==================== block 1
### config.mk
export PLATFORM = sky130hd
export DESIGN_NAME = mem_access_unit
export DESIGN_NICKNAME = d
export VERILOG_FILES = /design/src/rtl/mem_access_pkg.sv /design/src/rtl/mem_access_unit.sv
export SDC_FILE = /design/constraint.sdc
export NUM_CORES = 1
export LEC_CHECK = 0
export CAP_MARGIN = 10
export CORE_AREA = 2 2 232 234
export DETAILED_ROUTE_END_ITERATION = 10
export DIE_AREA = 0 0 234 236
export MAX_ROUTING_LAYER = met4
export PLACE_DENSITY = 0.61
export REMOVE_ABC_BUFFERS = 1
export SLEW_MARGIN = 20
export SYNTH_ARGS = -nofsm -noshare
export SYNTH_HDL_FRONTEND = slang
export SYNTH_SLANG_ARGS = --single-unit
### constraint.sdc
create_clock -name clk -period 14.3 [get_ports clk]
set_clock_uncertainty 0.15 [all_clocks]
set_input_delay 2.86 -clock clk [delete_from_list [all_inputs] [get_ports clk]]
set_output_delay 2.86 -clock clk [all_outputs]
set_load 0.01 [all_outputs]
### src/rtl/mem_access_pkg.sv
// Shared types and helpers for the LEGv8 memory-stage access unit.
package mem_access_pkg;

  typedef enum logic [1:0] {
    IDLE = 2'd0,
    REQ  = 2'd1,
    WAIT = 2'd2,
    DONE = 2'd3
  } mau_state_t;

  // Number of low address bits that must be zero for a word-aligned access.
  function automatic int align_bits(input int n);
    return $clog2(n / 8);
  endfunction

endpackage

### src/rtl/mem_access_unit.sv
// Memory-stage unit: resolves CBZ, runs one load/store at a time over a
// req/gnt/rvalid handshake, and emits one write-back result per instruction.
module mem_access_unit
  import mem_access_pkg::*;
#(
  parameter int N = 64
) (
  input  logic         clk,
  input  logic         reset,
  input  logic         valid_E,
  input  logic         memRead_E,
  input  logic         memWrite_E,
  input  logic         branch_E,
  input  logic [N-1:0] aluResult_E,
  input  logic [N-1:0] writeData_E,
  input  logic [N-1:0] PCBranch_E,
  input  logic         zero_E,
  output logic         ready_E,
  output logic         dm_req,
  output logic         dm_we,
  output logic [N-1:0] dm_addr,
  output logic [N-1:0] dm_wdata,
  input  logic         dm_gnt,
  input  logic         dm_rvalid,
  input  logic [N-1:0] dm_rdata,
  output logic         valid_W,
  output logic [N-1:0] aluResult_W,
  output logic [N-1:0] readData_W,
  output logic         misalign_W,
  output logic         PCSrc_M,
  output logic [N-1:0] PCBranch_M
);

  localparam int ALIGN_BITS = align_bits(N);

  mau_state_t   state_q, state_d;
  logic [N-1:0] alu_q, alu_d;
  logic [N-1:0] wdata_q, wdata_d;
  logic         is_load_q, is_load_d;
  logic         is_store_q, is_store_d;
  logic         ready_q, ready_d;
  logic         dm_req_q, dm_req_d;
  logic         dm_we_q, dm_we_d;
  logic         valid_w_q, valid_w_d;
  logic [N-1:0] alu_w_q, alu_w_d;
  logic [N-1:0] rdata_w_q, rdata_w_d;
  logic         misalign_w_q, misalign_w_d;
  logic         pcsrc_q, pcsrc_d;
  logic [N-1:0] pcbranch_q, pcbranch_d;
  logic         misaligned_s;

  assign misaligned_s = |aluResult_E[ALIGN_BITS-1:0];

  // Next-state and capture logic; handshake outputs are decoded from the next state.
  always_comb begin
    state_d      = state_q;
    alu_d        = alu_q;
    wdata_d      = wdata_q;
    is_load_d    = is_load_q;
    is_store_d   = is_store_q;
    alu_w_d      = alu_w_q;
    rdata_w_d    = rdata_w_q;
    misalign_w_d = misalign_w_q;
    pcbranch_d   = pcbranch_q;
    pcsrc_d      = 1'b0;

    case (state_q)
      IDLE: begin
        if (valid_E) begin
          alu_d      = aluResult_E;
          wdata_d    = writeData_E;
          is_load_d  = memRead_E;
          is_store_d = memWrite_E & ~memRead_E;
          pcbranch_d = PCBranch_E;
          pcsrc_d    = branch_E & zero_E;
          if (!(memRead_E || memWrite_E)) begin
            state_d      = DONE;
            alu_w_d      = aluResult_E;
            rdata_w_d    = {N{1'b0}};
            misalign_w_d = 1'b0;
          end else if (misaligned_s) begin
            state_d      = DONE;
            alu_w_d      = aluResult_E;
            rdata_w_d    = {N{1'b0}};
            misalign_w_d = 1'b1;
          end else begin
            state_d = REQ;
          end
        end else begin
          state_d = IDLE;
        end
      end
      REQ: begin
        if (dm_gnt) begin
          if (!is_load_q) begin
            state_d      = DONE;
            alu_w_d      = alu_q;
            rdata_w_d    = {N{1'b0}};
            misalign_w_d = 1'b0;
          end else if (dm_rvalid) begin
            state_d      = DONE;
            alu_w_d      = alu_q;
            rdata_w_d    = dm_rdata;
            misalign_w_d = 1'b0;
          end else begin
            state_d = WAIT;
          end
        end else begin
          state_d = REQ;
        end
      end
      WAIT: begin
        if (dm_rvalid) begin
          state_d      = DONE;
          alu_w_d      = alu_q;
          rdata_w_d    = dm_rdata;
          misalign_w_d = 1'b0;
        end else begin
          state_d = WAIT;
        end
      end
      DONE: begin
        state_d = IDLE;
      end
      default: begin
        state_d = IDLE;
      end
    endcase

    ready_d   = (state_d == IDLE);
    dm_req_d  = (state_d == REQ);
    dm_we_d   = (state_d == REQ) & is_store_d;
    valid_w_d = (state_d == DONE);
  end

  // State and output registers; async reset drops dm_req at once and returns to IDLE.
  always_ff @(posedge clk or posedge reset) begin
    if (reset) begin
      state_q      <= IDLE;
      alu_q        <= {N{1'b0}};
      wdata_q      <= {N{1'b0}};
      is_load_q    <= 1'b0;
      is_store_q   <= 1'b0;
      ready_q      <= 1'b1;
      dm_req_q     <= 1'b0;
      dm_we_q      <= 1'b0;
      valid_w_q    <= 1'b0;
      alu_w_q      <= {N{1'b0}};
      rdata_w_q    <= {N{1'b0}};
      misalign_w_q <= 1'b0;
      pcsrc_q      <= 1'b0;
      pcbranch_q   <= {N{1'b0}};
    end else begin
      state_q      <= state_d;
      alu_q        <= alu_d;
      wdata_q      <= wdata_d;
      is_load_q    <= is_load_d;
      is_store_q   <= is_store_d;
      ready_q      <= ready_d;
      dm_req_q     <= dm_req_d;
      dm_we_q      <= dm_we_d;
      valid_w_q    <= valid_w_d;
      alu_w_q      <= alu_w_d;
      rdata_w_q    <= rdata_w_d;
      misalign_w_q <= misalign_w_d;
      pcsrc_q      <= pcsrc_d;
      pcbranch_q   <= pcbranch_d;
    end
  end

  assign ready_E     = ready_q;
  assign dm_req      = dm_req_q;
  assign dm_we       = dm_we_q;
  assign dm_addr     = alu_q;
  assign dm_wdata    = wdata_q;
  assign valid_W     = valid_w_q;
  assign aluResult_W = alu_w_q;
  assign readData_W  = rdata_w_q;
  assign misalign_W  = misalign_w_q;
  assign PCSrc_M     = pcsrc_q;
  assign PCBranch_M  = pcbranch_q;

endmodule

==================== block 2
`src/rtl/aes_spi_stream_ctrl.sv`:
```
// aes_spi_stream_ctrl: session controller between the SPI frame interface
// and the AES cores. Accepts key, config, optional IV and N data frames,
// runs the blocks one at a time in ECB or CBC mode and queues the results
// in an OUT_DEPTH-entry FIFO for the SPI tx side.
//
// Ports
//   clk, rst_n            clock, async active-low reset
//   rx_valid, rx_frame    received frame strobe and payload (KEY_W+2 bits)
//   key_out, nk, nr       key and round parameters for key expansion
//   core_start, core_in   one-block start pulse and cipher input
//   core_done, core_out   cipher completion pulse and result
//   tx_valid, tx_data     FIFO not empty, FIFO head
//   tx_taken              pop request (ignored when FIFO empty)
//   busy                  session in progress (state != S_KEY)
//   blocks_done           results pushed this session
//   err_cfg, err_ovf      sticky config error, dropped data frame
module aes_spi_stream_ctrl #(
  parameter int unsigned BLK_W     = 128,
  parameter int unsigned KEY_W     = 256,
  parameter int unsigned OUT_DEPTH = 4,
  parameter int unsigned CNT_W     = 8
) (
  input  logic               clk,
  input  logic               rst_n,
  input  logic               rx_valid,
  input  logic [KEY_W+1:0]   rx_frame,
  output logic [KEY_W-1:0]   key_out,
  output logic [3:0]         nk,
  output logic [3:0]         nr,
  output logic               core_start,
  output logic [BLK_W-1:0]   core_in,
  input  logic               core_done,
  input  logic [BLK_W-1:0]   core_out,
  output logic               tx_valid,
  output logic [BLK_W-1:0]   tx_data,
  input  logic               tx_taken,
  output logic               busy,
  output logic [CNT_W-1:0]   blocks_done,
  output logic               err_cfg,
  output logic               err_ovf
);

  localparam int unsigned PTR_W  = $clog2(OUT_DEPTH);
  localparam int unsigned FCNT_W = PTR_W + 1;

  localparam logic [1:0] S_KEY = 2'd0;
  localparam logic [1:0] S_CFG = 2'd1;
  localparam logic [1:0] S_IV  = 2'd2;
  localparam logic [1:0] S_RUN = 2'd3;

  logic [1:0]        state, state_nxt;
  logic [CNT_W-1:0]  n_blocks, n_nxt;
  logic              cbc, cbc_nxt;
  logic [BLK_W-1:0]  chain, chain_nxt;
  logic              skid_full, skid_full_nxt;
  logic [BLK_W-1:0]  skid_data, skid_data_nxt;
  logic              in_flight, in_flight_nxt;
  logic [KEY_W-1:0]  key_nxt;
  logic [3:0]        nk_nxt, nr_nxt;
  logic              core_start_nxt;
  logic [BLK_W-1:0]  core_in_nxt;
  logic [CNT_W-1:0]  blocks_nxt;
  logic              err_cfg_nxt, err_ovf_nxt, busy_nxt;
  logic              tx_valid_nxt;
  logic [BLK_W-1:0]  tx_data_nxt;

  logic [BLK_W-1:0]  mem [OUT_DEPTH];
  logic [PTR_W-1:0]  wr_ptr, rd_ptr, rd_ptr_nxt;
  logic [FCNT_W-1:0] fifo_cnt, fifo_cnt_nxt;
  logic              push, pop;
  logic              cand_valid;
  logic [BLK_W-1:0]  cand_data;

  // Next-state, datapath and FIFO bookkeeping
  always_comb begin
    state_nxt      = state;
    n_nxt          = n_blocks;
    cbc_nxt        = cbc;
    chain_nxt      = chain;
    skid_full_nxt  = skid_full;
    skid_data_nxt  = skid_data;
    in_flight_nxt  = in_flight;
    key_nxt        = key_out;
    nk_nxt         = nk;
    nr_nxt         = nr;
    core_start_nxt = 1'b0;
    core_in_nxt    = core_in;
    blocks_nxt     = blocks_done;
    err_cfg_nxt    = err_cfg;
    err_ovf_nxt    = err_ovf;
    push           = 1'b0;
    // A frame arriving while the skid is empty may launch straight away
    cand_valid     = skid_full | rx_valid;
    cand_data      = skid_full ? skid_data : rx_frame[BLK_W-1:0];

    case (state)
      S_KEY: begin
        if (rx_valid) begin
          if (rx_frame[KEY_W+1:KEY_W] == 2'b11) begin
            err_cfg_nxt = 1'b1;
          end else begin
            case (rx_frame[KEY_W+1:KEY_W])
              2'b00:   begin nk_nxt = 4'd4; nr_nxt = 4'd10; end
              2'b01:   begin nk_nxt = 4'd6; nr_nxt = 4'd12; end
              default: begin nk_nxt = 4'd8; nr_nxt = 4'd14; end
            endcase
            key_nxt     = rx_frame[KEY_W-1:0];
            err_cfg_nxt = 1'b0;
            err_ovf_nxt = 1'b0;
            blocks_nxt  = '0;
            state_nxt   = S_CFG;
          end
        end
      end
      S_CFG: begin
        if (rx_valid) begin
          if (rx_frame[CNT_W-1:0] == '0) begin
            err_cfg_nxt = 1'b1;
            state_nxt   = S_KEY;
          end else begin
            n_nxt   = rx_frame[CNT_W-1:0];
            cbc_nxt = rx_frame[CNT_W];
            if (rx_frame[CNT_W]) begin
              state_nxt = S_IV;
            end else begin
              chain_nxt = '0;
              state_nxt = S_RUN;
            end
          end
        end
      end
      S_IV: begin
        if (rx_valid) begin
          chain_nxt = rx_frame[BLK_W-1:0];
          state_nxt = S_RUN;
        end
      end
      S_RUN: begin
        if (rx_valid && skid_full) err_ovf_nxt = 1'b1;
        // At most one block in flight, so a free slot now is still free at done
        if (cand_valid && !in_flight && (fifo_cnt < FCNT_W'(OUT_DEPTH))) begin
          core_start_nxt = 1'b1;
          core_in_nxt    = cbc ? (cand_data ^ chain) : cand_data;
          in_flight_nxt  = 1'b1;
          skid_full_nxt  = 1'b0;
        end else if (rx_valid && !skid_full) begin
          skid_full_nxt = 1'b1;
          skid_data_nxt = rx_frame[BLK_W-1:0];
        end
        if (core_done && in_flight) begin
          push          = 1'b1;
          in_flight_nxt = 1'b0;
          if (cbc) chain_nxt = core_out;
          blocks_nxt = blocks_done + CNT_W'(1);
          if (blocks_nxt == n_blocks) begin
            state_nxt     = S_KEY;
            skid_full_nxt = 1'b0;
          end
        end
      end
      default: state_nxt = S_KEY;
    endcase

    pop          = tx_taken && (fifo_cnt != '0);
    fifo_cnt_nxt = fifo_cnt + FCNT_W'(push) - FCNT_W'(pop);
    rd_ptr_nxt   = pop ? rd_ptr + PTR_W'(1) : rd_ptr;
    tx_valid_nxt = (fifo_cnt_nxt != '0);
    // Head after this edge: the incoming result if it lands in an empty queue
    if (fifo_cnt_nxt == '0)
      tx_data_nxt = tx_data;
    else if ((fifo_cnt == '0) || (pop && (fifo_cnt == FCNT_W'(1))))
      tx_data_nxt = core_out;
    else
      tx_data_nxt = mem[rd_ptr_nxt];
    busy_nxt = (state_nxt != S_KEY);
  end

  // State and output registers
  always_ff @(posedge clk or negedge rst_n) begin
    if (!rst_n) begin
      state       <= S_KEY;
      n_blocks    <= '0;
      cbc         <= 1'b0;
      chain       <= '0;
      skid_full   <= 1'b0;
      skid_data   <= '0;
      in_flight   <= 1'b0;
      key_out     <= '0;
      nk          <= '0;
      nr          <= '0;
      core_start  <= 1'b0;
      core_in     <= '0;
      blocks_done <= '0;
      err_cfg     <= 1'b0;
      err_ovf     <= 1'b0;
      busy        <= 1'b0;
      wr_ptr      <= '0;
      rd_ptr      <= '0;
      fifo_cnt    <= '0;
      tx_valid    <= 1'b0;
      tx_data     <= '0;
    end else begin
      state       <= state_nxt;
      n_blocks    <= n_nxt;
      cbc         <= cbc_nxt;
      chain       <= chain_nxt;
      skid_full   <= skid_full_nxt;
      skid_data   <= skid_data_nxt;
      in_flight   <= in_flight_nxt;
      key_out     <= key_nxt;
      nk          <= nk_nxt;
      nr          <= nr_nxt;
      core_start  <= core_start_nxt;
      core_in     <= core_in_nxt;
      blocks_done <= blocks_nxt;
      err_cfg     <= err_cfg_nxt;
      err_ovf     <= err_ovf_nxt;
      busy        <= busy_nxt;
      wr_ptr      <= wr_ptr + PTR_W'(push);
      rd_ptr      <= rd_ptr_nxt;
      fifo_cnt    <= fifo_cnt_nxt;
      tx_valid    <= tx_valid_nxt;
      tx_data     <= tx_data_nxt;
    end
  end

  // Result storage; contents are meaningless once the pointers reset
  always_ff @(posedge clk) begin
    if (push) mem[wr_ptr] <= core_out;
  end

endmodule

```
`config.mk`:
```
export PLATFORM = sky130hd
export DESIGN_NAME = aes_spi_stream_ctrl
export DESIGN_NICKNAME = d
export VERILOG_FILES = /design/src/rtl/aes_spi_stream_ctrl.sv
export SDC_FILE = /design/constraint.sdc
export NUM_CORES = 2
export LEC_CHECK = 0
export CAP_MARGIN = 40
export CORE_AREA = 4 4 356 358
export DETAILED_ROUTE_END_ITERATION = 16
export DIE_AREA = 0 0 360 362
export GPL_TIMING_DRIVEN = 0
export PLACE_DENSITY = 0.72
export RECOVER_POWER = 25
export SLEW_MARGIN = 20
export SYNTH_ARGS = -nofsm -noshare
export SYNTH_HDL_FRONTEND = slang
export SYNTH_SLANG_ARGS = --single-unit
```
`constraint.sdc`:
```
create_clock -name clk -period 10.45 [get_ports clk]
set_clock_uncertainty 0.2 [all_clocks]
set_input_delay 2.09 -clock clk [delete_from_list [all_inputs] [get_ports clk]]
set_output_delay 2.09 -clock clk [all_outputs]
set_load 0.02 [all_outputs]
```

==> screenshots <==
I/O nets highlighted.
(1 px per µm)
panel A
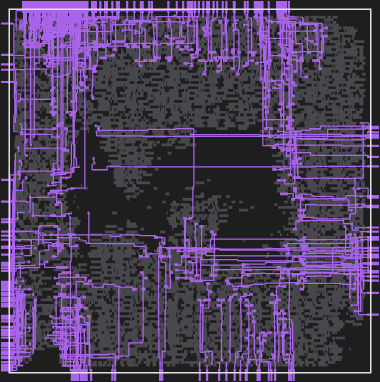
panel B
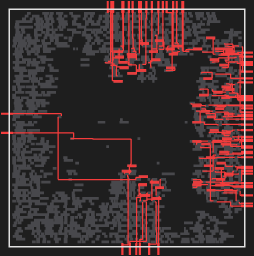
| picture | from |
|---|---|
| panel B | block 1 |
| panel A | block 2 |
The one with the most cells is panel A.

Block 2, placement view:
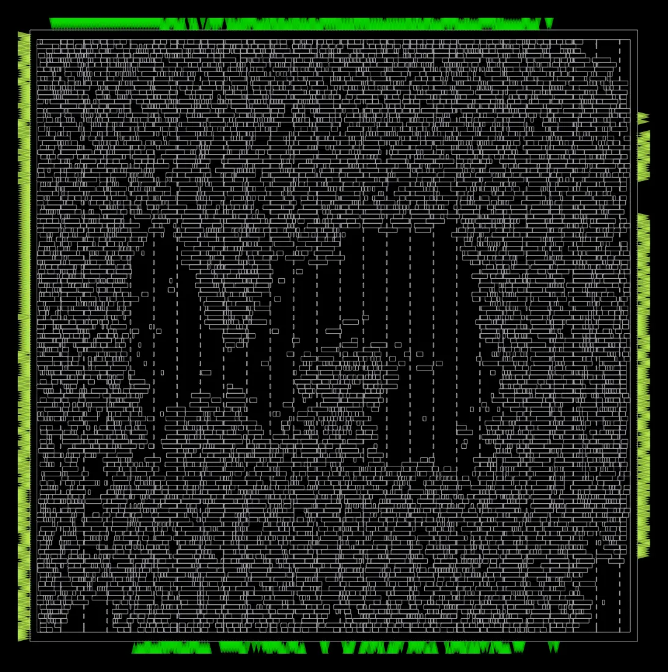
fillcell total: 10.0k
sequential share of cell area: 0.483
n_taps: 1637

==> impl_metrics.env, block 2 <==
# source this file to load flow results
export IMPL_status="finished with violations"
export IMPL_failed_checks="max-capacitance violations, max-slew violations"
export IMPL_total_power_mw=25.6
export IMPL_top_cells_by_area="dfrtp_1, edfxtp_1, nand2_1"
export IMPL_min_from="chain[114]"
export IMPL_comb_share=0.257
export IMPL_synthFlopType="dfrtp_1"
export IMPL_drc=0
export IMPL_critPathKind="in -> async"
export IMPL_p_sw_frac=0.395
export IMPL_slowest_delay_ns=2.69
export IMPL_syn2layout_area_growth_pct=30.1
export IMPL_grt_use_met3=0.0806
export IMPL_nMultiInputCombCells=3339
export IMPL_xor_share=0.0233
export IMPL_cp_endpoint="key_out[4]"
export IMPL_yosys_cell_types_count=62
export IMPL_clock_sinks=1319
export IMPL_crit_slowest_cell="clkbuf_1"
export IMPL_ys_sh_adder=0.00124
export IMPL_p_clk_mw=5.20
export IMPL_port_buffers=920
export IMPL_final_nonclk_buf_share=0.165
export IMPL_worstHoldEndpoint="chain[114]"
export IMPL_top_layer="met5"
export IMPL_common_cells="nand2_1, dfrtp_1, edfxtp_1, mux2_2, nand3_1"
export IMPL_ys_cells=5002
export IMPL_powerComb_mw=12.3
export IMPL_p_clk_frac=0.203
export IMPL_slew_headroom=-1.61
export IMPL_logic_family="simple AND/OR/NAND/NOR gates"
export IMPL_period_needed_ns=6.10
export IMPL_insertion_delay_ns=0.76
export IMPL_r2r_start="state[0]"
export IMPL_synth_top_cell_area_share=0.357
export IMPL_dr_first_iter_drc_count=3647
export IMPL_worst_pin_slew_ns=3.91
export IMPL_maxSlewViolCount=66
export IMPL_netSwitchingPower_mw=10.1
export IMPL_maxCapViolations=1
export IMPL_combGateArea_mm2=0.0189
export IMPL_finalCritPeriodShare=0.584
export IMPL_first_pass_iters=5
export IMPL_use_met1=0.360
export IMPL_nNonClkBuffers=1303
export IMPL_edf_count=512
export IMPL_grt_pass1_vias=43487
export IMPL_clkTransAtPathRegs_ns=0.06
export IMPL_n_clock_buffer=205
export IMPL_cts_root_buffer="clkbuf_16"
export IMPL_viasPerCell=5.49
export IMPL_core_area_mm2=0.123
export IMPL_cp_max_fo=131
export IMPL_internal_power_mw=15.5
export IMPL_largest_registers="mem x512, key_out x256"
export IMPL_vias=43351
export IMPL_cp_required_ns=11.04
export IMPL_ys_warn_count=0
export IMPL_num_antenna_cells=29
## block 2: metrics by stage
step / util / std cells / setup WS, ns / instance area, µm²
CTS: 0.597 / 7871 / 4.94 / 73600
global placement: 0.550 / 7560 / -31.36 / 67900
global route: 0.597 / 7892 / 3.64 / 73600
detailed placement: 0.558 / 7607 / 4.13 / 68800
floorplan: - / 5003 / 1.87 / 56600
finish: 0.597 / 7901 / 4.35 / 73700
## block 2: worst max-delay path, delay by kind of cell
family                 cells  cell delay (ns)
buffers and inverters      4             4.10
Block 1, gate-type map:
(2 px per µm)
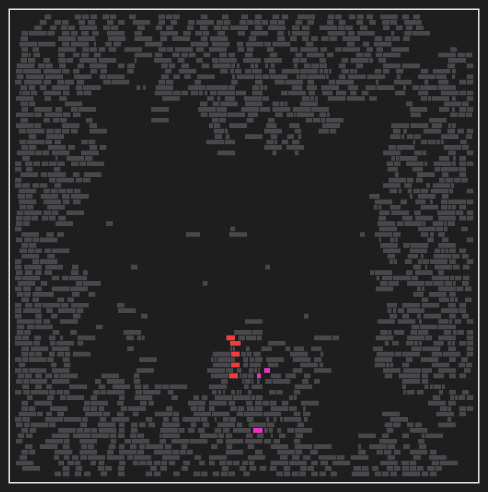
legend:
  red:
    family: adder and majority cells
    cells: 5
    where: south
  magenta:
    family: AND and OR gates
    cells: 3
multi-input combinational area share: 0.223
highest-count logic cell in the final layout: clkdlybuf4s50_1
Cell Count, Final, Fillers Out: 2182

==> impl_metrics.env, block 1 <==
# source this file to load flow results
export IMPL_status="completed"
export IMPL_common_cells="dfrtp_1, mux2_2, a21oi_1, a22o_1, nor2b_1"
export IMPL_r2r_end="aluResult_W[60]"
export IMPL_num_antenna_cells=1
export IMPL_seq_power_share=0.325
export IMPL_met1_length_um=16500
export IMPL_worstHoldEndpoint="is_store_q"
export IMPL_top_area_cell_class="registers"
export IMPL_max_freq_ghz=0.194
export IMPL_fillers=4976
export IMPL_ys_cells=883
export IMPL_p_per_area_mw_per_mm2=240
export IMPL_nets=1732
export IMPL_port_buffers=590
export IMPL_netSwitchingPower_mw=1.79
export IMPL_p_clk_frac=0.188
export IMPL_p_comb_frac=0.487
export IMPL_routed_wl_met3_um=3360
export IMPL_postCtsSetupRepairBufs=0
export IMPL_cts_buffers=38
export IMPL_slowest_delay_ns=0.77
export IMPL_synth_flops=330
export IMPL_rr_worst_depth=8
export IMPL_seq_area_mm2=0.00826
export IMPL_synth_cells=883
export IMPL_gp_congestion=0.813
export IMPL_cp_start_kind="input port"
export IMPL_postLayoutSetupSlackWorst_ns=9.13
export IMPL_finalWirelength_um=42200
export IMPL_clock_sinks=330
export IMPL_seq_area_frac=0.393
export IMPL_hold_viol=0
export IMPL_worst_path_buf_inv=2
export IMPL_slew_headroom=0.278
export IMPL_endpoint_kind="flip-flop"
export IMPL_insertion_delay_ns=0.53
export IMPL_yosys_cell_types_count=34
export IMPL_internal_power_mw=3.27
-- block 1: through the flow --
step | hold slack [ns] | instance area (µm²)
detailed placement | 0.320 | 19800
finish | 0.336 | 21000
floorplan | 0.296 | 13000
global route | 0.352 | 21000
CTS | 0.333 | 21000
global placement | 0.315 | 19800
-- block 1: logic make-up (layout without fill, tap and decap cells) --
logic type,after synthesis,after routing,share of synthesized area
buffers and inverters,67,669,0.0323
other,0,1,0
flip-flops,330,330,0.618
adder cells (fa/ha/maj),5,5,0.00468
multiplexers,193,193,0.163
AND-OR/OR-AND,204,204,0.144
AND/OR/NAND/NOR,84,84,0.0385

==================== block 3
Block 3, sizing map:
(4 px per µm)
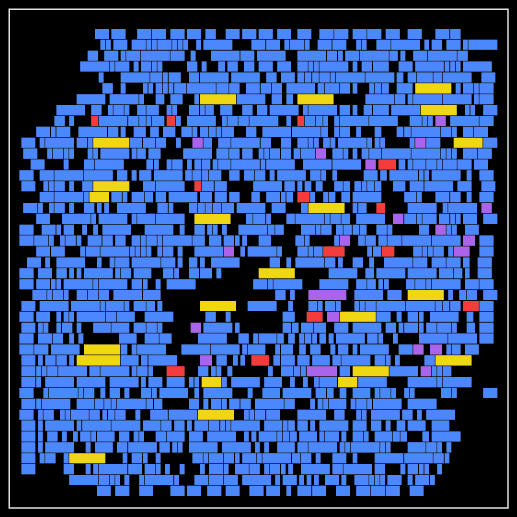

### config.mk
export PLATFORM = sky130hd
export DESIGN_NAME = branch_resolve_ctrl
export DESIGN_NICKNAME = d
export VERILOG_FILES = /design/src/rtl/branch_resolve_ctrl_pkg.sv /design/src/rtl/branch_resolve_ctrl_cmp.sv /design/src/rtl/branch_resolve_ctrl.sv
export SDC_FILE = /design/constraint.sdc
export NUM_CORES = 1
export LEC_CHECK = 0
export CAP_MARGIN = 30
export CORE_MARGIN = 2
export CORE_UTILIZATION = 55
export CTS_CLUSTER_SIZE = 25
export DETAILED_ROUTE_END_ITERATION = 8
export PLACE_DENSITY = 0.87
export SYNTH_ARGS = -nofsm -noshare
export SYNTH_HDL_FRONTEND = slang
export SYNTH_SLANG_ARGS = --single-unit
export TNS_END_PERCENT = 30
### constraint.sdc
create_clock -name clk -period 5.7 [get_ports clk]
set_input_delay 1.425 -clock clk [delete_from_list [all_inputs] [get_ports clk]]
set_output_delay 1.425 -clock clk [all_outputs]
set_load 0.05 [all_outputs]
### src/rtl/branch_resolve_ctrl_pkg.sv
`default_nettype none
// ============================================================================
// Module      : branch_resolve_ctrl_pkg
// Description : Shared constants and types for the branch resolve controller.
//               Holds the operand/PC width, the branch-type encoding and the
//               controller state encoding.
// Revision    : 1.0 - initial release
// ============================================================================
package branch_resolve_ctrl_pkg;

    // Operand and PC width shared by decode, fetch and the controller
    localparam int BUS_WIDTH = 32;

    // Branch condition encoding as presented by decode
    typedef enum logic [2:0] {
        BR_EQ     = 3'd0,
        BR_NE     = 3'd1,
        BR_NEVER  = 3'd2,
        BR_ALWAYS = 3'd3,
        BR_LT     = 3'd4,
        BR_GE     = 3'd5,
        BR_LTU    = 3'd6,
        BR_GEU    = 3'd7
    } br_type_e;

    // Controller state encoding
    typedef logic [1:0] brc_state_t;
    localparam brc_state_t c_ST_IDLE     = 2'd0;
    localparam brc_state_t c_ST_EVAL     = 2'd1;
    localparam brc_state_t c_ST_REDIRECT = 2'd2;
    localparam brc_state_t c_ST_FLUSH    = 2'd3;

endpackage : branch_resolve_ctrl_pkg
`default_nettype wire

### src/rtl/branch_resolve_ctrl_cmp.sv
`default_nettype none
// ============================================================================
// Module      : branch_cmp
// Description : Combinational branch condition evaluator. Signed compares for
//               BR_LT/BR_GE, unsigned for BR_LTU/BR_GEU.
// Revision    : 1.0 - initial release
// ============================================================================
module branch_cmp
    import branch_resolve_ctrl_pkg::*;
(
    input  logic [2:0]           i_type,
    input  logic [BUS_WIDTH-1:0] i_a,
    input  logic [BUS_WIDTH-1:0] i_b,
    output logic                 o_taken
);

    // Decode the branch condition into the actual taken outcome
    always_comb begin
        o_taken = 1'b0;
        case (br_type_e'(i_type))
            BR_EQ:     o_taken = (i_a == i_b);
            BR_NE:     o_taken = (i_a != i_b);
            BR_NEVER:  o_taken = 1'b0;
            BR_ALWAYS: o_taken = 1'b1;
            BR_LT:     o_taken = ($signed(i_a) <  $signed(i_b));
            BR_GE:     o_taken = ($signed(i_a) >= $signed(i_b));
            BR_LTU:    o_taken = (i_a <  i_b);
            BR_GEU:    o_taken = (i_a >= i_b);
            default:   o_taken = 1'b0;
        endcase
    end

endmodule : branch_cmp
`default_nettype wire

### src/rtl/branch_resolve_ctrl.sv
`default_nettype none
// ============================================================================
// Module      : branch_resolve_ctrl
// Description : Resolves one in-flight branch at a time. Latches the branch
//               from decode, evaluates it, reports the outcome and, on a
//               mispredict, issues a held redirect to fetch followed by a
//               FLUSH_CYCLES-long flush window. kill aborts in any state.
//               Optional macro BR_STATS_EN adds saturating branch/mispredict
//               counters (stat_branches, stat_mispred).
// Revision    : 1.0 - initial release
// ============================================================================
module branch_resolve_ctrl
    import branch_resolve_ctrl_pkg::*;
#(
    parameter int FLUSH_CYCLES = 2
`ifdef BR_STATS_EN
    ,
    parameter int CNT_W = 32
`endif
) (
    input  logic                 clk,
    input  logic                 rst_n,
    input  logic                 br_valid,
    output logic                 br_ready,
    input  logic [2:0]           br_type,
    input  logic [BUS_WIDTH-1:0] br_a,
    input  logic [BUS_WIDTH-1:0] br_b,
    input  logic [BUS_WIDTH-1:0] br_pc,
    input  logic [BUS_WIDTH-1:0] br_target,
    input  logic                 br_pred_taken,
    input  logic                 kill,
    output logic                 resolve_valid,
    output logic                 resolve_taken,
    output logic                 redirect_valid,
    input  logic                 redirect_ready,
    output logic [BUS_WIDTH-1:0] redirect_pc,
    output logic                 flush
`ifdef BR_STATS_EN
    ,
    output logic [CNT_W-1:0]     stat_branches,
    output logic [CNT_W-1:0]     stat_mispred
`endif
);

    // Counter only needs to hold FLUSH_CYCLES-1
    localparam int c_FCNT_W = (FLUSH_CYCLES > 1) ? $clog2(FLUSH_CYCLES) : 1;

    brc_state_t           r_state;
    brc_state_t           w_state_nxt;
    logic [2:0]           r_type;
    logic [BUS_WIDTH-1:0] r_a;
    logic [BUS_WIDTH-1:0] r_b;
    logic [BUS_WIDTH-1:0] r_pc;
    logic [BUS_WIDTH-1:0] r_target;
    logic                 r_pred;
    logic [BUS_WIDTH-1:0] r_redirect_pc;
    logic [c_FCNT_W-1:0]  r_flush_cnt;

    logic                 w_accept;
    logic                 w_taken;
    logic                 w_mispred;
    logic                 w_enter_redirect;
    logic                 w_redirect_hs;
    logic [BUS_WIDTH-1:0] w_redirect_pc_nxt;

    branch_cmp u_cmp (
        .i_type  (r_type),
        .i_a     (r_a),
        .i_b     (r_b),
        .o_taken (w_taken)
    );

    // kill suppresses every handshake and pulse in the cycle it is seen
    assign br_ready       = (r_state == c_ST_IDLE) && !kill;
    assign w_accept       = br_valid && br_ready;
    assign resolve_valid  = (r_state == c_ST_EVAL) && !kill;
    assign resolve_taken  = resolve_valid && w_taken;
    assign redirect_valid = (r_state == c_ST_REDIRECT) && !kill;
    assign redirect_pc    = r_redirect_pc;
    assign flush          = (r_state == c_ST_FLUSH) && !kill;

    assign w_mispred         = (w_taken != r_pred);
    assign w_enter_redirect  = resolve_valid && w_mispred;
    assign w_redirect_hs     = redirect_valid && redirect_ready;
    // r_target is stored with bit 0 already cleared
    assign w_redirect_pc_nxt = w_taken ? r_target : (r_pc + BUS_WIDTH'(4));

    // Next-state selection; kill forces a return to IDLE from anywhere
    always_comb begin
        w_state_nxt = r_state;
        if (kill) begin
            w_state_nxt = c_ST_IDLE;
        end else begin
            case (r_state)
                c_ST_IDLE:     if (w_accept) w_state_nxt = c_ST_EVAL;
                c_ST_EVAL:     w_state_nxt = w_mispred ? c_ST_REDIRECT : c_ST_IDLE;
                c_ST_REDIRECT: if (redirect_ready) w_state_nxt = c_ST_FLUSH;
                c_ST_FLUSH:    if (r_flush_cnt == '0) w_state_nxt = c_ST_IDLE;
                default:       w_state_nxt = c_ST_IDLE;
            endcase
        end
    end

    // State register and branch operand capture at the decode handshake
    always_ff @(posedge clk) begin
        if (!rst_n) begin
            r_state  <= c_ST_IDLE;
            r_type   <= '0;
            r_a      <= '0;
            r_b      <= '0;
            r_pc     <= '0;
            r_target <= '0;
            r_pred   <= 1'b0;
        end else begin
            r_state <= w_state_nxt;
            if (w_accept) begin
                r_type   <= br_type;
                r_a      <= br_a;
                r_b      <= br_b;
                r_pc     <= br_pc;
                r_target <= br_target & ~BUS_WIDTH'(1);
                r_pred   <= br_pred_taken;
            end
        end
    end

    // Corrected PC is captured on mispredict and held through the redirect
    always_ff @(posedge clk) begin
        if (!rst_n) begin
            r_redirect_pc <= '0;
        end else if (w_enter_redirect) begin
            r_redirect_pc <= w_redirect_pc_nxt;
        end
    end

    // Flush window length counter, loaded at the redirect handshake
    always_ff @(posedge clk) begin
        if (!rst_n) begin
            r_flush_cnt <= '0;
        end else if (w_redirect_hs) begin
            r_flush_cnt <= c_FCNT_W'(FLUSH_CYCLES - 1);
        end else if (flush && (r_flush_cnt != '0)) begin
            r_flush_cnt <= r_flush_cnt - 1'b1;
        end
    end

`ifdef BR_STATS_EN
    logic [CNT_W-1:0] r_stat_branches;
    logic [CNT_W-1:0] r_stat_mispred;

    // Saturating statistics; killed branches never reach resolve_valid
    always_ff @(posedge clk) begin
        if (!rst_n) begin
            r_stat_branches <= '0;
            r_stat_mispred  <= '0;
        end else begin
            if (resolve_valid && (r_stat_branches != '1)) begin
                r_stat_branches <= r_stat_branches + 1'b1;
            end
            if (w_enter_redirect && (r_stat_mispred != '1)) begin
                r_stat_mispred <= r_stat_mispred + 1'b1;
            end
        end
    end

    assign stat_branches = r_stat_branches;
    assign stat_mispred  = r_stat_mispred;
`endif

endmodule : branch_resolve_ctrl
`default_nettype wire
==================== block 4
`src/rtl/prog_sequencer.sv`:
```
// Launches up to three CPU programs back-to-back, shaping the CPU reset/start pulses and timing each run.
// Optional watchdog abort compiled in with `define PROG_SEQ_TIMEOUT_EN.
//
//  state  | meaning
//  -------+------------------------------------------------------------
//  IDLE   | after reset; CPU held in reset, waiting for go
//  PICK   | select lowest pending program, or finish if none left
//  LAUNCH | CPU start high (with reset) for START_CYCLES
//  HOLD   | CPU start low, reset still high, for HOLD_CYCLES
//  RUN    | CPU released; count cycles until ack (or watchdog)
//  FIN    | sequence complete; done/err held until next go
module prog_sequencer #(
    parameter int              START_CYCLES = 2,
    parameter int              HOLD_CYCLES  = 2,
    parameter int              CW           = 16,
    parameter logic [CW-1:0]   TIMEOUT      = 16'hFFFF
) (
    input  logic          clk_i,
    input  logic          rst_i,
    input  logic          go_i,
    input  logic [2:0]    prog_mask_i,
    input  logic          cpu_ack_i,
    output logic          cpu_reset_o,
    output logic          cpu_start_o,
    output logic [1:0]    prog_sel_o,
    output logic          busy_o,
    output logic          done_o,
    output logic          err_o,
    output logic [1:0]    err_prog_o,
    output logic [CW-1:0] last_cycles_o,
    output logic [2:0]    done_mask_o
);

    localparam int PW = 8;

    typedef enum logic [2:0] {
        S_IDLE,
        S_PICK,
        S_LAUNCH,
        S_HOLD,
        S_RUN,
        S_FIN
    } state_t;

    state_t        state_q, state_d;
    logic [2:0]    pending_q, pending_d;
    logic [1:0]    prog_sel_q, prog_sel_d;
    logic [PW-1:0] phase_q, phase_d;
    logic [CW-1:0] count_q, count_d;
    logic [CW-1:0] last_cycles_q, last_cycles_d;
    logic [2:0]    done_mask_q, done_mask_d;
    logic          busy_q, busy_d;
    logic          done_q, done_d;
    logic          cpu_reset_q, cpu_reset_d;
    logic          cpu_start_q, cpu_start_d;
`ifdef PROG_SEQ_TIMEOUT_EN
    logic          err_q, err_d;
    logic [1:0]    err_prog_q, err_prog_d;
`endif

    always_ff @(posedge clk_i or posedge rst_i) begin
        if (rst_i) begin
            state_q       <= S_IDLE;
            pending_q     <= '0;
            prog_sel_q    <= '0;
            phase_q       <= '0;
            count_q       <= '0;
            last_cycles_q <= '0;
            done_mask_q   <= '0;
            busy_q        <= 1'b0;
            done_q        <= 1'b0;
            cpu_reset_q   <= 1'b1;
            cpu_start_q   <= 1'b0;
`ifdef PROG_SEQ_TIMEOUT_EN
            err_q         <= 1'b0;
            err_prog_q    <= '0;
`endif
        end else begin
            state_q       <= state_d;
            pending_q     <= pending_d;
            prog_sel_q    <= prog_sel_d;
            phase_q       <= phase_d;
            count_q       <= count_d;
            last_cycles_q <= last_cycles_d;
            done_mask_q   <= done_mask_d;
            busy_q        <= busy_d;
            done_q        <= done_d;
            cpu_reset_q   <= cpu_reset_d;
            cpu_start_q   <= cpu_start_d;
`ifdef PROG_SEQ_TIMEOUT_EN
            err_q         <= err_d;
            err_prog_q    <= err_prog_d;
`endif
        end
    end

    always_comb begin
        state_d       = state_q;
        pending_d     = pending_q;
        prog_sel_d    = prog_sel_q;
        phase_d       = phase_q;
        count_d       = count_q;
        last_cycles_d = last_cycles_q;
        done_mask_d   = done_mask_q;
        busy_d        = busy_q;
        done_d        = done_q;
`ifdef PROG_SEQ_TIMEOUT_EN
        err_d         = err_q;
        err_prog_d    = err_prog_q;
`endif

        case (state_q)
            S_IDLE, S_FIN: begin
                if (go_i) begin
                    pending_d   = prog_mask_i;
                    done_d      = 1'b0;
                    done_mask_d = '0;
                    busy_d      = 1'b1;
`ifdef PROG_SEQ_TIMEOUT_EN
                    err_d       = 1'b0;
`endif
                    state_d     = S_PICK;
                end
            end
            S_PICK: begin
                if (pending_q == 3'b000) begin
                    done_d  = 1'b1;
                    busy_d  = 1'b0;
                    state_d = S_FIN;
                end else begin
                    if (pending_q[0])      prog_sel_d = 2'd0;
                    else if (pending_q[1]) prog_sel_d = 2'd1;
                    else                   prog_sel_d = 2'd2;
                    // x & (x-1) drops the lowest set bit, i.e. the program just picked
                    pending_d = pending_q & (pending_q - 3'd1);
                    phase_d   = PW'(START_CYCLES - 1);
                    state_d   = S_LAUNCH;
                end
            end
            S_LAUNCH: begin
                if (phase_q == '0) begin
                    phase_d = PW'(HOLD_CYCLES - 1);
                    state_d = S_HOLD;
                end else begin
                    phase_d = phase_q - PW'(1);
                end
            end
            S_HOLD: begin
                if (phase_q == '0) begin
                    count_d = '0;
                    state_d = S_RUN;
                end else begin
                    phase_d = phase_q - PW'(1);
                end
            end
            S_RUN: begin
                if (cpu_ack_i) begin
                    last_cycles_d           = count_q;
                    done_mask_d[prog_sel_q] = 1'b1;
                    state_d                 = S_PICK;
`ifdef PROG_SEQ_TIMEOUT_EN
                end else if (count_q == TIMEOUT) begin
                    err_d      = 1'b1;
                    err_prog_d = prog_sel_q;
                    pending_d  = '0;
                    done_d     = 1'b1;
                    busy_d     = 1'b0;
                    state_d    = S_FIN;
`endif
                end else if (count_q != '1) begin
                    count_d = count_q + CW'(1);
                end
            end
            default: state_d = S_IDLE;
        endcase

        // CPU pins are registered from the next state so they change cleanly with the FSM
        cpu_reset_d = (state_d != S_RUN);
        cpu_start_d = (state_d == S_LAUNCH);
    end

    assign cpu_reset_o   = cpu_reset_q;
    assign cpu_start_o   = cpu_start_q;
    assign prog_sel_o    = prog_sel_q;
    assign busy_o        = busy_q;
    assign done_o        = done_q;
    assign last_cycles_o = last_cycles_q;
    assign done_mask_o   = done_mask_q;

`ifdef PROG_SEQ_TIMEOUT_EN
    assign err_o      = err_q;
    assign err_prog_o = err_prog_q;
`else
    logic unused_timeout;
    assign unused_timeout = ^TIMEOUT;
    assign err_o          = 1'b0;
    assign err_prog_o     = 2'd0;
`endif

endmodule

```
`config.mk`:
```
export PLATFORM = sky130hd
export DESIGN_NAME = prog_sequencer
export DESIGN_NICKNAME = d
export VERILOG_FILES = /design/src/rtl/prog_sequencer.sv
export SDC_FILE = /design/constraint.sdc
export NUM_CORES = 1
export LEC_CHECK = 0
export CAP_MARGIN = 20
export CORE_MARGIN = 5
export CORE_UTILIZATION = 53
export CTS_CLUSTER_SIZE = 40
export DETAILED_ROUTE_END_ITERATION = 10
export PLACE_DENSITY = 0.87
export SYNTH_ARGS = -nofsm -noshare
export SYNTH_HDL_FRONTEND = slang
export SYNTH_SLANG_ARGS = --single-unit
```
`constraint.sdc`:
```
create_clock -name clk_i -period 4.67 [get_ports clk_i]
set_input_delay 0.934 -clock clk_i [delete_from_list [all_inputs] [get_ports clk_i]]
set_output_delay 0.934 -clock clk_i [all_outputs]
set_load 0.05 [all_outputs]
```
==================== block 5
## src/rtl/matcher_lane_scheduler.sv

```systemverilog
// Round-robin seed dispatcher shared by NUM_LANES matcher engines.
// Hands a unique nonzero seed to each free lane, tracks outstanding jobs,
// counts match/pass results, latches the first hit and stops on a match
// target or an explicit stop command.
module matcher_lane_scheduler #(
    parameter int unsigned NUM_LANES  = 4,
    parameter int unsigned SEED_WIDTH = 64,
    parameter int unsigned LANE_W     = 2
) (
    input  logic                  i_fclk,
    input  logic                  i_reset_n,
    input  logic                  i_start,
    input  logic                  i_stop,
    input  logic                  i_counter_reset,
    input  logic [SEED_WIDTH-1:0] i_seed_base,
    input  logic [31:0]           i_match_target,
    output logic [NUM_LANES-1:0]  o_lane_start,
    output logic [SEED_WIDTH-1:0] o_lane_seed,
    input  logic [NUM_LANES-1:0]  i_lane_done,
    input  logic [NUM_LANES-1:0]  i_lane_match,
    output logic                  o_running,
    output logic                  o_finished,
    output logic                  o_first_hit_valid,
    output logic [LANE_W-1:0]     o_first_hit_lane,
    output logic [SEED_WIDTH-1:0] o_first_hit_seed,
    output logic                  o_err_spurious,
    output logic [31:0]           o_match_count,
    output logic [31:0]           o_pass_count
);

    typedef enum logic [1:0] {
        StIdle     = 2'd0,
        StDispatch = 2'd1,
        StDrain    = 2'd2,
        StDone     = 2'd3
    } state_e;

    state_e                r_state;
    state_e                w_state_next;
    logic [SEED_WIDTH-1:0] r_seed;
    logic [NUM_LANES-1:0]  r_outstanding;
    logic [SEED_WIDTH-1:0] r_lane_seed [NUM_LANES];
    logic [LANE_W-1:0]     r_rr_ptr;
    logic [31:0]           r_match_count;
    logic [31:0]           r_pass_count;
    logic                  r_first_hit_valid;
    logic [LANE_W-1:0]     r_first_hit_lane;
    logic [SEED_WIDTH-1:0] r_first_hit_seed;
    logic                  r_err_spurious;

    logic [NUM_LANES-1:0]  w_qual;
    logic [NUM_LANES-1:0]  w_qual_match;
    logic [NUM_LANES-1:0]  w_qual_pass;
    logic [7:0]            w_match_pop;
    logic [7:0]            w_pass_pop;
    logic [32:0]           w_match_sum;
    logic [32:0]           w_pass_sum;
    logic [31:0]           w_match_next;
    logic [31:0]           w_pass_next;
    logic                  w_stop_now;
    logic                  w_grant_valid;
    logic [LANE_W-1:0]     w_grant_idx;
    logic [LANE_W-1:0]     w_scan_idx;
    logic [NUM_LANES-1:0]  w_grant_onehot;
    logic [LANE_W-1:0]     w_rr_next;
    logic [SEED_WIDTH-1:0] w_seed_inc;
    logic [SEED_WIDTH-1:0] w_seed_start;
    logic                  w_hit_any;
    logic [LANE_W-1:0]     w_hit_lane;
    logic                  w_start_ok;

    // Only done pulses on lanes with a job in flight are real results.
    assign w_qual       = i_lane_done & r_outstanding;
    assign w_qual_match = w_qual & i_lane_match;
    assign w_qual_pass  = w_qual & ~i_lane_match;
    assign w_hit_any    = |w_qual_match;
    assign w_start_ok   = (r_state == StIdle || r_state == StDone) && i_start;

    // Zero is reserved: a zero base starts at 1 and all-ones wraps to 1.
    assign w_seed_start = (i_seed_base == '0) ? SEED_WIDTH'(1) : i_seed_base;
    assign w_seed_inc   = (&r_seed) ? SEED_WIDTH'(1) : r_seed + SEED_WIDTH'(1);
    assign w_rr_next    = (w_grant_idx == LANE_W'(NUM_LANES - 1)) ? '0
                                                                  : w_grant_idx + LANE_W'(1);

    // Saturating next-cycle counter values; counter reset wins over increments.
    always_comb begin
        w_match_pop = '0;
        w_pass_pop  = '0;
        for (int unsigned k = 0; k < NUM_LANES; k++) begin
            w_match_pop = w_match_pop + 8'(w_qual_match[k]);
            w_pass_pop  = w_pass_pop + 8'(w_qual_pass[k]);
        end
        w_match_sum  = {1'b0, r_match_count} + 33'(w_match_pop);
        w_pass_sum   = {1'b0, r_pass_count} + 33'(w_pass_pop);
        w_match_next = w_match_sum[32] ? '1 : w_match_sum[31:0];
        w_pass_next  = w_pass_sum[32] ? '1 : w_pass_sum[31:0];
        if (i_counter_reset) begin
            w_match_next = '0;
            w_pass_next  = '0;
        end
    end

    // Stop request or target reached ends dispatch without a grant this cycle.
    assign w_stop_now = (r_state == StDispatch) &&
                        (i_stop || (i_match_target != 32'd0 && w_match_next >= i_match_target));

    // Round-robin search for the first idle lane starting at the pointer.
    always_comb begin
        w_grant_valid = 1'b0;
        w_grant_idx   = '0;
        w_scan_idx    = '0;
        if (r_state == StDispatch && !w_stop_now) begin
            for (int unsigned k = 0; k < NUM_LANES; k++) begin
                w_scan_idx = LANE_W'((32'(r_rr_ptr) + k) % NUM_LANES);
                if (!w_grant_valid && !r_outstanding[w_scan_idx]) begin
                    w_grant_valid = 1'b1;
                    w_grant_idx   = w_scan_idx;
                end
            end
        end
        w_grant_onehot = w_grant_valid ? (NUM_LANES'(1) << w_grant_idx) : '0;
    end

    // Lowest-index lane among this cycle's qualified matches.
    always_comb begin
        w_hit_lane = '0;
        for (int k = int'(NUM_LANES) - 1; k >= 0; k--) begin
            if (w_qual_match[k]) begin
                w_hit_lane = LANE_W'(k);
            end
        end
    end

    // Next-state logic.
    always_comb begin
        w_state_next = r_state;
        case (r_state)
            StIdle, StDone: if (i_start) w_state_next = StDispatch;
            StDispatch:     if (w_stop_now) w_state_next = StDrain;
            StDrain: begin
                if (r_outstanding == '0 && i_lane_done == '0) w_state_next = StDone;
            end
            default:        w_state_next = StIdle;
        endcase
    end

    // State, seed, outstanding bits and round-robin pointer.
    always_ff @(posedge i_fclk or negedge i_reset_n) begin
        if (!i_reset_n) begin
            r_state       <= StIdle;
            r_seed        <= '0;
            r_outstanding <= '0;
            r_rr_ptr      <= '0;
        end else begin
            r_state       <= w_state_next;
            r_outstanding <= (r_outstanding & ~w_qual) | w_grant_onehot;
            if (w_start_ok) begin
                r_seed <= w_seed_start;
            end else if (w_grant_valid) begin
                r_seed   <= w_seed_inc;
                r_rr_ptr <= w_rr_next;
            end
        end
    end

    // Remember the seed each lane is working on for first-hit reporting.
    always_ff @(posedge i_fclk or negedge i_reset_n) begin
        if (!i_reset_n) begin
            for (int unsigned k = 0; k < NUM_LANES; k++) r_lane_seed[k] <= '0;
        end else begin
            for (int unsigned k = 0; k < NUM_LANES; k++) begin
                if (w_grant_onehot[k]) r_lane_seed[k] <= r_seed;
            end
        end
    end

    // Result counters, sticky first hit and spurious-done flag.
    always_ff @(posedge i_fclk or negedge i_reset_n) begin
        if (!i_reset_n) begin
            r_match_count     <= '0;
            r_pass_count      <= '0;
            r_first_hit_valid <= 1'b0;
            r_first_hit_lane  <= '0;
            r_first_hit_seed  <= '0;
            r_err_spurious    <= 1'b0;
        end else begin
            r_match_count <= w_match_next;
            r_pass_count  <= w_pass_next;
            if (i_counter_reset) begin
                r_first_hit_valid <= 1'b0;
                r_first_hit_lane  <= '0;
                r_first_hit_seed  <= '0;
                r_err_spurious    <= 1'b0;
            end else begin
                if (!r_first_hit_valid && w_hit_any) begin
                    r_first_hit_valid <= 1'b1;
                    r_first_hit_lane  <= w_hit_lane;
                    r_first_hit_seed  <= r_lane_seed[w_hit_lane];
                end
                if (|(i_lane_done & ~r_outstanding)) r_err_spurious <= 1'b1;
            end
        end
    end

    assign o_lane_start      = w_grant_onehot;
    assign o_lane_seed       = r_seed;
    assign o_running         = (r_state == StDispatch) || (r_state == StDrain);
    assign o_finished        = (r_state == StDone);
    assign o_first_hit_valid = r_first_hit_valid;
    assign o_first_hit_lane  = r_first_hit_lane;
    assign o_first_hit_seed  = r_first_hit_seed;
    assign o_err_spurious    = r_err_spurious;
    assign o_match_count     = r_match_count;
    assign o_pass_count      = r_pass_count;

endmodule
```

## config.mk

```make
export PLATFORM = sky130hd
export DESIGN_NAME = matcher_lane_scheduler
export DESIGN_NICKNAME = d
export VERILOG_FILES = /design/src/rtl/matcher_lane_scheduler.sv
export SDC_FILE = /design/constraint.sdc
export NUM_CORES = 1
export LEC_CHECK = 0
export ABC_CLOCK_PERIOD_IN_PS = 7520
export CAP_MARGIN = 20
export CORE_ASPECT_RATIO = 1.75
export CORE_MARGIN = 10
export CORE_UTILIZATION = 51
export DETAILED_ROUTE_END_ITERATION = 12
export PLACE_DENSITY = 0.81
export SLEW_MARGIN = 10
export SYNTH_ARGS = -nofsm -noshare
export SYNTH_HDL_FRONTEND = slang
export SYNTH_SLANG_ARGS = --single-unit
```

## constraint.sdc

```tcl
create_clock -name i_fclk -period 7.52 [get_ports i_fclk]
set_clock_uncertainty 0.1 [all_clocks]
set_input_delay 1.128 -clock i_fclk [delete_from_list [all_inputs] [get_ports i_fclk]]
set_output_delay 1.128 -clock i_fclk [all_outputs]
set_load 0.03 [all_outputs]
```

==================== block 6
### src/rtl/timer_pkg.sv
// timer_pkg: shared definitions for the APB timer counting core.
//   tmr_state_e  : counter FSM states
//   FLG_*        : bit positions inside the {cmp, udf, ovf} flag vector
//   CNT_W_DEF    : default counter width
package timer_pkg;

    localparam int unsigned CNT_W_DEF = 32;

    localparam int unsigned FLG_OVF = 0;
    localparam int unsigned FLG_UDF = 1;
    localparam int unsigned FLG_CMP = 2;

    typedef enum logic [1:0] {
        IDLE,
        RUN,
        DONE
    } tmr_state_e;

endpackage

### src/rtl/tick_edge_det.sv
// tick_edge_det: turns a level-sampled divided clock into a one-clk pulse
// per rising edge.
//   clk      in  system clock
//   rst_n    in  asynchronous active-low reset
//   tick_in  in  divided clock, sampled as a level
//   tick     out one-cycle pulse per rising edge of tick_in
// EDGE_REG=1 adds a sample register in front of the detector (+1 clk).
module tick_edge_det #(
    parameter int unsigned EDGE_REG = 1
) (
    input  logic clk,
    input  logic rst_n,
    input  logic tick_in,
    output logic tick
);

    logic t;
    logic t_q;

    if (EDGE_REG != 0) begin : g_sample
        logic t_r;
        always_ff @(posedge clk or negedge rst_n) begin
            if (!rst_n) t_r <= 1'b0;
            else        t_r <= tick_in;
        end
        assign t = t_r;
    end else begin : g_raw
        assign t = tick_in;
    end

    always_ff @(posedge clk or negedge rst_n) begin
        if (!rst_n) t_q <= 1'b0;
        else        t_q <= t;
    end

    assign tick = t & ~t_q;

endmodule

### src/rtl/timer_counter.sv
// timer_counter: counting core of the APB timer.
//   clk, rst_n  system clock, asynchronous active-low reset
//   tick_in     prescaler output, sampled as a level
//   cnt_en      run (1) / stop and hold (0)
//   dir_down    0 = up, 1 = down
//   one_shot    stop in DONE after the first wrap
//   load        single-cycle pulse, cnt <= load_val (beats a same-cycle tick)
//   load_val    load value
//   cmp_val     compare value
//   int_en      interrupt enables {cmp, udf, ovf}
//   flag_clr    single-cycle clear pulses {cmp, udf, ovf}
//   cnt         current count
//   running     1 while in RUN
//   flags       sticky {cmp, udf, ovf}
//   irq         registered OR of flags & int_en
module timer_counter
    import timer_pkg::*;
#(
    parameter int unsigned CNT_W    = CNT_W_DEF,
    parameter int unsigned EDGE_REG = 1
) (
    input  logic             clk,
    input  logic             rst_n,
    input  logic             tick_in,
    input  logic             cnt_en,
    input  logic             dir_down,
    input  logic             one_shot,
    input  logic             load,
    input  logic [CNT_W-1:0] load_val,
    input  logic [CNT_W-1:0] cmp_val,
    input  logic [2:0]       int_en,
    input  logic [2:0]       flag_clr,
    output logic [CNT_W-1:0] cnt,
    output logic             running,
    output logic [2:0]       flags,
    output logic             irq
);

    localparam logic [CNT_W-1:0] CNT_ONE = {{(CNT_W-1){1'b0}}, 1'b1};

    tmr_state_e       state;
    tmr_state_e       state_nxt;
    logic [CNT_W-1:0] cnt_nxt;
    logic [2:0]       flg_set;
    logic             cnt_upd;
    logic             wrap;
    logic             tick;

    tick_edge_det #(
        .EDGE_REG (EDGE_REG)
    ) u_edge (
        .clk     (clk),
        .rst_n   (rst_n),
        .tick_in (tick_in),
        .tick    (tick)
    );

    always_comb begin
        state_nxt = state;
        cnt_nxt   = cnt;
        flg_set   = '0;
        cnt_upd   = 1'b0;
        wrap      = 1'b0;

        // Load wins over a tick in the same cycle; the tick is dropped.
        // A tick with cnt_en low is ignored even though RUN is still current.
        if (load) begin
            cnt_nxt = load_val;
            cnt_upd = 1'b1;
        end else if (state == RUN && cnt_en && tick) begin
            cnt_upd = 1'b1;
            if (dir_down) begin
                cnt_nxt          = cnt - CNT_ONE;
                wrap             = (cnt == '0);
                flg_set[FLG_UDF] = wrap;
            end else begin
                cnt_nxt          = cnt + CNT_ONE;
                wrap             = (cnt == '1);
                flg_set[FLG_OVF] = wrap;
            end
        end

        // Compare only fires on an actual update, not on static equality.
        if (cnt_upd && cnt_nxt == cmp_val) flg_set[FLG_CMP] = 1'b1;

        case (state)
            IDLE:    if (cnt_en) state_nxt = RUN;
            RUN: begin
                if (!cnt_en)              state_nxt = IDLE;
                else if (wrap && one_shot) state_nxt = DONE;
            end
            DONE:    if (!cnt_en) state_nxt = IDLE;
            default: state_nxt = IDLE;
        endcase
    end

    always_ff @(posedge clk or negedge rst_n) begin
        if (!rst_n) begin
            state   <= IDLE;
            cnt     <= '0;
            flags   <= '0;
            irq     <= 1'b0;
            running <= 1'b0;
        end else begin
            state   <= state_nxt;
            cnt     <= cnt_nxt;
            // Set is OR-ed after the clear so a colliding set survives.
            flags   <= (flags & ~flag_clr) | flg_set;
            irq     <= |(flags & int_en);
            running <= (state_nxt == RUN);
        end
    end

endmodule

### config.mk
export PLATFORM = sky130hd
export DESIGN_NAME = timer_counter
export DESIGN_NICKNAME = d
export VERILOG_FILES = /design/src/rtl/timer_pkg.sv /design/src/rtl/tick_edge_det.sv /design/src/rtl/timer_counter.sv
export SDC_FILE = /design/constraint.sdc
export NUM_CORES = 1
export LEC_CHECK = 0
export CORE_MARGIN = 3
export CORE_UTILIZATION = 30
export DETAILED_ROUTE_END_ITERATION = 6
export HOLD_SLACK_MARGIN = 0.05
export PLACE_DENSITY = 0.63
export SYNTH_ARGS = -nofsm -noshare
export SYNTH_HDL_FRONTEND = slang
export SYNTH_SLANG_ARGS = --single-unit
### constraint.sdc
create_clock -name clk -period 7.5 [get_ports clk]
set_clock_uncertainty 0.2 [all_clocks]
set_input_delay 1.5 -clock clk [delete_from_list [all_inputs] [get_ports clk]]
set_output_delay 1.5 -clock clk [all_outputs]
set_load 0.05 [all_outputs]
Block 3, ports around the boundary:
(4 px per µm) Pins as bars across the die edge, other pins in gray.
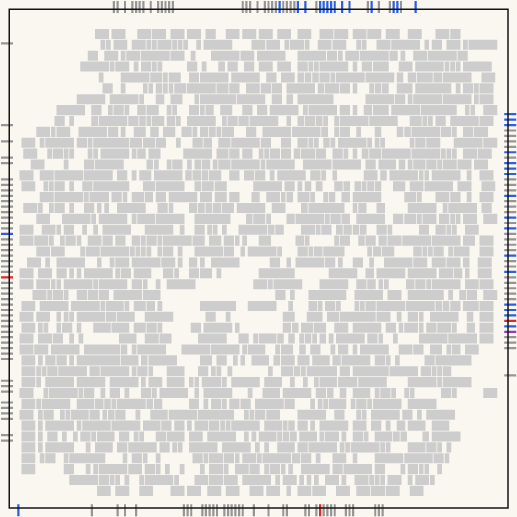
legend:
  blue:
    port: br_target
    pins: 32
    direction: input
    edge: 16 east, 14 north, 1 south, 1 west
  red:
    port: br_type
    pins: 3
    direction: input
    edge: 1 east, 1 south, 1 west
  purple:
    port: flush
    pins: 1
    direction: output
    edge: east
Die H: 124 µm
IO Port Bufs: 172
die width: 124 µm

Block 3, placement view:
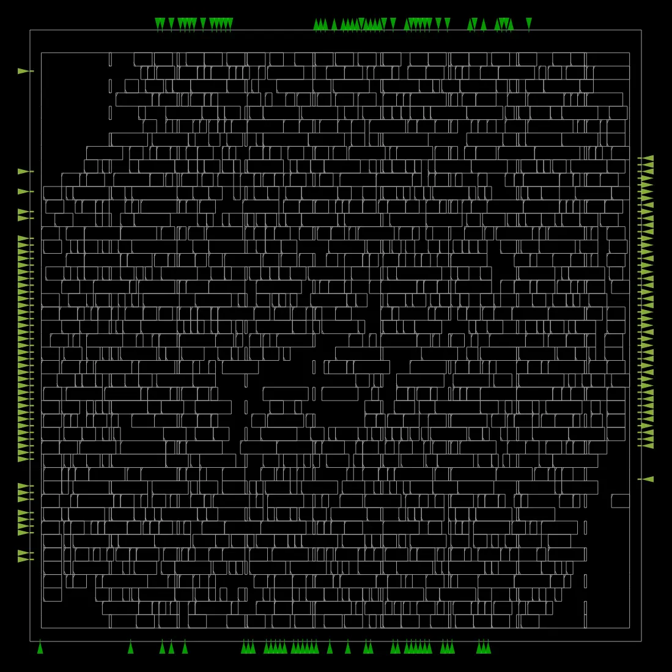
Cell Count, Final, Fillers Out: 1313
Final Core Density: 0.737
Std-Cell Core Area: 0.0140 mm²
fillcell total: 1061

Notes on 'sizing map' of block 3 above:
legend:
  yellow:
    size: drive 6 and up
    cells: 22
    share: 1.9%
    most_used: clkbuf_16
  blue:
    size: drive 1 or less
    cells: 1077
    share: 95%
    most_used: nand2_1
  purple:
    size: drive 3 to 4
    cells: 20
    share: 1.8%
    most_used: buf_4
  red:
    size: drive 2
    cells: 13
    share: 1.1%
    most_used: clkinv_2
Layout area overhead: 29.5%
fin area: 0.0103 mm²
Non-clk bufs: 180

==> impl_metrics.env, block 3 <==
# source this file to load flow results
export IMPL_final_nonclk_buf_share=0.174
export IMPL_xor_share=0.0297
export IMPL_status="completed"
export IMPL_worst_path_buf_inv=3
export IMPL_num_antenna_cells=1
export IMPL_dp_cells=1280
export IMPL_seq_power_share=0.456
export IMPL_p_comb_frac=0.139
export IMPL_total_power_mw=2.72
export IMPL_cts_hold_buf=0
export IMPL_grt_max_degree=105
export IMPL_cp_max_fo=10
export IMPL_dp_slack_ns=0.895
export IMPL_worst_pin_slew_ns=1.00
export IMPL_r2r_start="r_b[5]"
export IMPL_worstHoldEndpoint="redirect_pc[20]"
export IMPL_pin_count=174
export IMPL_nMultiInputCombCells=712
export IMPL_postLayoutSetupSlackWorst_ns=0.842
[block 3: layer usage]
metal | routed length, µm | share of wire | global-route usage | up-vias
li1 | - | - | - | 3603
met1 | 9530 | 0.46 | 0.367 | 3369
met2 | 9300 | 0.45 | 0.417 | 252
met3 | 1600 | 0.077 | 0.0610 | 24
met4 | 310 | 0.015 | 0.0846 | 0
met5 | 0 | 0 | 0 | -
[block 3: state kept, by name, indices dropped and copies added, names as in the netlist, named ones only]
signal,cells
r_a,32
r_b,32
r_flush_cnt,1
r_pc,32
r_pred,1
r_state,1
r_target,31
r_type,3
redirect_pc,32
Block 6, ports around the boundary:
(4 px per µm) Pins as bars across the die edge, other pins in gray.
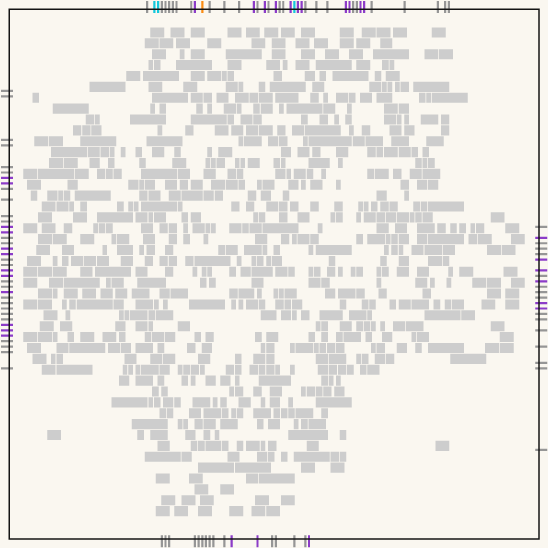
legend:
  orange:
    port: irq
    pins: 1
    direction: output
    edge: north
  cyan:
    port: flag_clr
    pins: 3
    direction: input
    edge: north
  purple:
    port: cmp_val
    pins: 32
    direction: input
    edge: 12 west, 11 north, 6 east, 3 south
IO Port Bufs: 113
die width: 132 µm
Die H: 132 µm

Block 6, sizing map:
(4 px per µm)
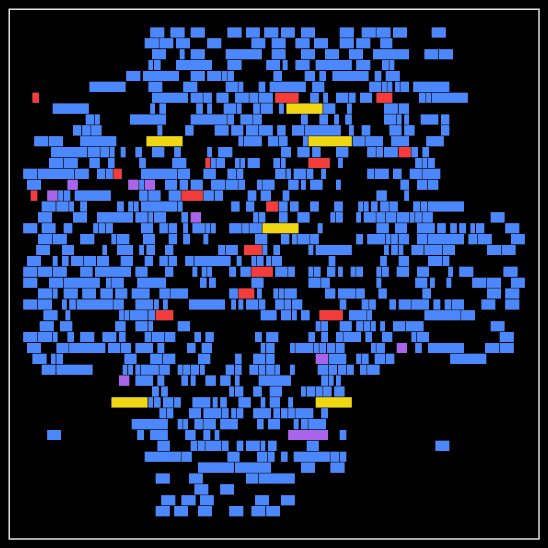
legend:
  red:
    size: drive 2
    cells: 15
    share: 2.1%
  purple:
    size: drive 3 to 4
    cells: 9
    share: 1.3%
    most_used: buf_4
  blue:
    size: drive 1 or less
    cells: 685
    share: 96%
    most_used: clkdlybuf4s50_1
  yellow:
    size: drive 6 and up
    cells: 6
    share: 0.84%
    most_used: clkbuf_16
Non-clk bufs: 119
PnR worst setup slack: 1.77 ns

==> impl_metrics.env, block 6 <==
# source this file to load flow results
export IMPL_status="completed"
export IMPL_nets=822
export IMPL_p_comb_frac=0.504
export IMPL_comb_share=0.565
export IMPL_syn_nets=726
export IMPL_gr_total_overflow=0
export IMPL_cts_max_level=2
export IMPL_vias=5283
export IMPL_use_met1=0.291
export IMPL_finalSetupTns_ns=0
export IMPL_lay_top_cells="clkdlybuf4s50_1, nand2_1, a21oi_1"
export IMPL_nMultiInputCombCells=523
export IMPL_synth_area_mm2=0.00477
export IMPL_cts_resized=0
export IMPL_top_usage_layer="met2"
export IMPL_r2r_start="cnt[0]"
export IMPL_hold_viol=0
export IMPL_drc=0
export IMPL_grt_use_met2=0.326
export IMPL_cts_buffers=5
export IMPL_max_freq_ghz=0.174
export IMPL_powerComb_mw=0.557
export IMPL_cp_endpoint="flags[2]"
export IMPL_wl_met2_um=8340
export IMPL_cts_tree="done"
export IMPL_initCoreUtil=0.310
export IMPL_crit_family="AND-OR/OR-AND gates"
export IMPL_ys_chip_area_mm2=0.00477
export IMPL_seq_area_frac=0.164
export IMPL_seq_power_share=0.253
export IMPL_internal_power_mw=0.619
export IMPL_clock_sinks=41
export IMPL_synth_flops=41
## block 6: cells by family (layout without fill, tap and decap cells)
logic type / count (synthesis) / after routing / share of synthesized area
AND/OR/NAND/NOR: 225 / 225 / 0.239
AND-OR/OR-AND: 188 / 188 / 0.265
XOR/XNOR: 65 / 65 / 0.122
buffers and inverters: 54 / 151 / 0.0449
flip-flops: 41 / 41 / 0.215
adder cells (fa/ha/maj): 31 / 31 / 0.0829
multiplexers: 14 / 14 / 0.0304
## block 6: registers in the layout (all words and copies together), names as in the netlist
name,count
running,1
state,2
flags,3
u_edge.t_q,1
cnt,32
u_edge.g_sample.t_r,1
irq,1
Block 4, I/O nets highlighted:
(3 px per µm)
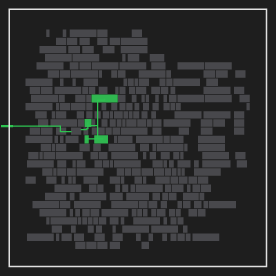
legend:
  green:
    port: cpu_ack_i
    direction: input
    end_cells: 4
    buffers: 1
    wire: 51.0 µm
IO Port Bufs: 31
io pins: 35

==> impl_metrics.env, block 4 <==
# source this file to load flow results
export IMPL_synth_top_cell_by_count="dfrtp_1"
export IMPL_postSynthSeqShare=0.459
export IMPL_core_area_mm2=0.00551
export IMPL_grt_pass1_vias=2329
export IMPL_ant_nets=0
export IMPL_synth_flops=55
export IMPL_synth_cells=291
export IMPL_gr_total_overflow=0
export IMPL_status="completed"
export IMPL_ys_sh_mux=0.100
export IMPL_postPlaceCellArea_mm2=0.00333
export IMPL_power_leakage_nw=1.43
export IMPL_top_cells_by_area="dfrtp_1, mux2_2, mux2i_1"
export IMPL_wl_met2_um=3190
export IMPL_ys_cells=291
export IMPL_holdWs_ns=0.513
export IMPL_seq_area_frac=0.401
export IMPL_clockBufferDepth=2
export IMPL_period_needed_ns=2.56
export IMPL_endpoint_kind="primary output"
export IMPL_cts_max_level=2
export IMPL_insertion_delay_ns=0.31
export IMPL_ys_warn_count=0
export IMPL_yosys_area_share_simple=0.223
export IMPL_r2r_start="phase_q[0]"
export IMPL_routed_wl_met3_um=355
export IMPL_grt_pass1_wl_um=11000
export IMPL_peakVddDrop_mv=0.441
export IMPL_worst_path_buf_inv=1
export IMPL_seq_area_mm2=0.00138
export IMPL_critPathArrivalTime_ns=1.62
export IMPL_top_layer="met4"
export IMPL_fillers=454
export IMPL_final_nonclk_buf_share=0.0962
export IMPL_edf_count=0
export IMPL_postCtsSetupRepairBufs=0
export IMPL_num_antenna_cells=0
export IMPL_r2r_end="count_q[6]"
export IMPL_max_freq_ghz=0.391
export IMPL_slew_headroom=0.411
export IMPL_rsz0062_at_grt="no"
export IMPL_ys_sh_adder=0.0125
export IMPL_antenna_found_initial=0
export IMPL_yosysTopAreaCell="dfrtp_1"
export IMPL_xor_share=0.00583
export IMPL_maxCapViolations=0
export IMPL_num_rows=27
export IMPL_finalSetupTns_ns=0
export IMPL_met1_length_um=2870
-- block 4: metrics by stage --
stage	std cells	utilization	total power, mW	setup slack [ns]
finish	387	0.624	2.35	2.11
global route	387	0.624	2.50	1.82
CTS	387	0.624	2.35	2.10
detailed placement	379	0.606	2.06	1.93
global placement	378	0.602	2.01	1.99
floorplan	293	-	1.74	2.39
-- block 4: power breakdown --
| group | switching [mW] | internal (mW) | leakage, nW | total (mW) |
|---|---|---|---|---|
| Clock | 0.151 | 0.136 | 0.0515 | 0.286 |
| Sequential | 0.235 | 0.655 | 0.683 | 0.890 |
| Combinational | 0.736 | 0.438 | 0.694 | 1.17 |
Block 5, placement view:
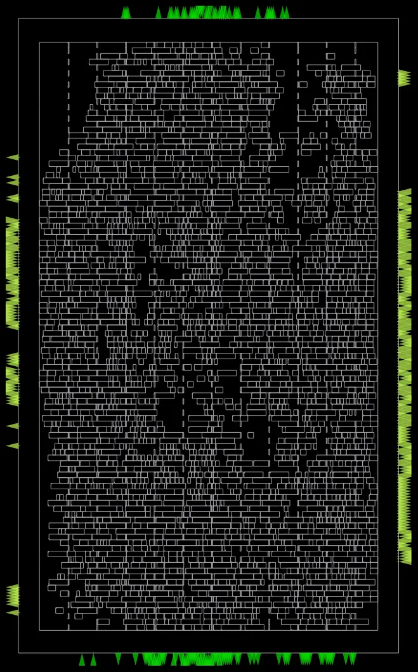
Std-Cell Core Area: 0.0461 mm²
fillcell total: 3616
Final Core Density: 0.637

Block 5, ports around the boundary:
(2 px per µm) Pins as bars across the die edge, other pins in gray.
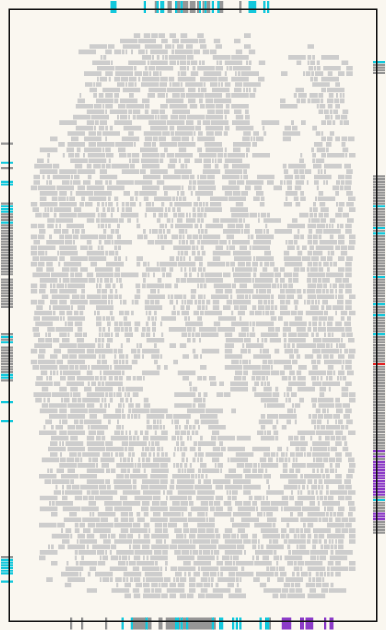
legend:
  purple:
    port: o_pass_count
    pins: 32
    direction: output
    edge: 18 east, 14 south
  cyan:
    port: o_first_hit_seed
    pins: 64
    direction: output
    edge: 20 west, 19 north, 16 south, 9 east
  red:
    port: o_finished
    pins: 1
    direction: output
    edge: east
all pins by edge: 137 east, 70 west, 67 south, 37 north
IO Port Bufs: 310
die width: 183 µm
Die H: 305 µm

==> impl_metrics.env, block 5 <==
# source this file to load flow results
export IMPL_min_delay_path_class="reg -> reg"
export IMPL_crit_slowest_cell="or4b_4"
export IMPL_endpoint_kind="primary output"
export IMPL_ys_warn_count=0
export IMPL_async_flop_share=1.00
export IMPL_drive_above_1_share=0.182
export IMPL_finalSetupViolations=4
export IMPL_initCoreUtil=0.515
export IMPL_dp_slack_ns=-1.02
export IMPL_largest_reg_flops=256
export IMPL_final_nonclk_buf_share=0.140
export IMPL_grt_max_degree=193
export IMPL_postLayoutSetupSlackWorst_ns=-0.0697
export IMPL_failed_checks="negative setup slack"
export IMPL_hold_viol=0
export IMPL_cp_startpoint="i_lane_match[0]"
export IMPL_critPathArrivalTime_ns=6.36
export IMPL_status="finished with violations"
-- block 5: power by group through the flow --
stage / Clock [mW] / Sequential, mW / Combinational (mW)
final: 2.19 / 3.75 / 2.76
after global routing: 2.34 / 3.83 / 2.98
after CTS: 2.23 / 3.73 / 2.75
after detailed placement: 0 / 3.77 / 2.72
after global placement: 0 / 3.71 / 2.64
after floorplan: 0 / 3.75 / 1.66
-- block 5: repair_timing --
action / 4_1_cts / 5_1_grt
pin swaps: 14 / 14
buffers inserted: 26 / 10
resized: 51 / 17
gates cloned: 1 / 0
endpoints found under the hold margin: 0 / 0
endpoints found under the setup margin: 165 / 4

==> notes/layouts.md <==
Pictures saved along the way, in no particular order.

Gate-type map.
(a)
(4 px per µm)
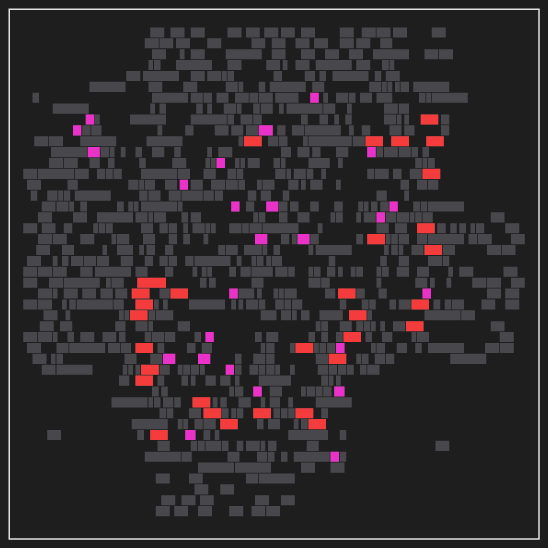
(b)
(2 px per µm)
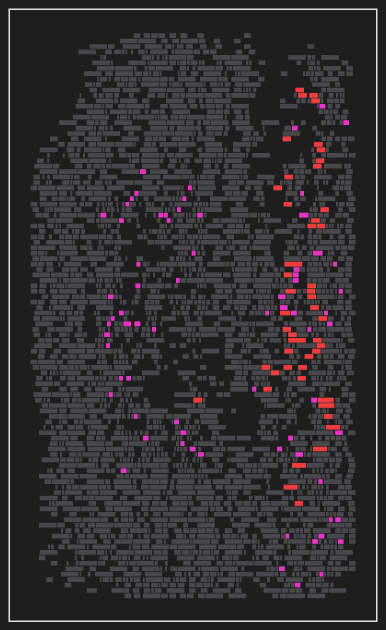
(c)
(6 px per µm)
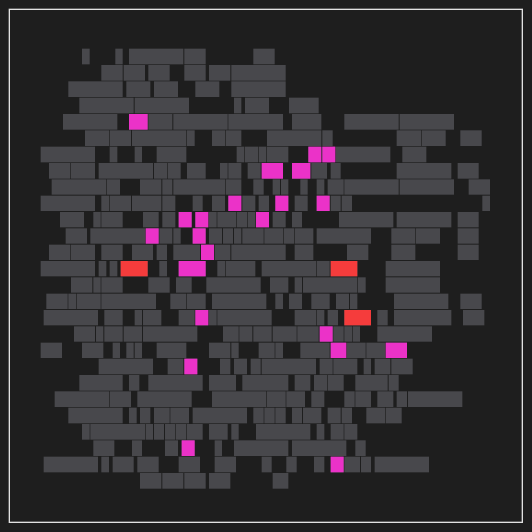
(d)
(4 px per µm)
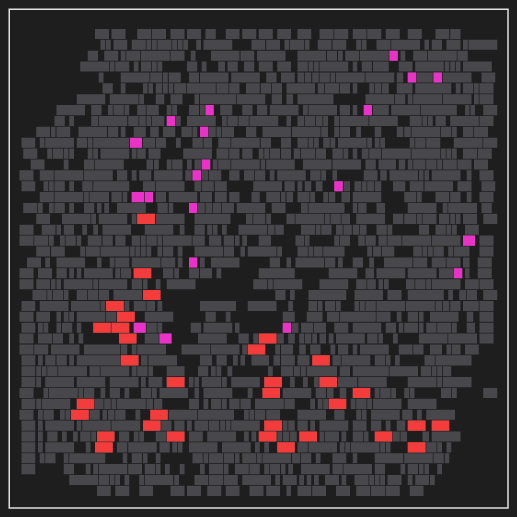
The one with the largest die is (b).
block 4 -> (c)
block 3 -> (d)
block 6 -> (a)
block 5 -> (b)



==> notes/layouts.md <==
Pictures saved along the way, in no particular order.

I/O nets highlighted.
shot_01.png
(2 px per µm)
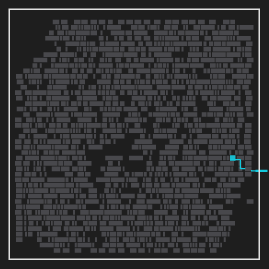
shot_02.png
(1 px per µm)
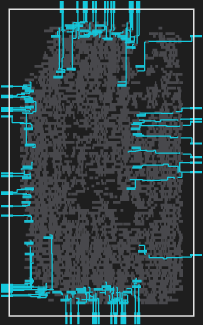
shot_03.png
(2 px per µm)
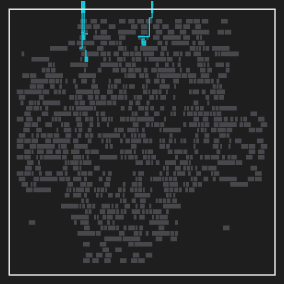
The one with the most cells is shot_02.png.
The one with the fewest cells is shot_03.png.
| from | picture |
|---|---|
| block 5 | shot_02.png |
| block 3 | shot_01.png |
| block 6 | shot_03.png |


==> layout pictures side by side <==
Sizing map.
Plate I
(6 px per µm)
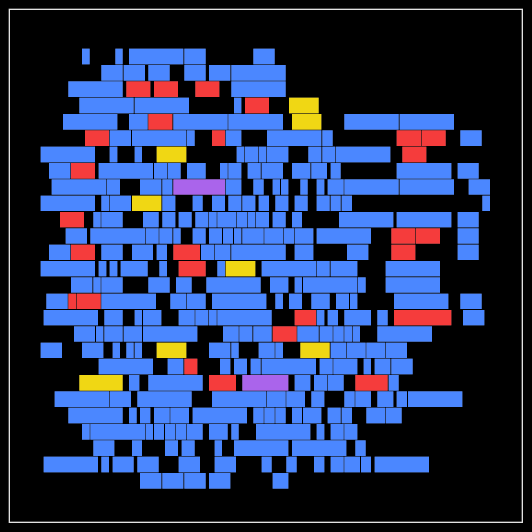
Plate II
(2 px per µm)
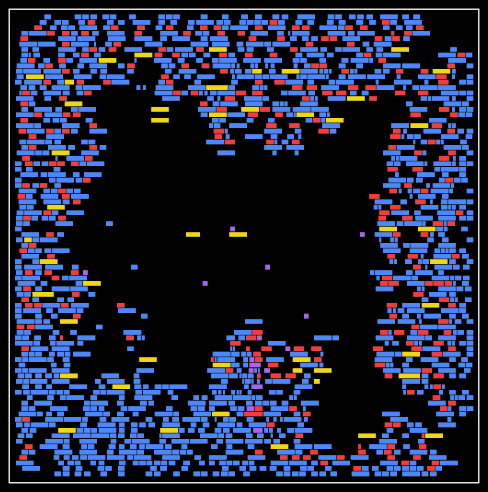
Plate III
(2 px per µm)
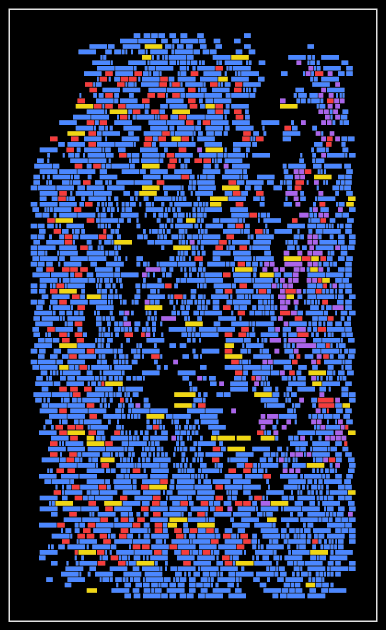
Plate I comes from block 4.
Plate III comes from block 5.
Plate II comes from block 1.
- smallest die: Plate I
- most cells: Plate III

Key to Plate I:
legend:
  purple:
    size: drive 3 to 4
    cells: 2
    share: 0.63%
  red:
    size: drive 2
    cells: 26
    share: 8.3%
    most_used: mux2_2
  blue:
    size: drive 1 or less
    cells: 279
    share: 89%
    most_used: dfrtp_1
  yellow:
    size: drive 6 and up
    cells: 8
    share: 2.5%
    most_used: clkbuf_8

No activity file was given, so power comes from the tool's default toggle rates.
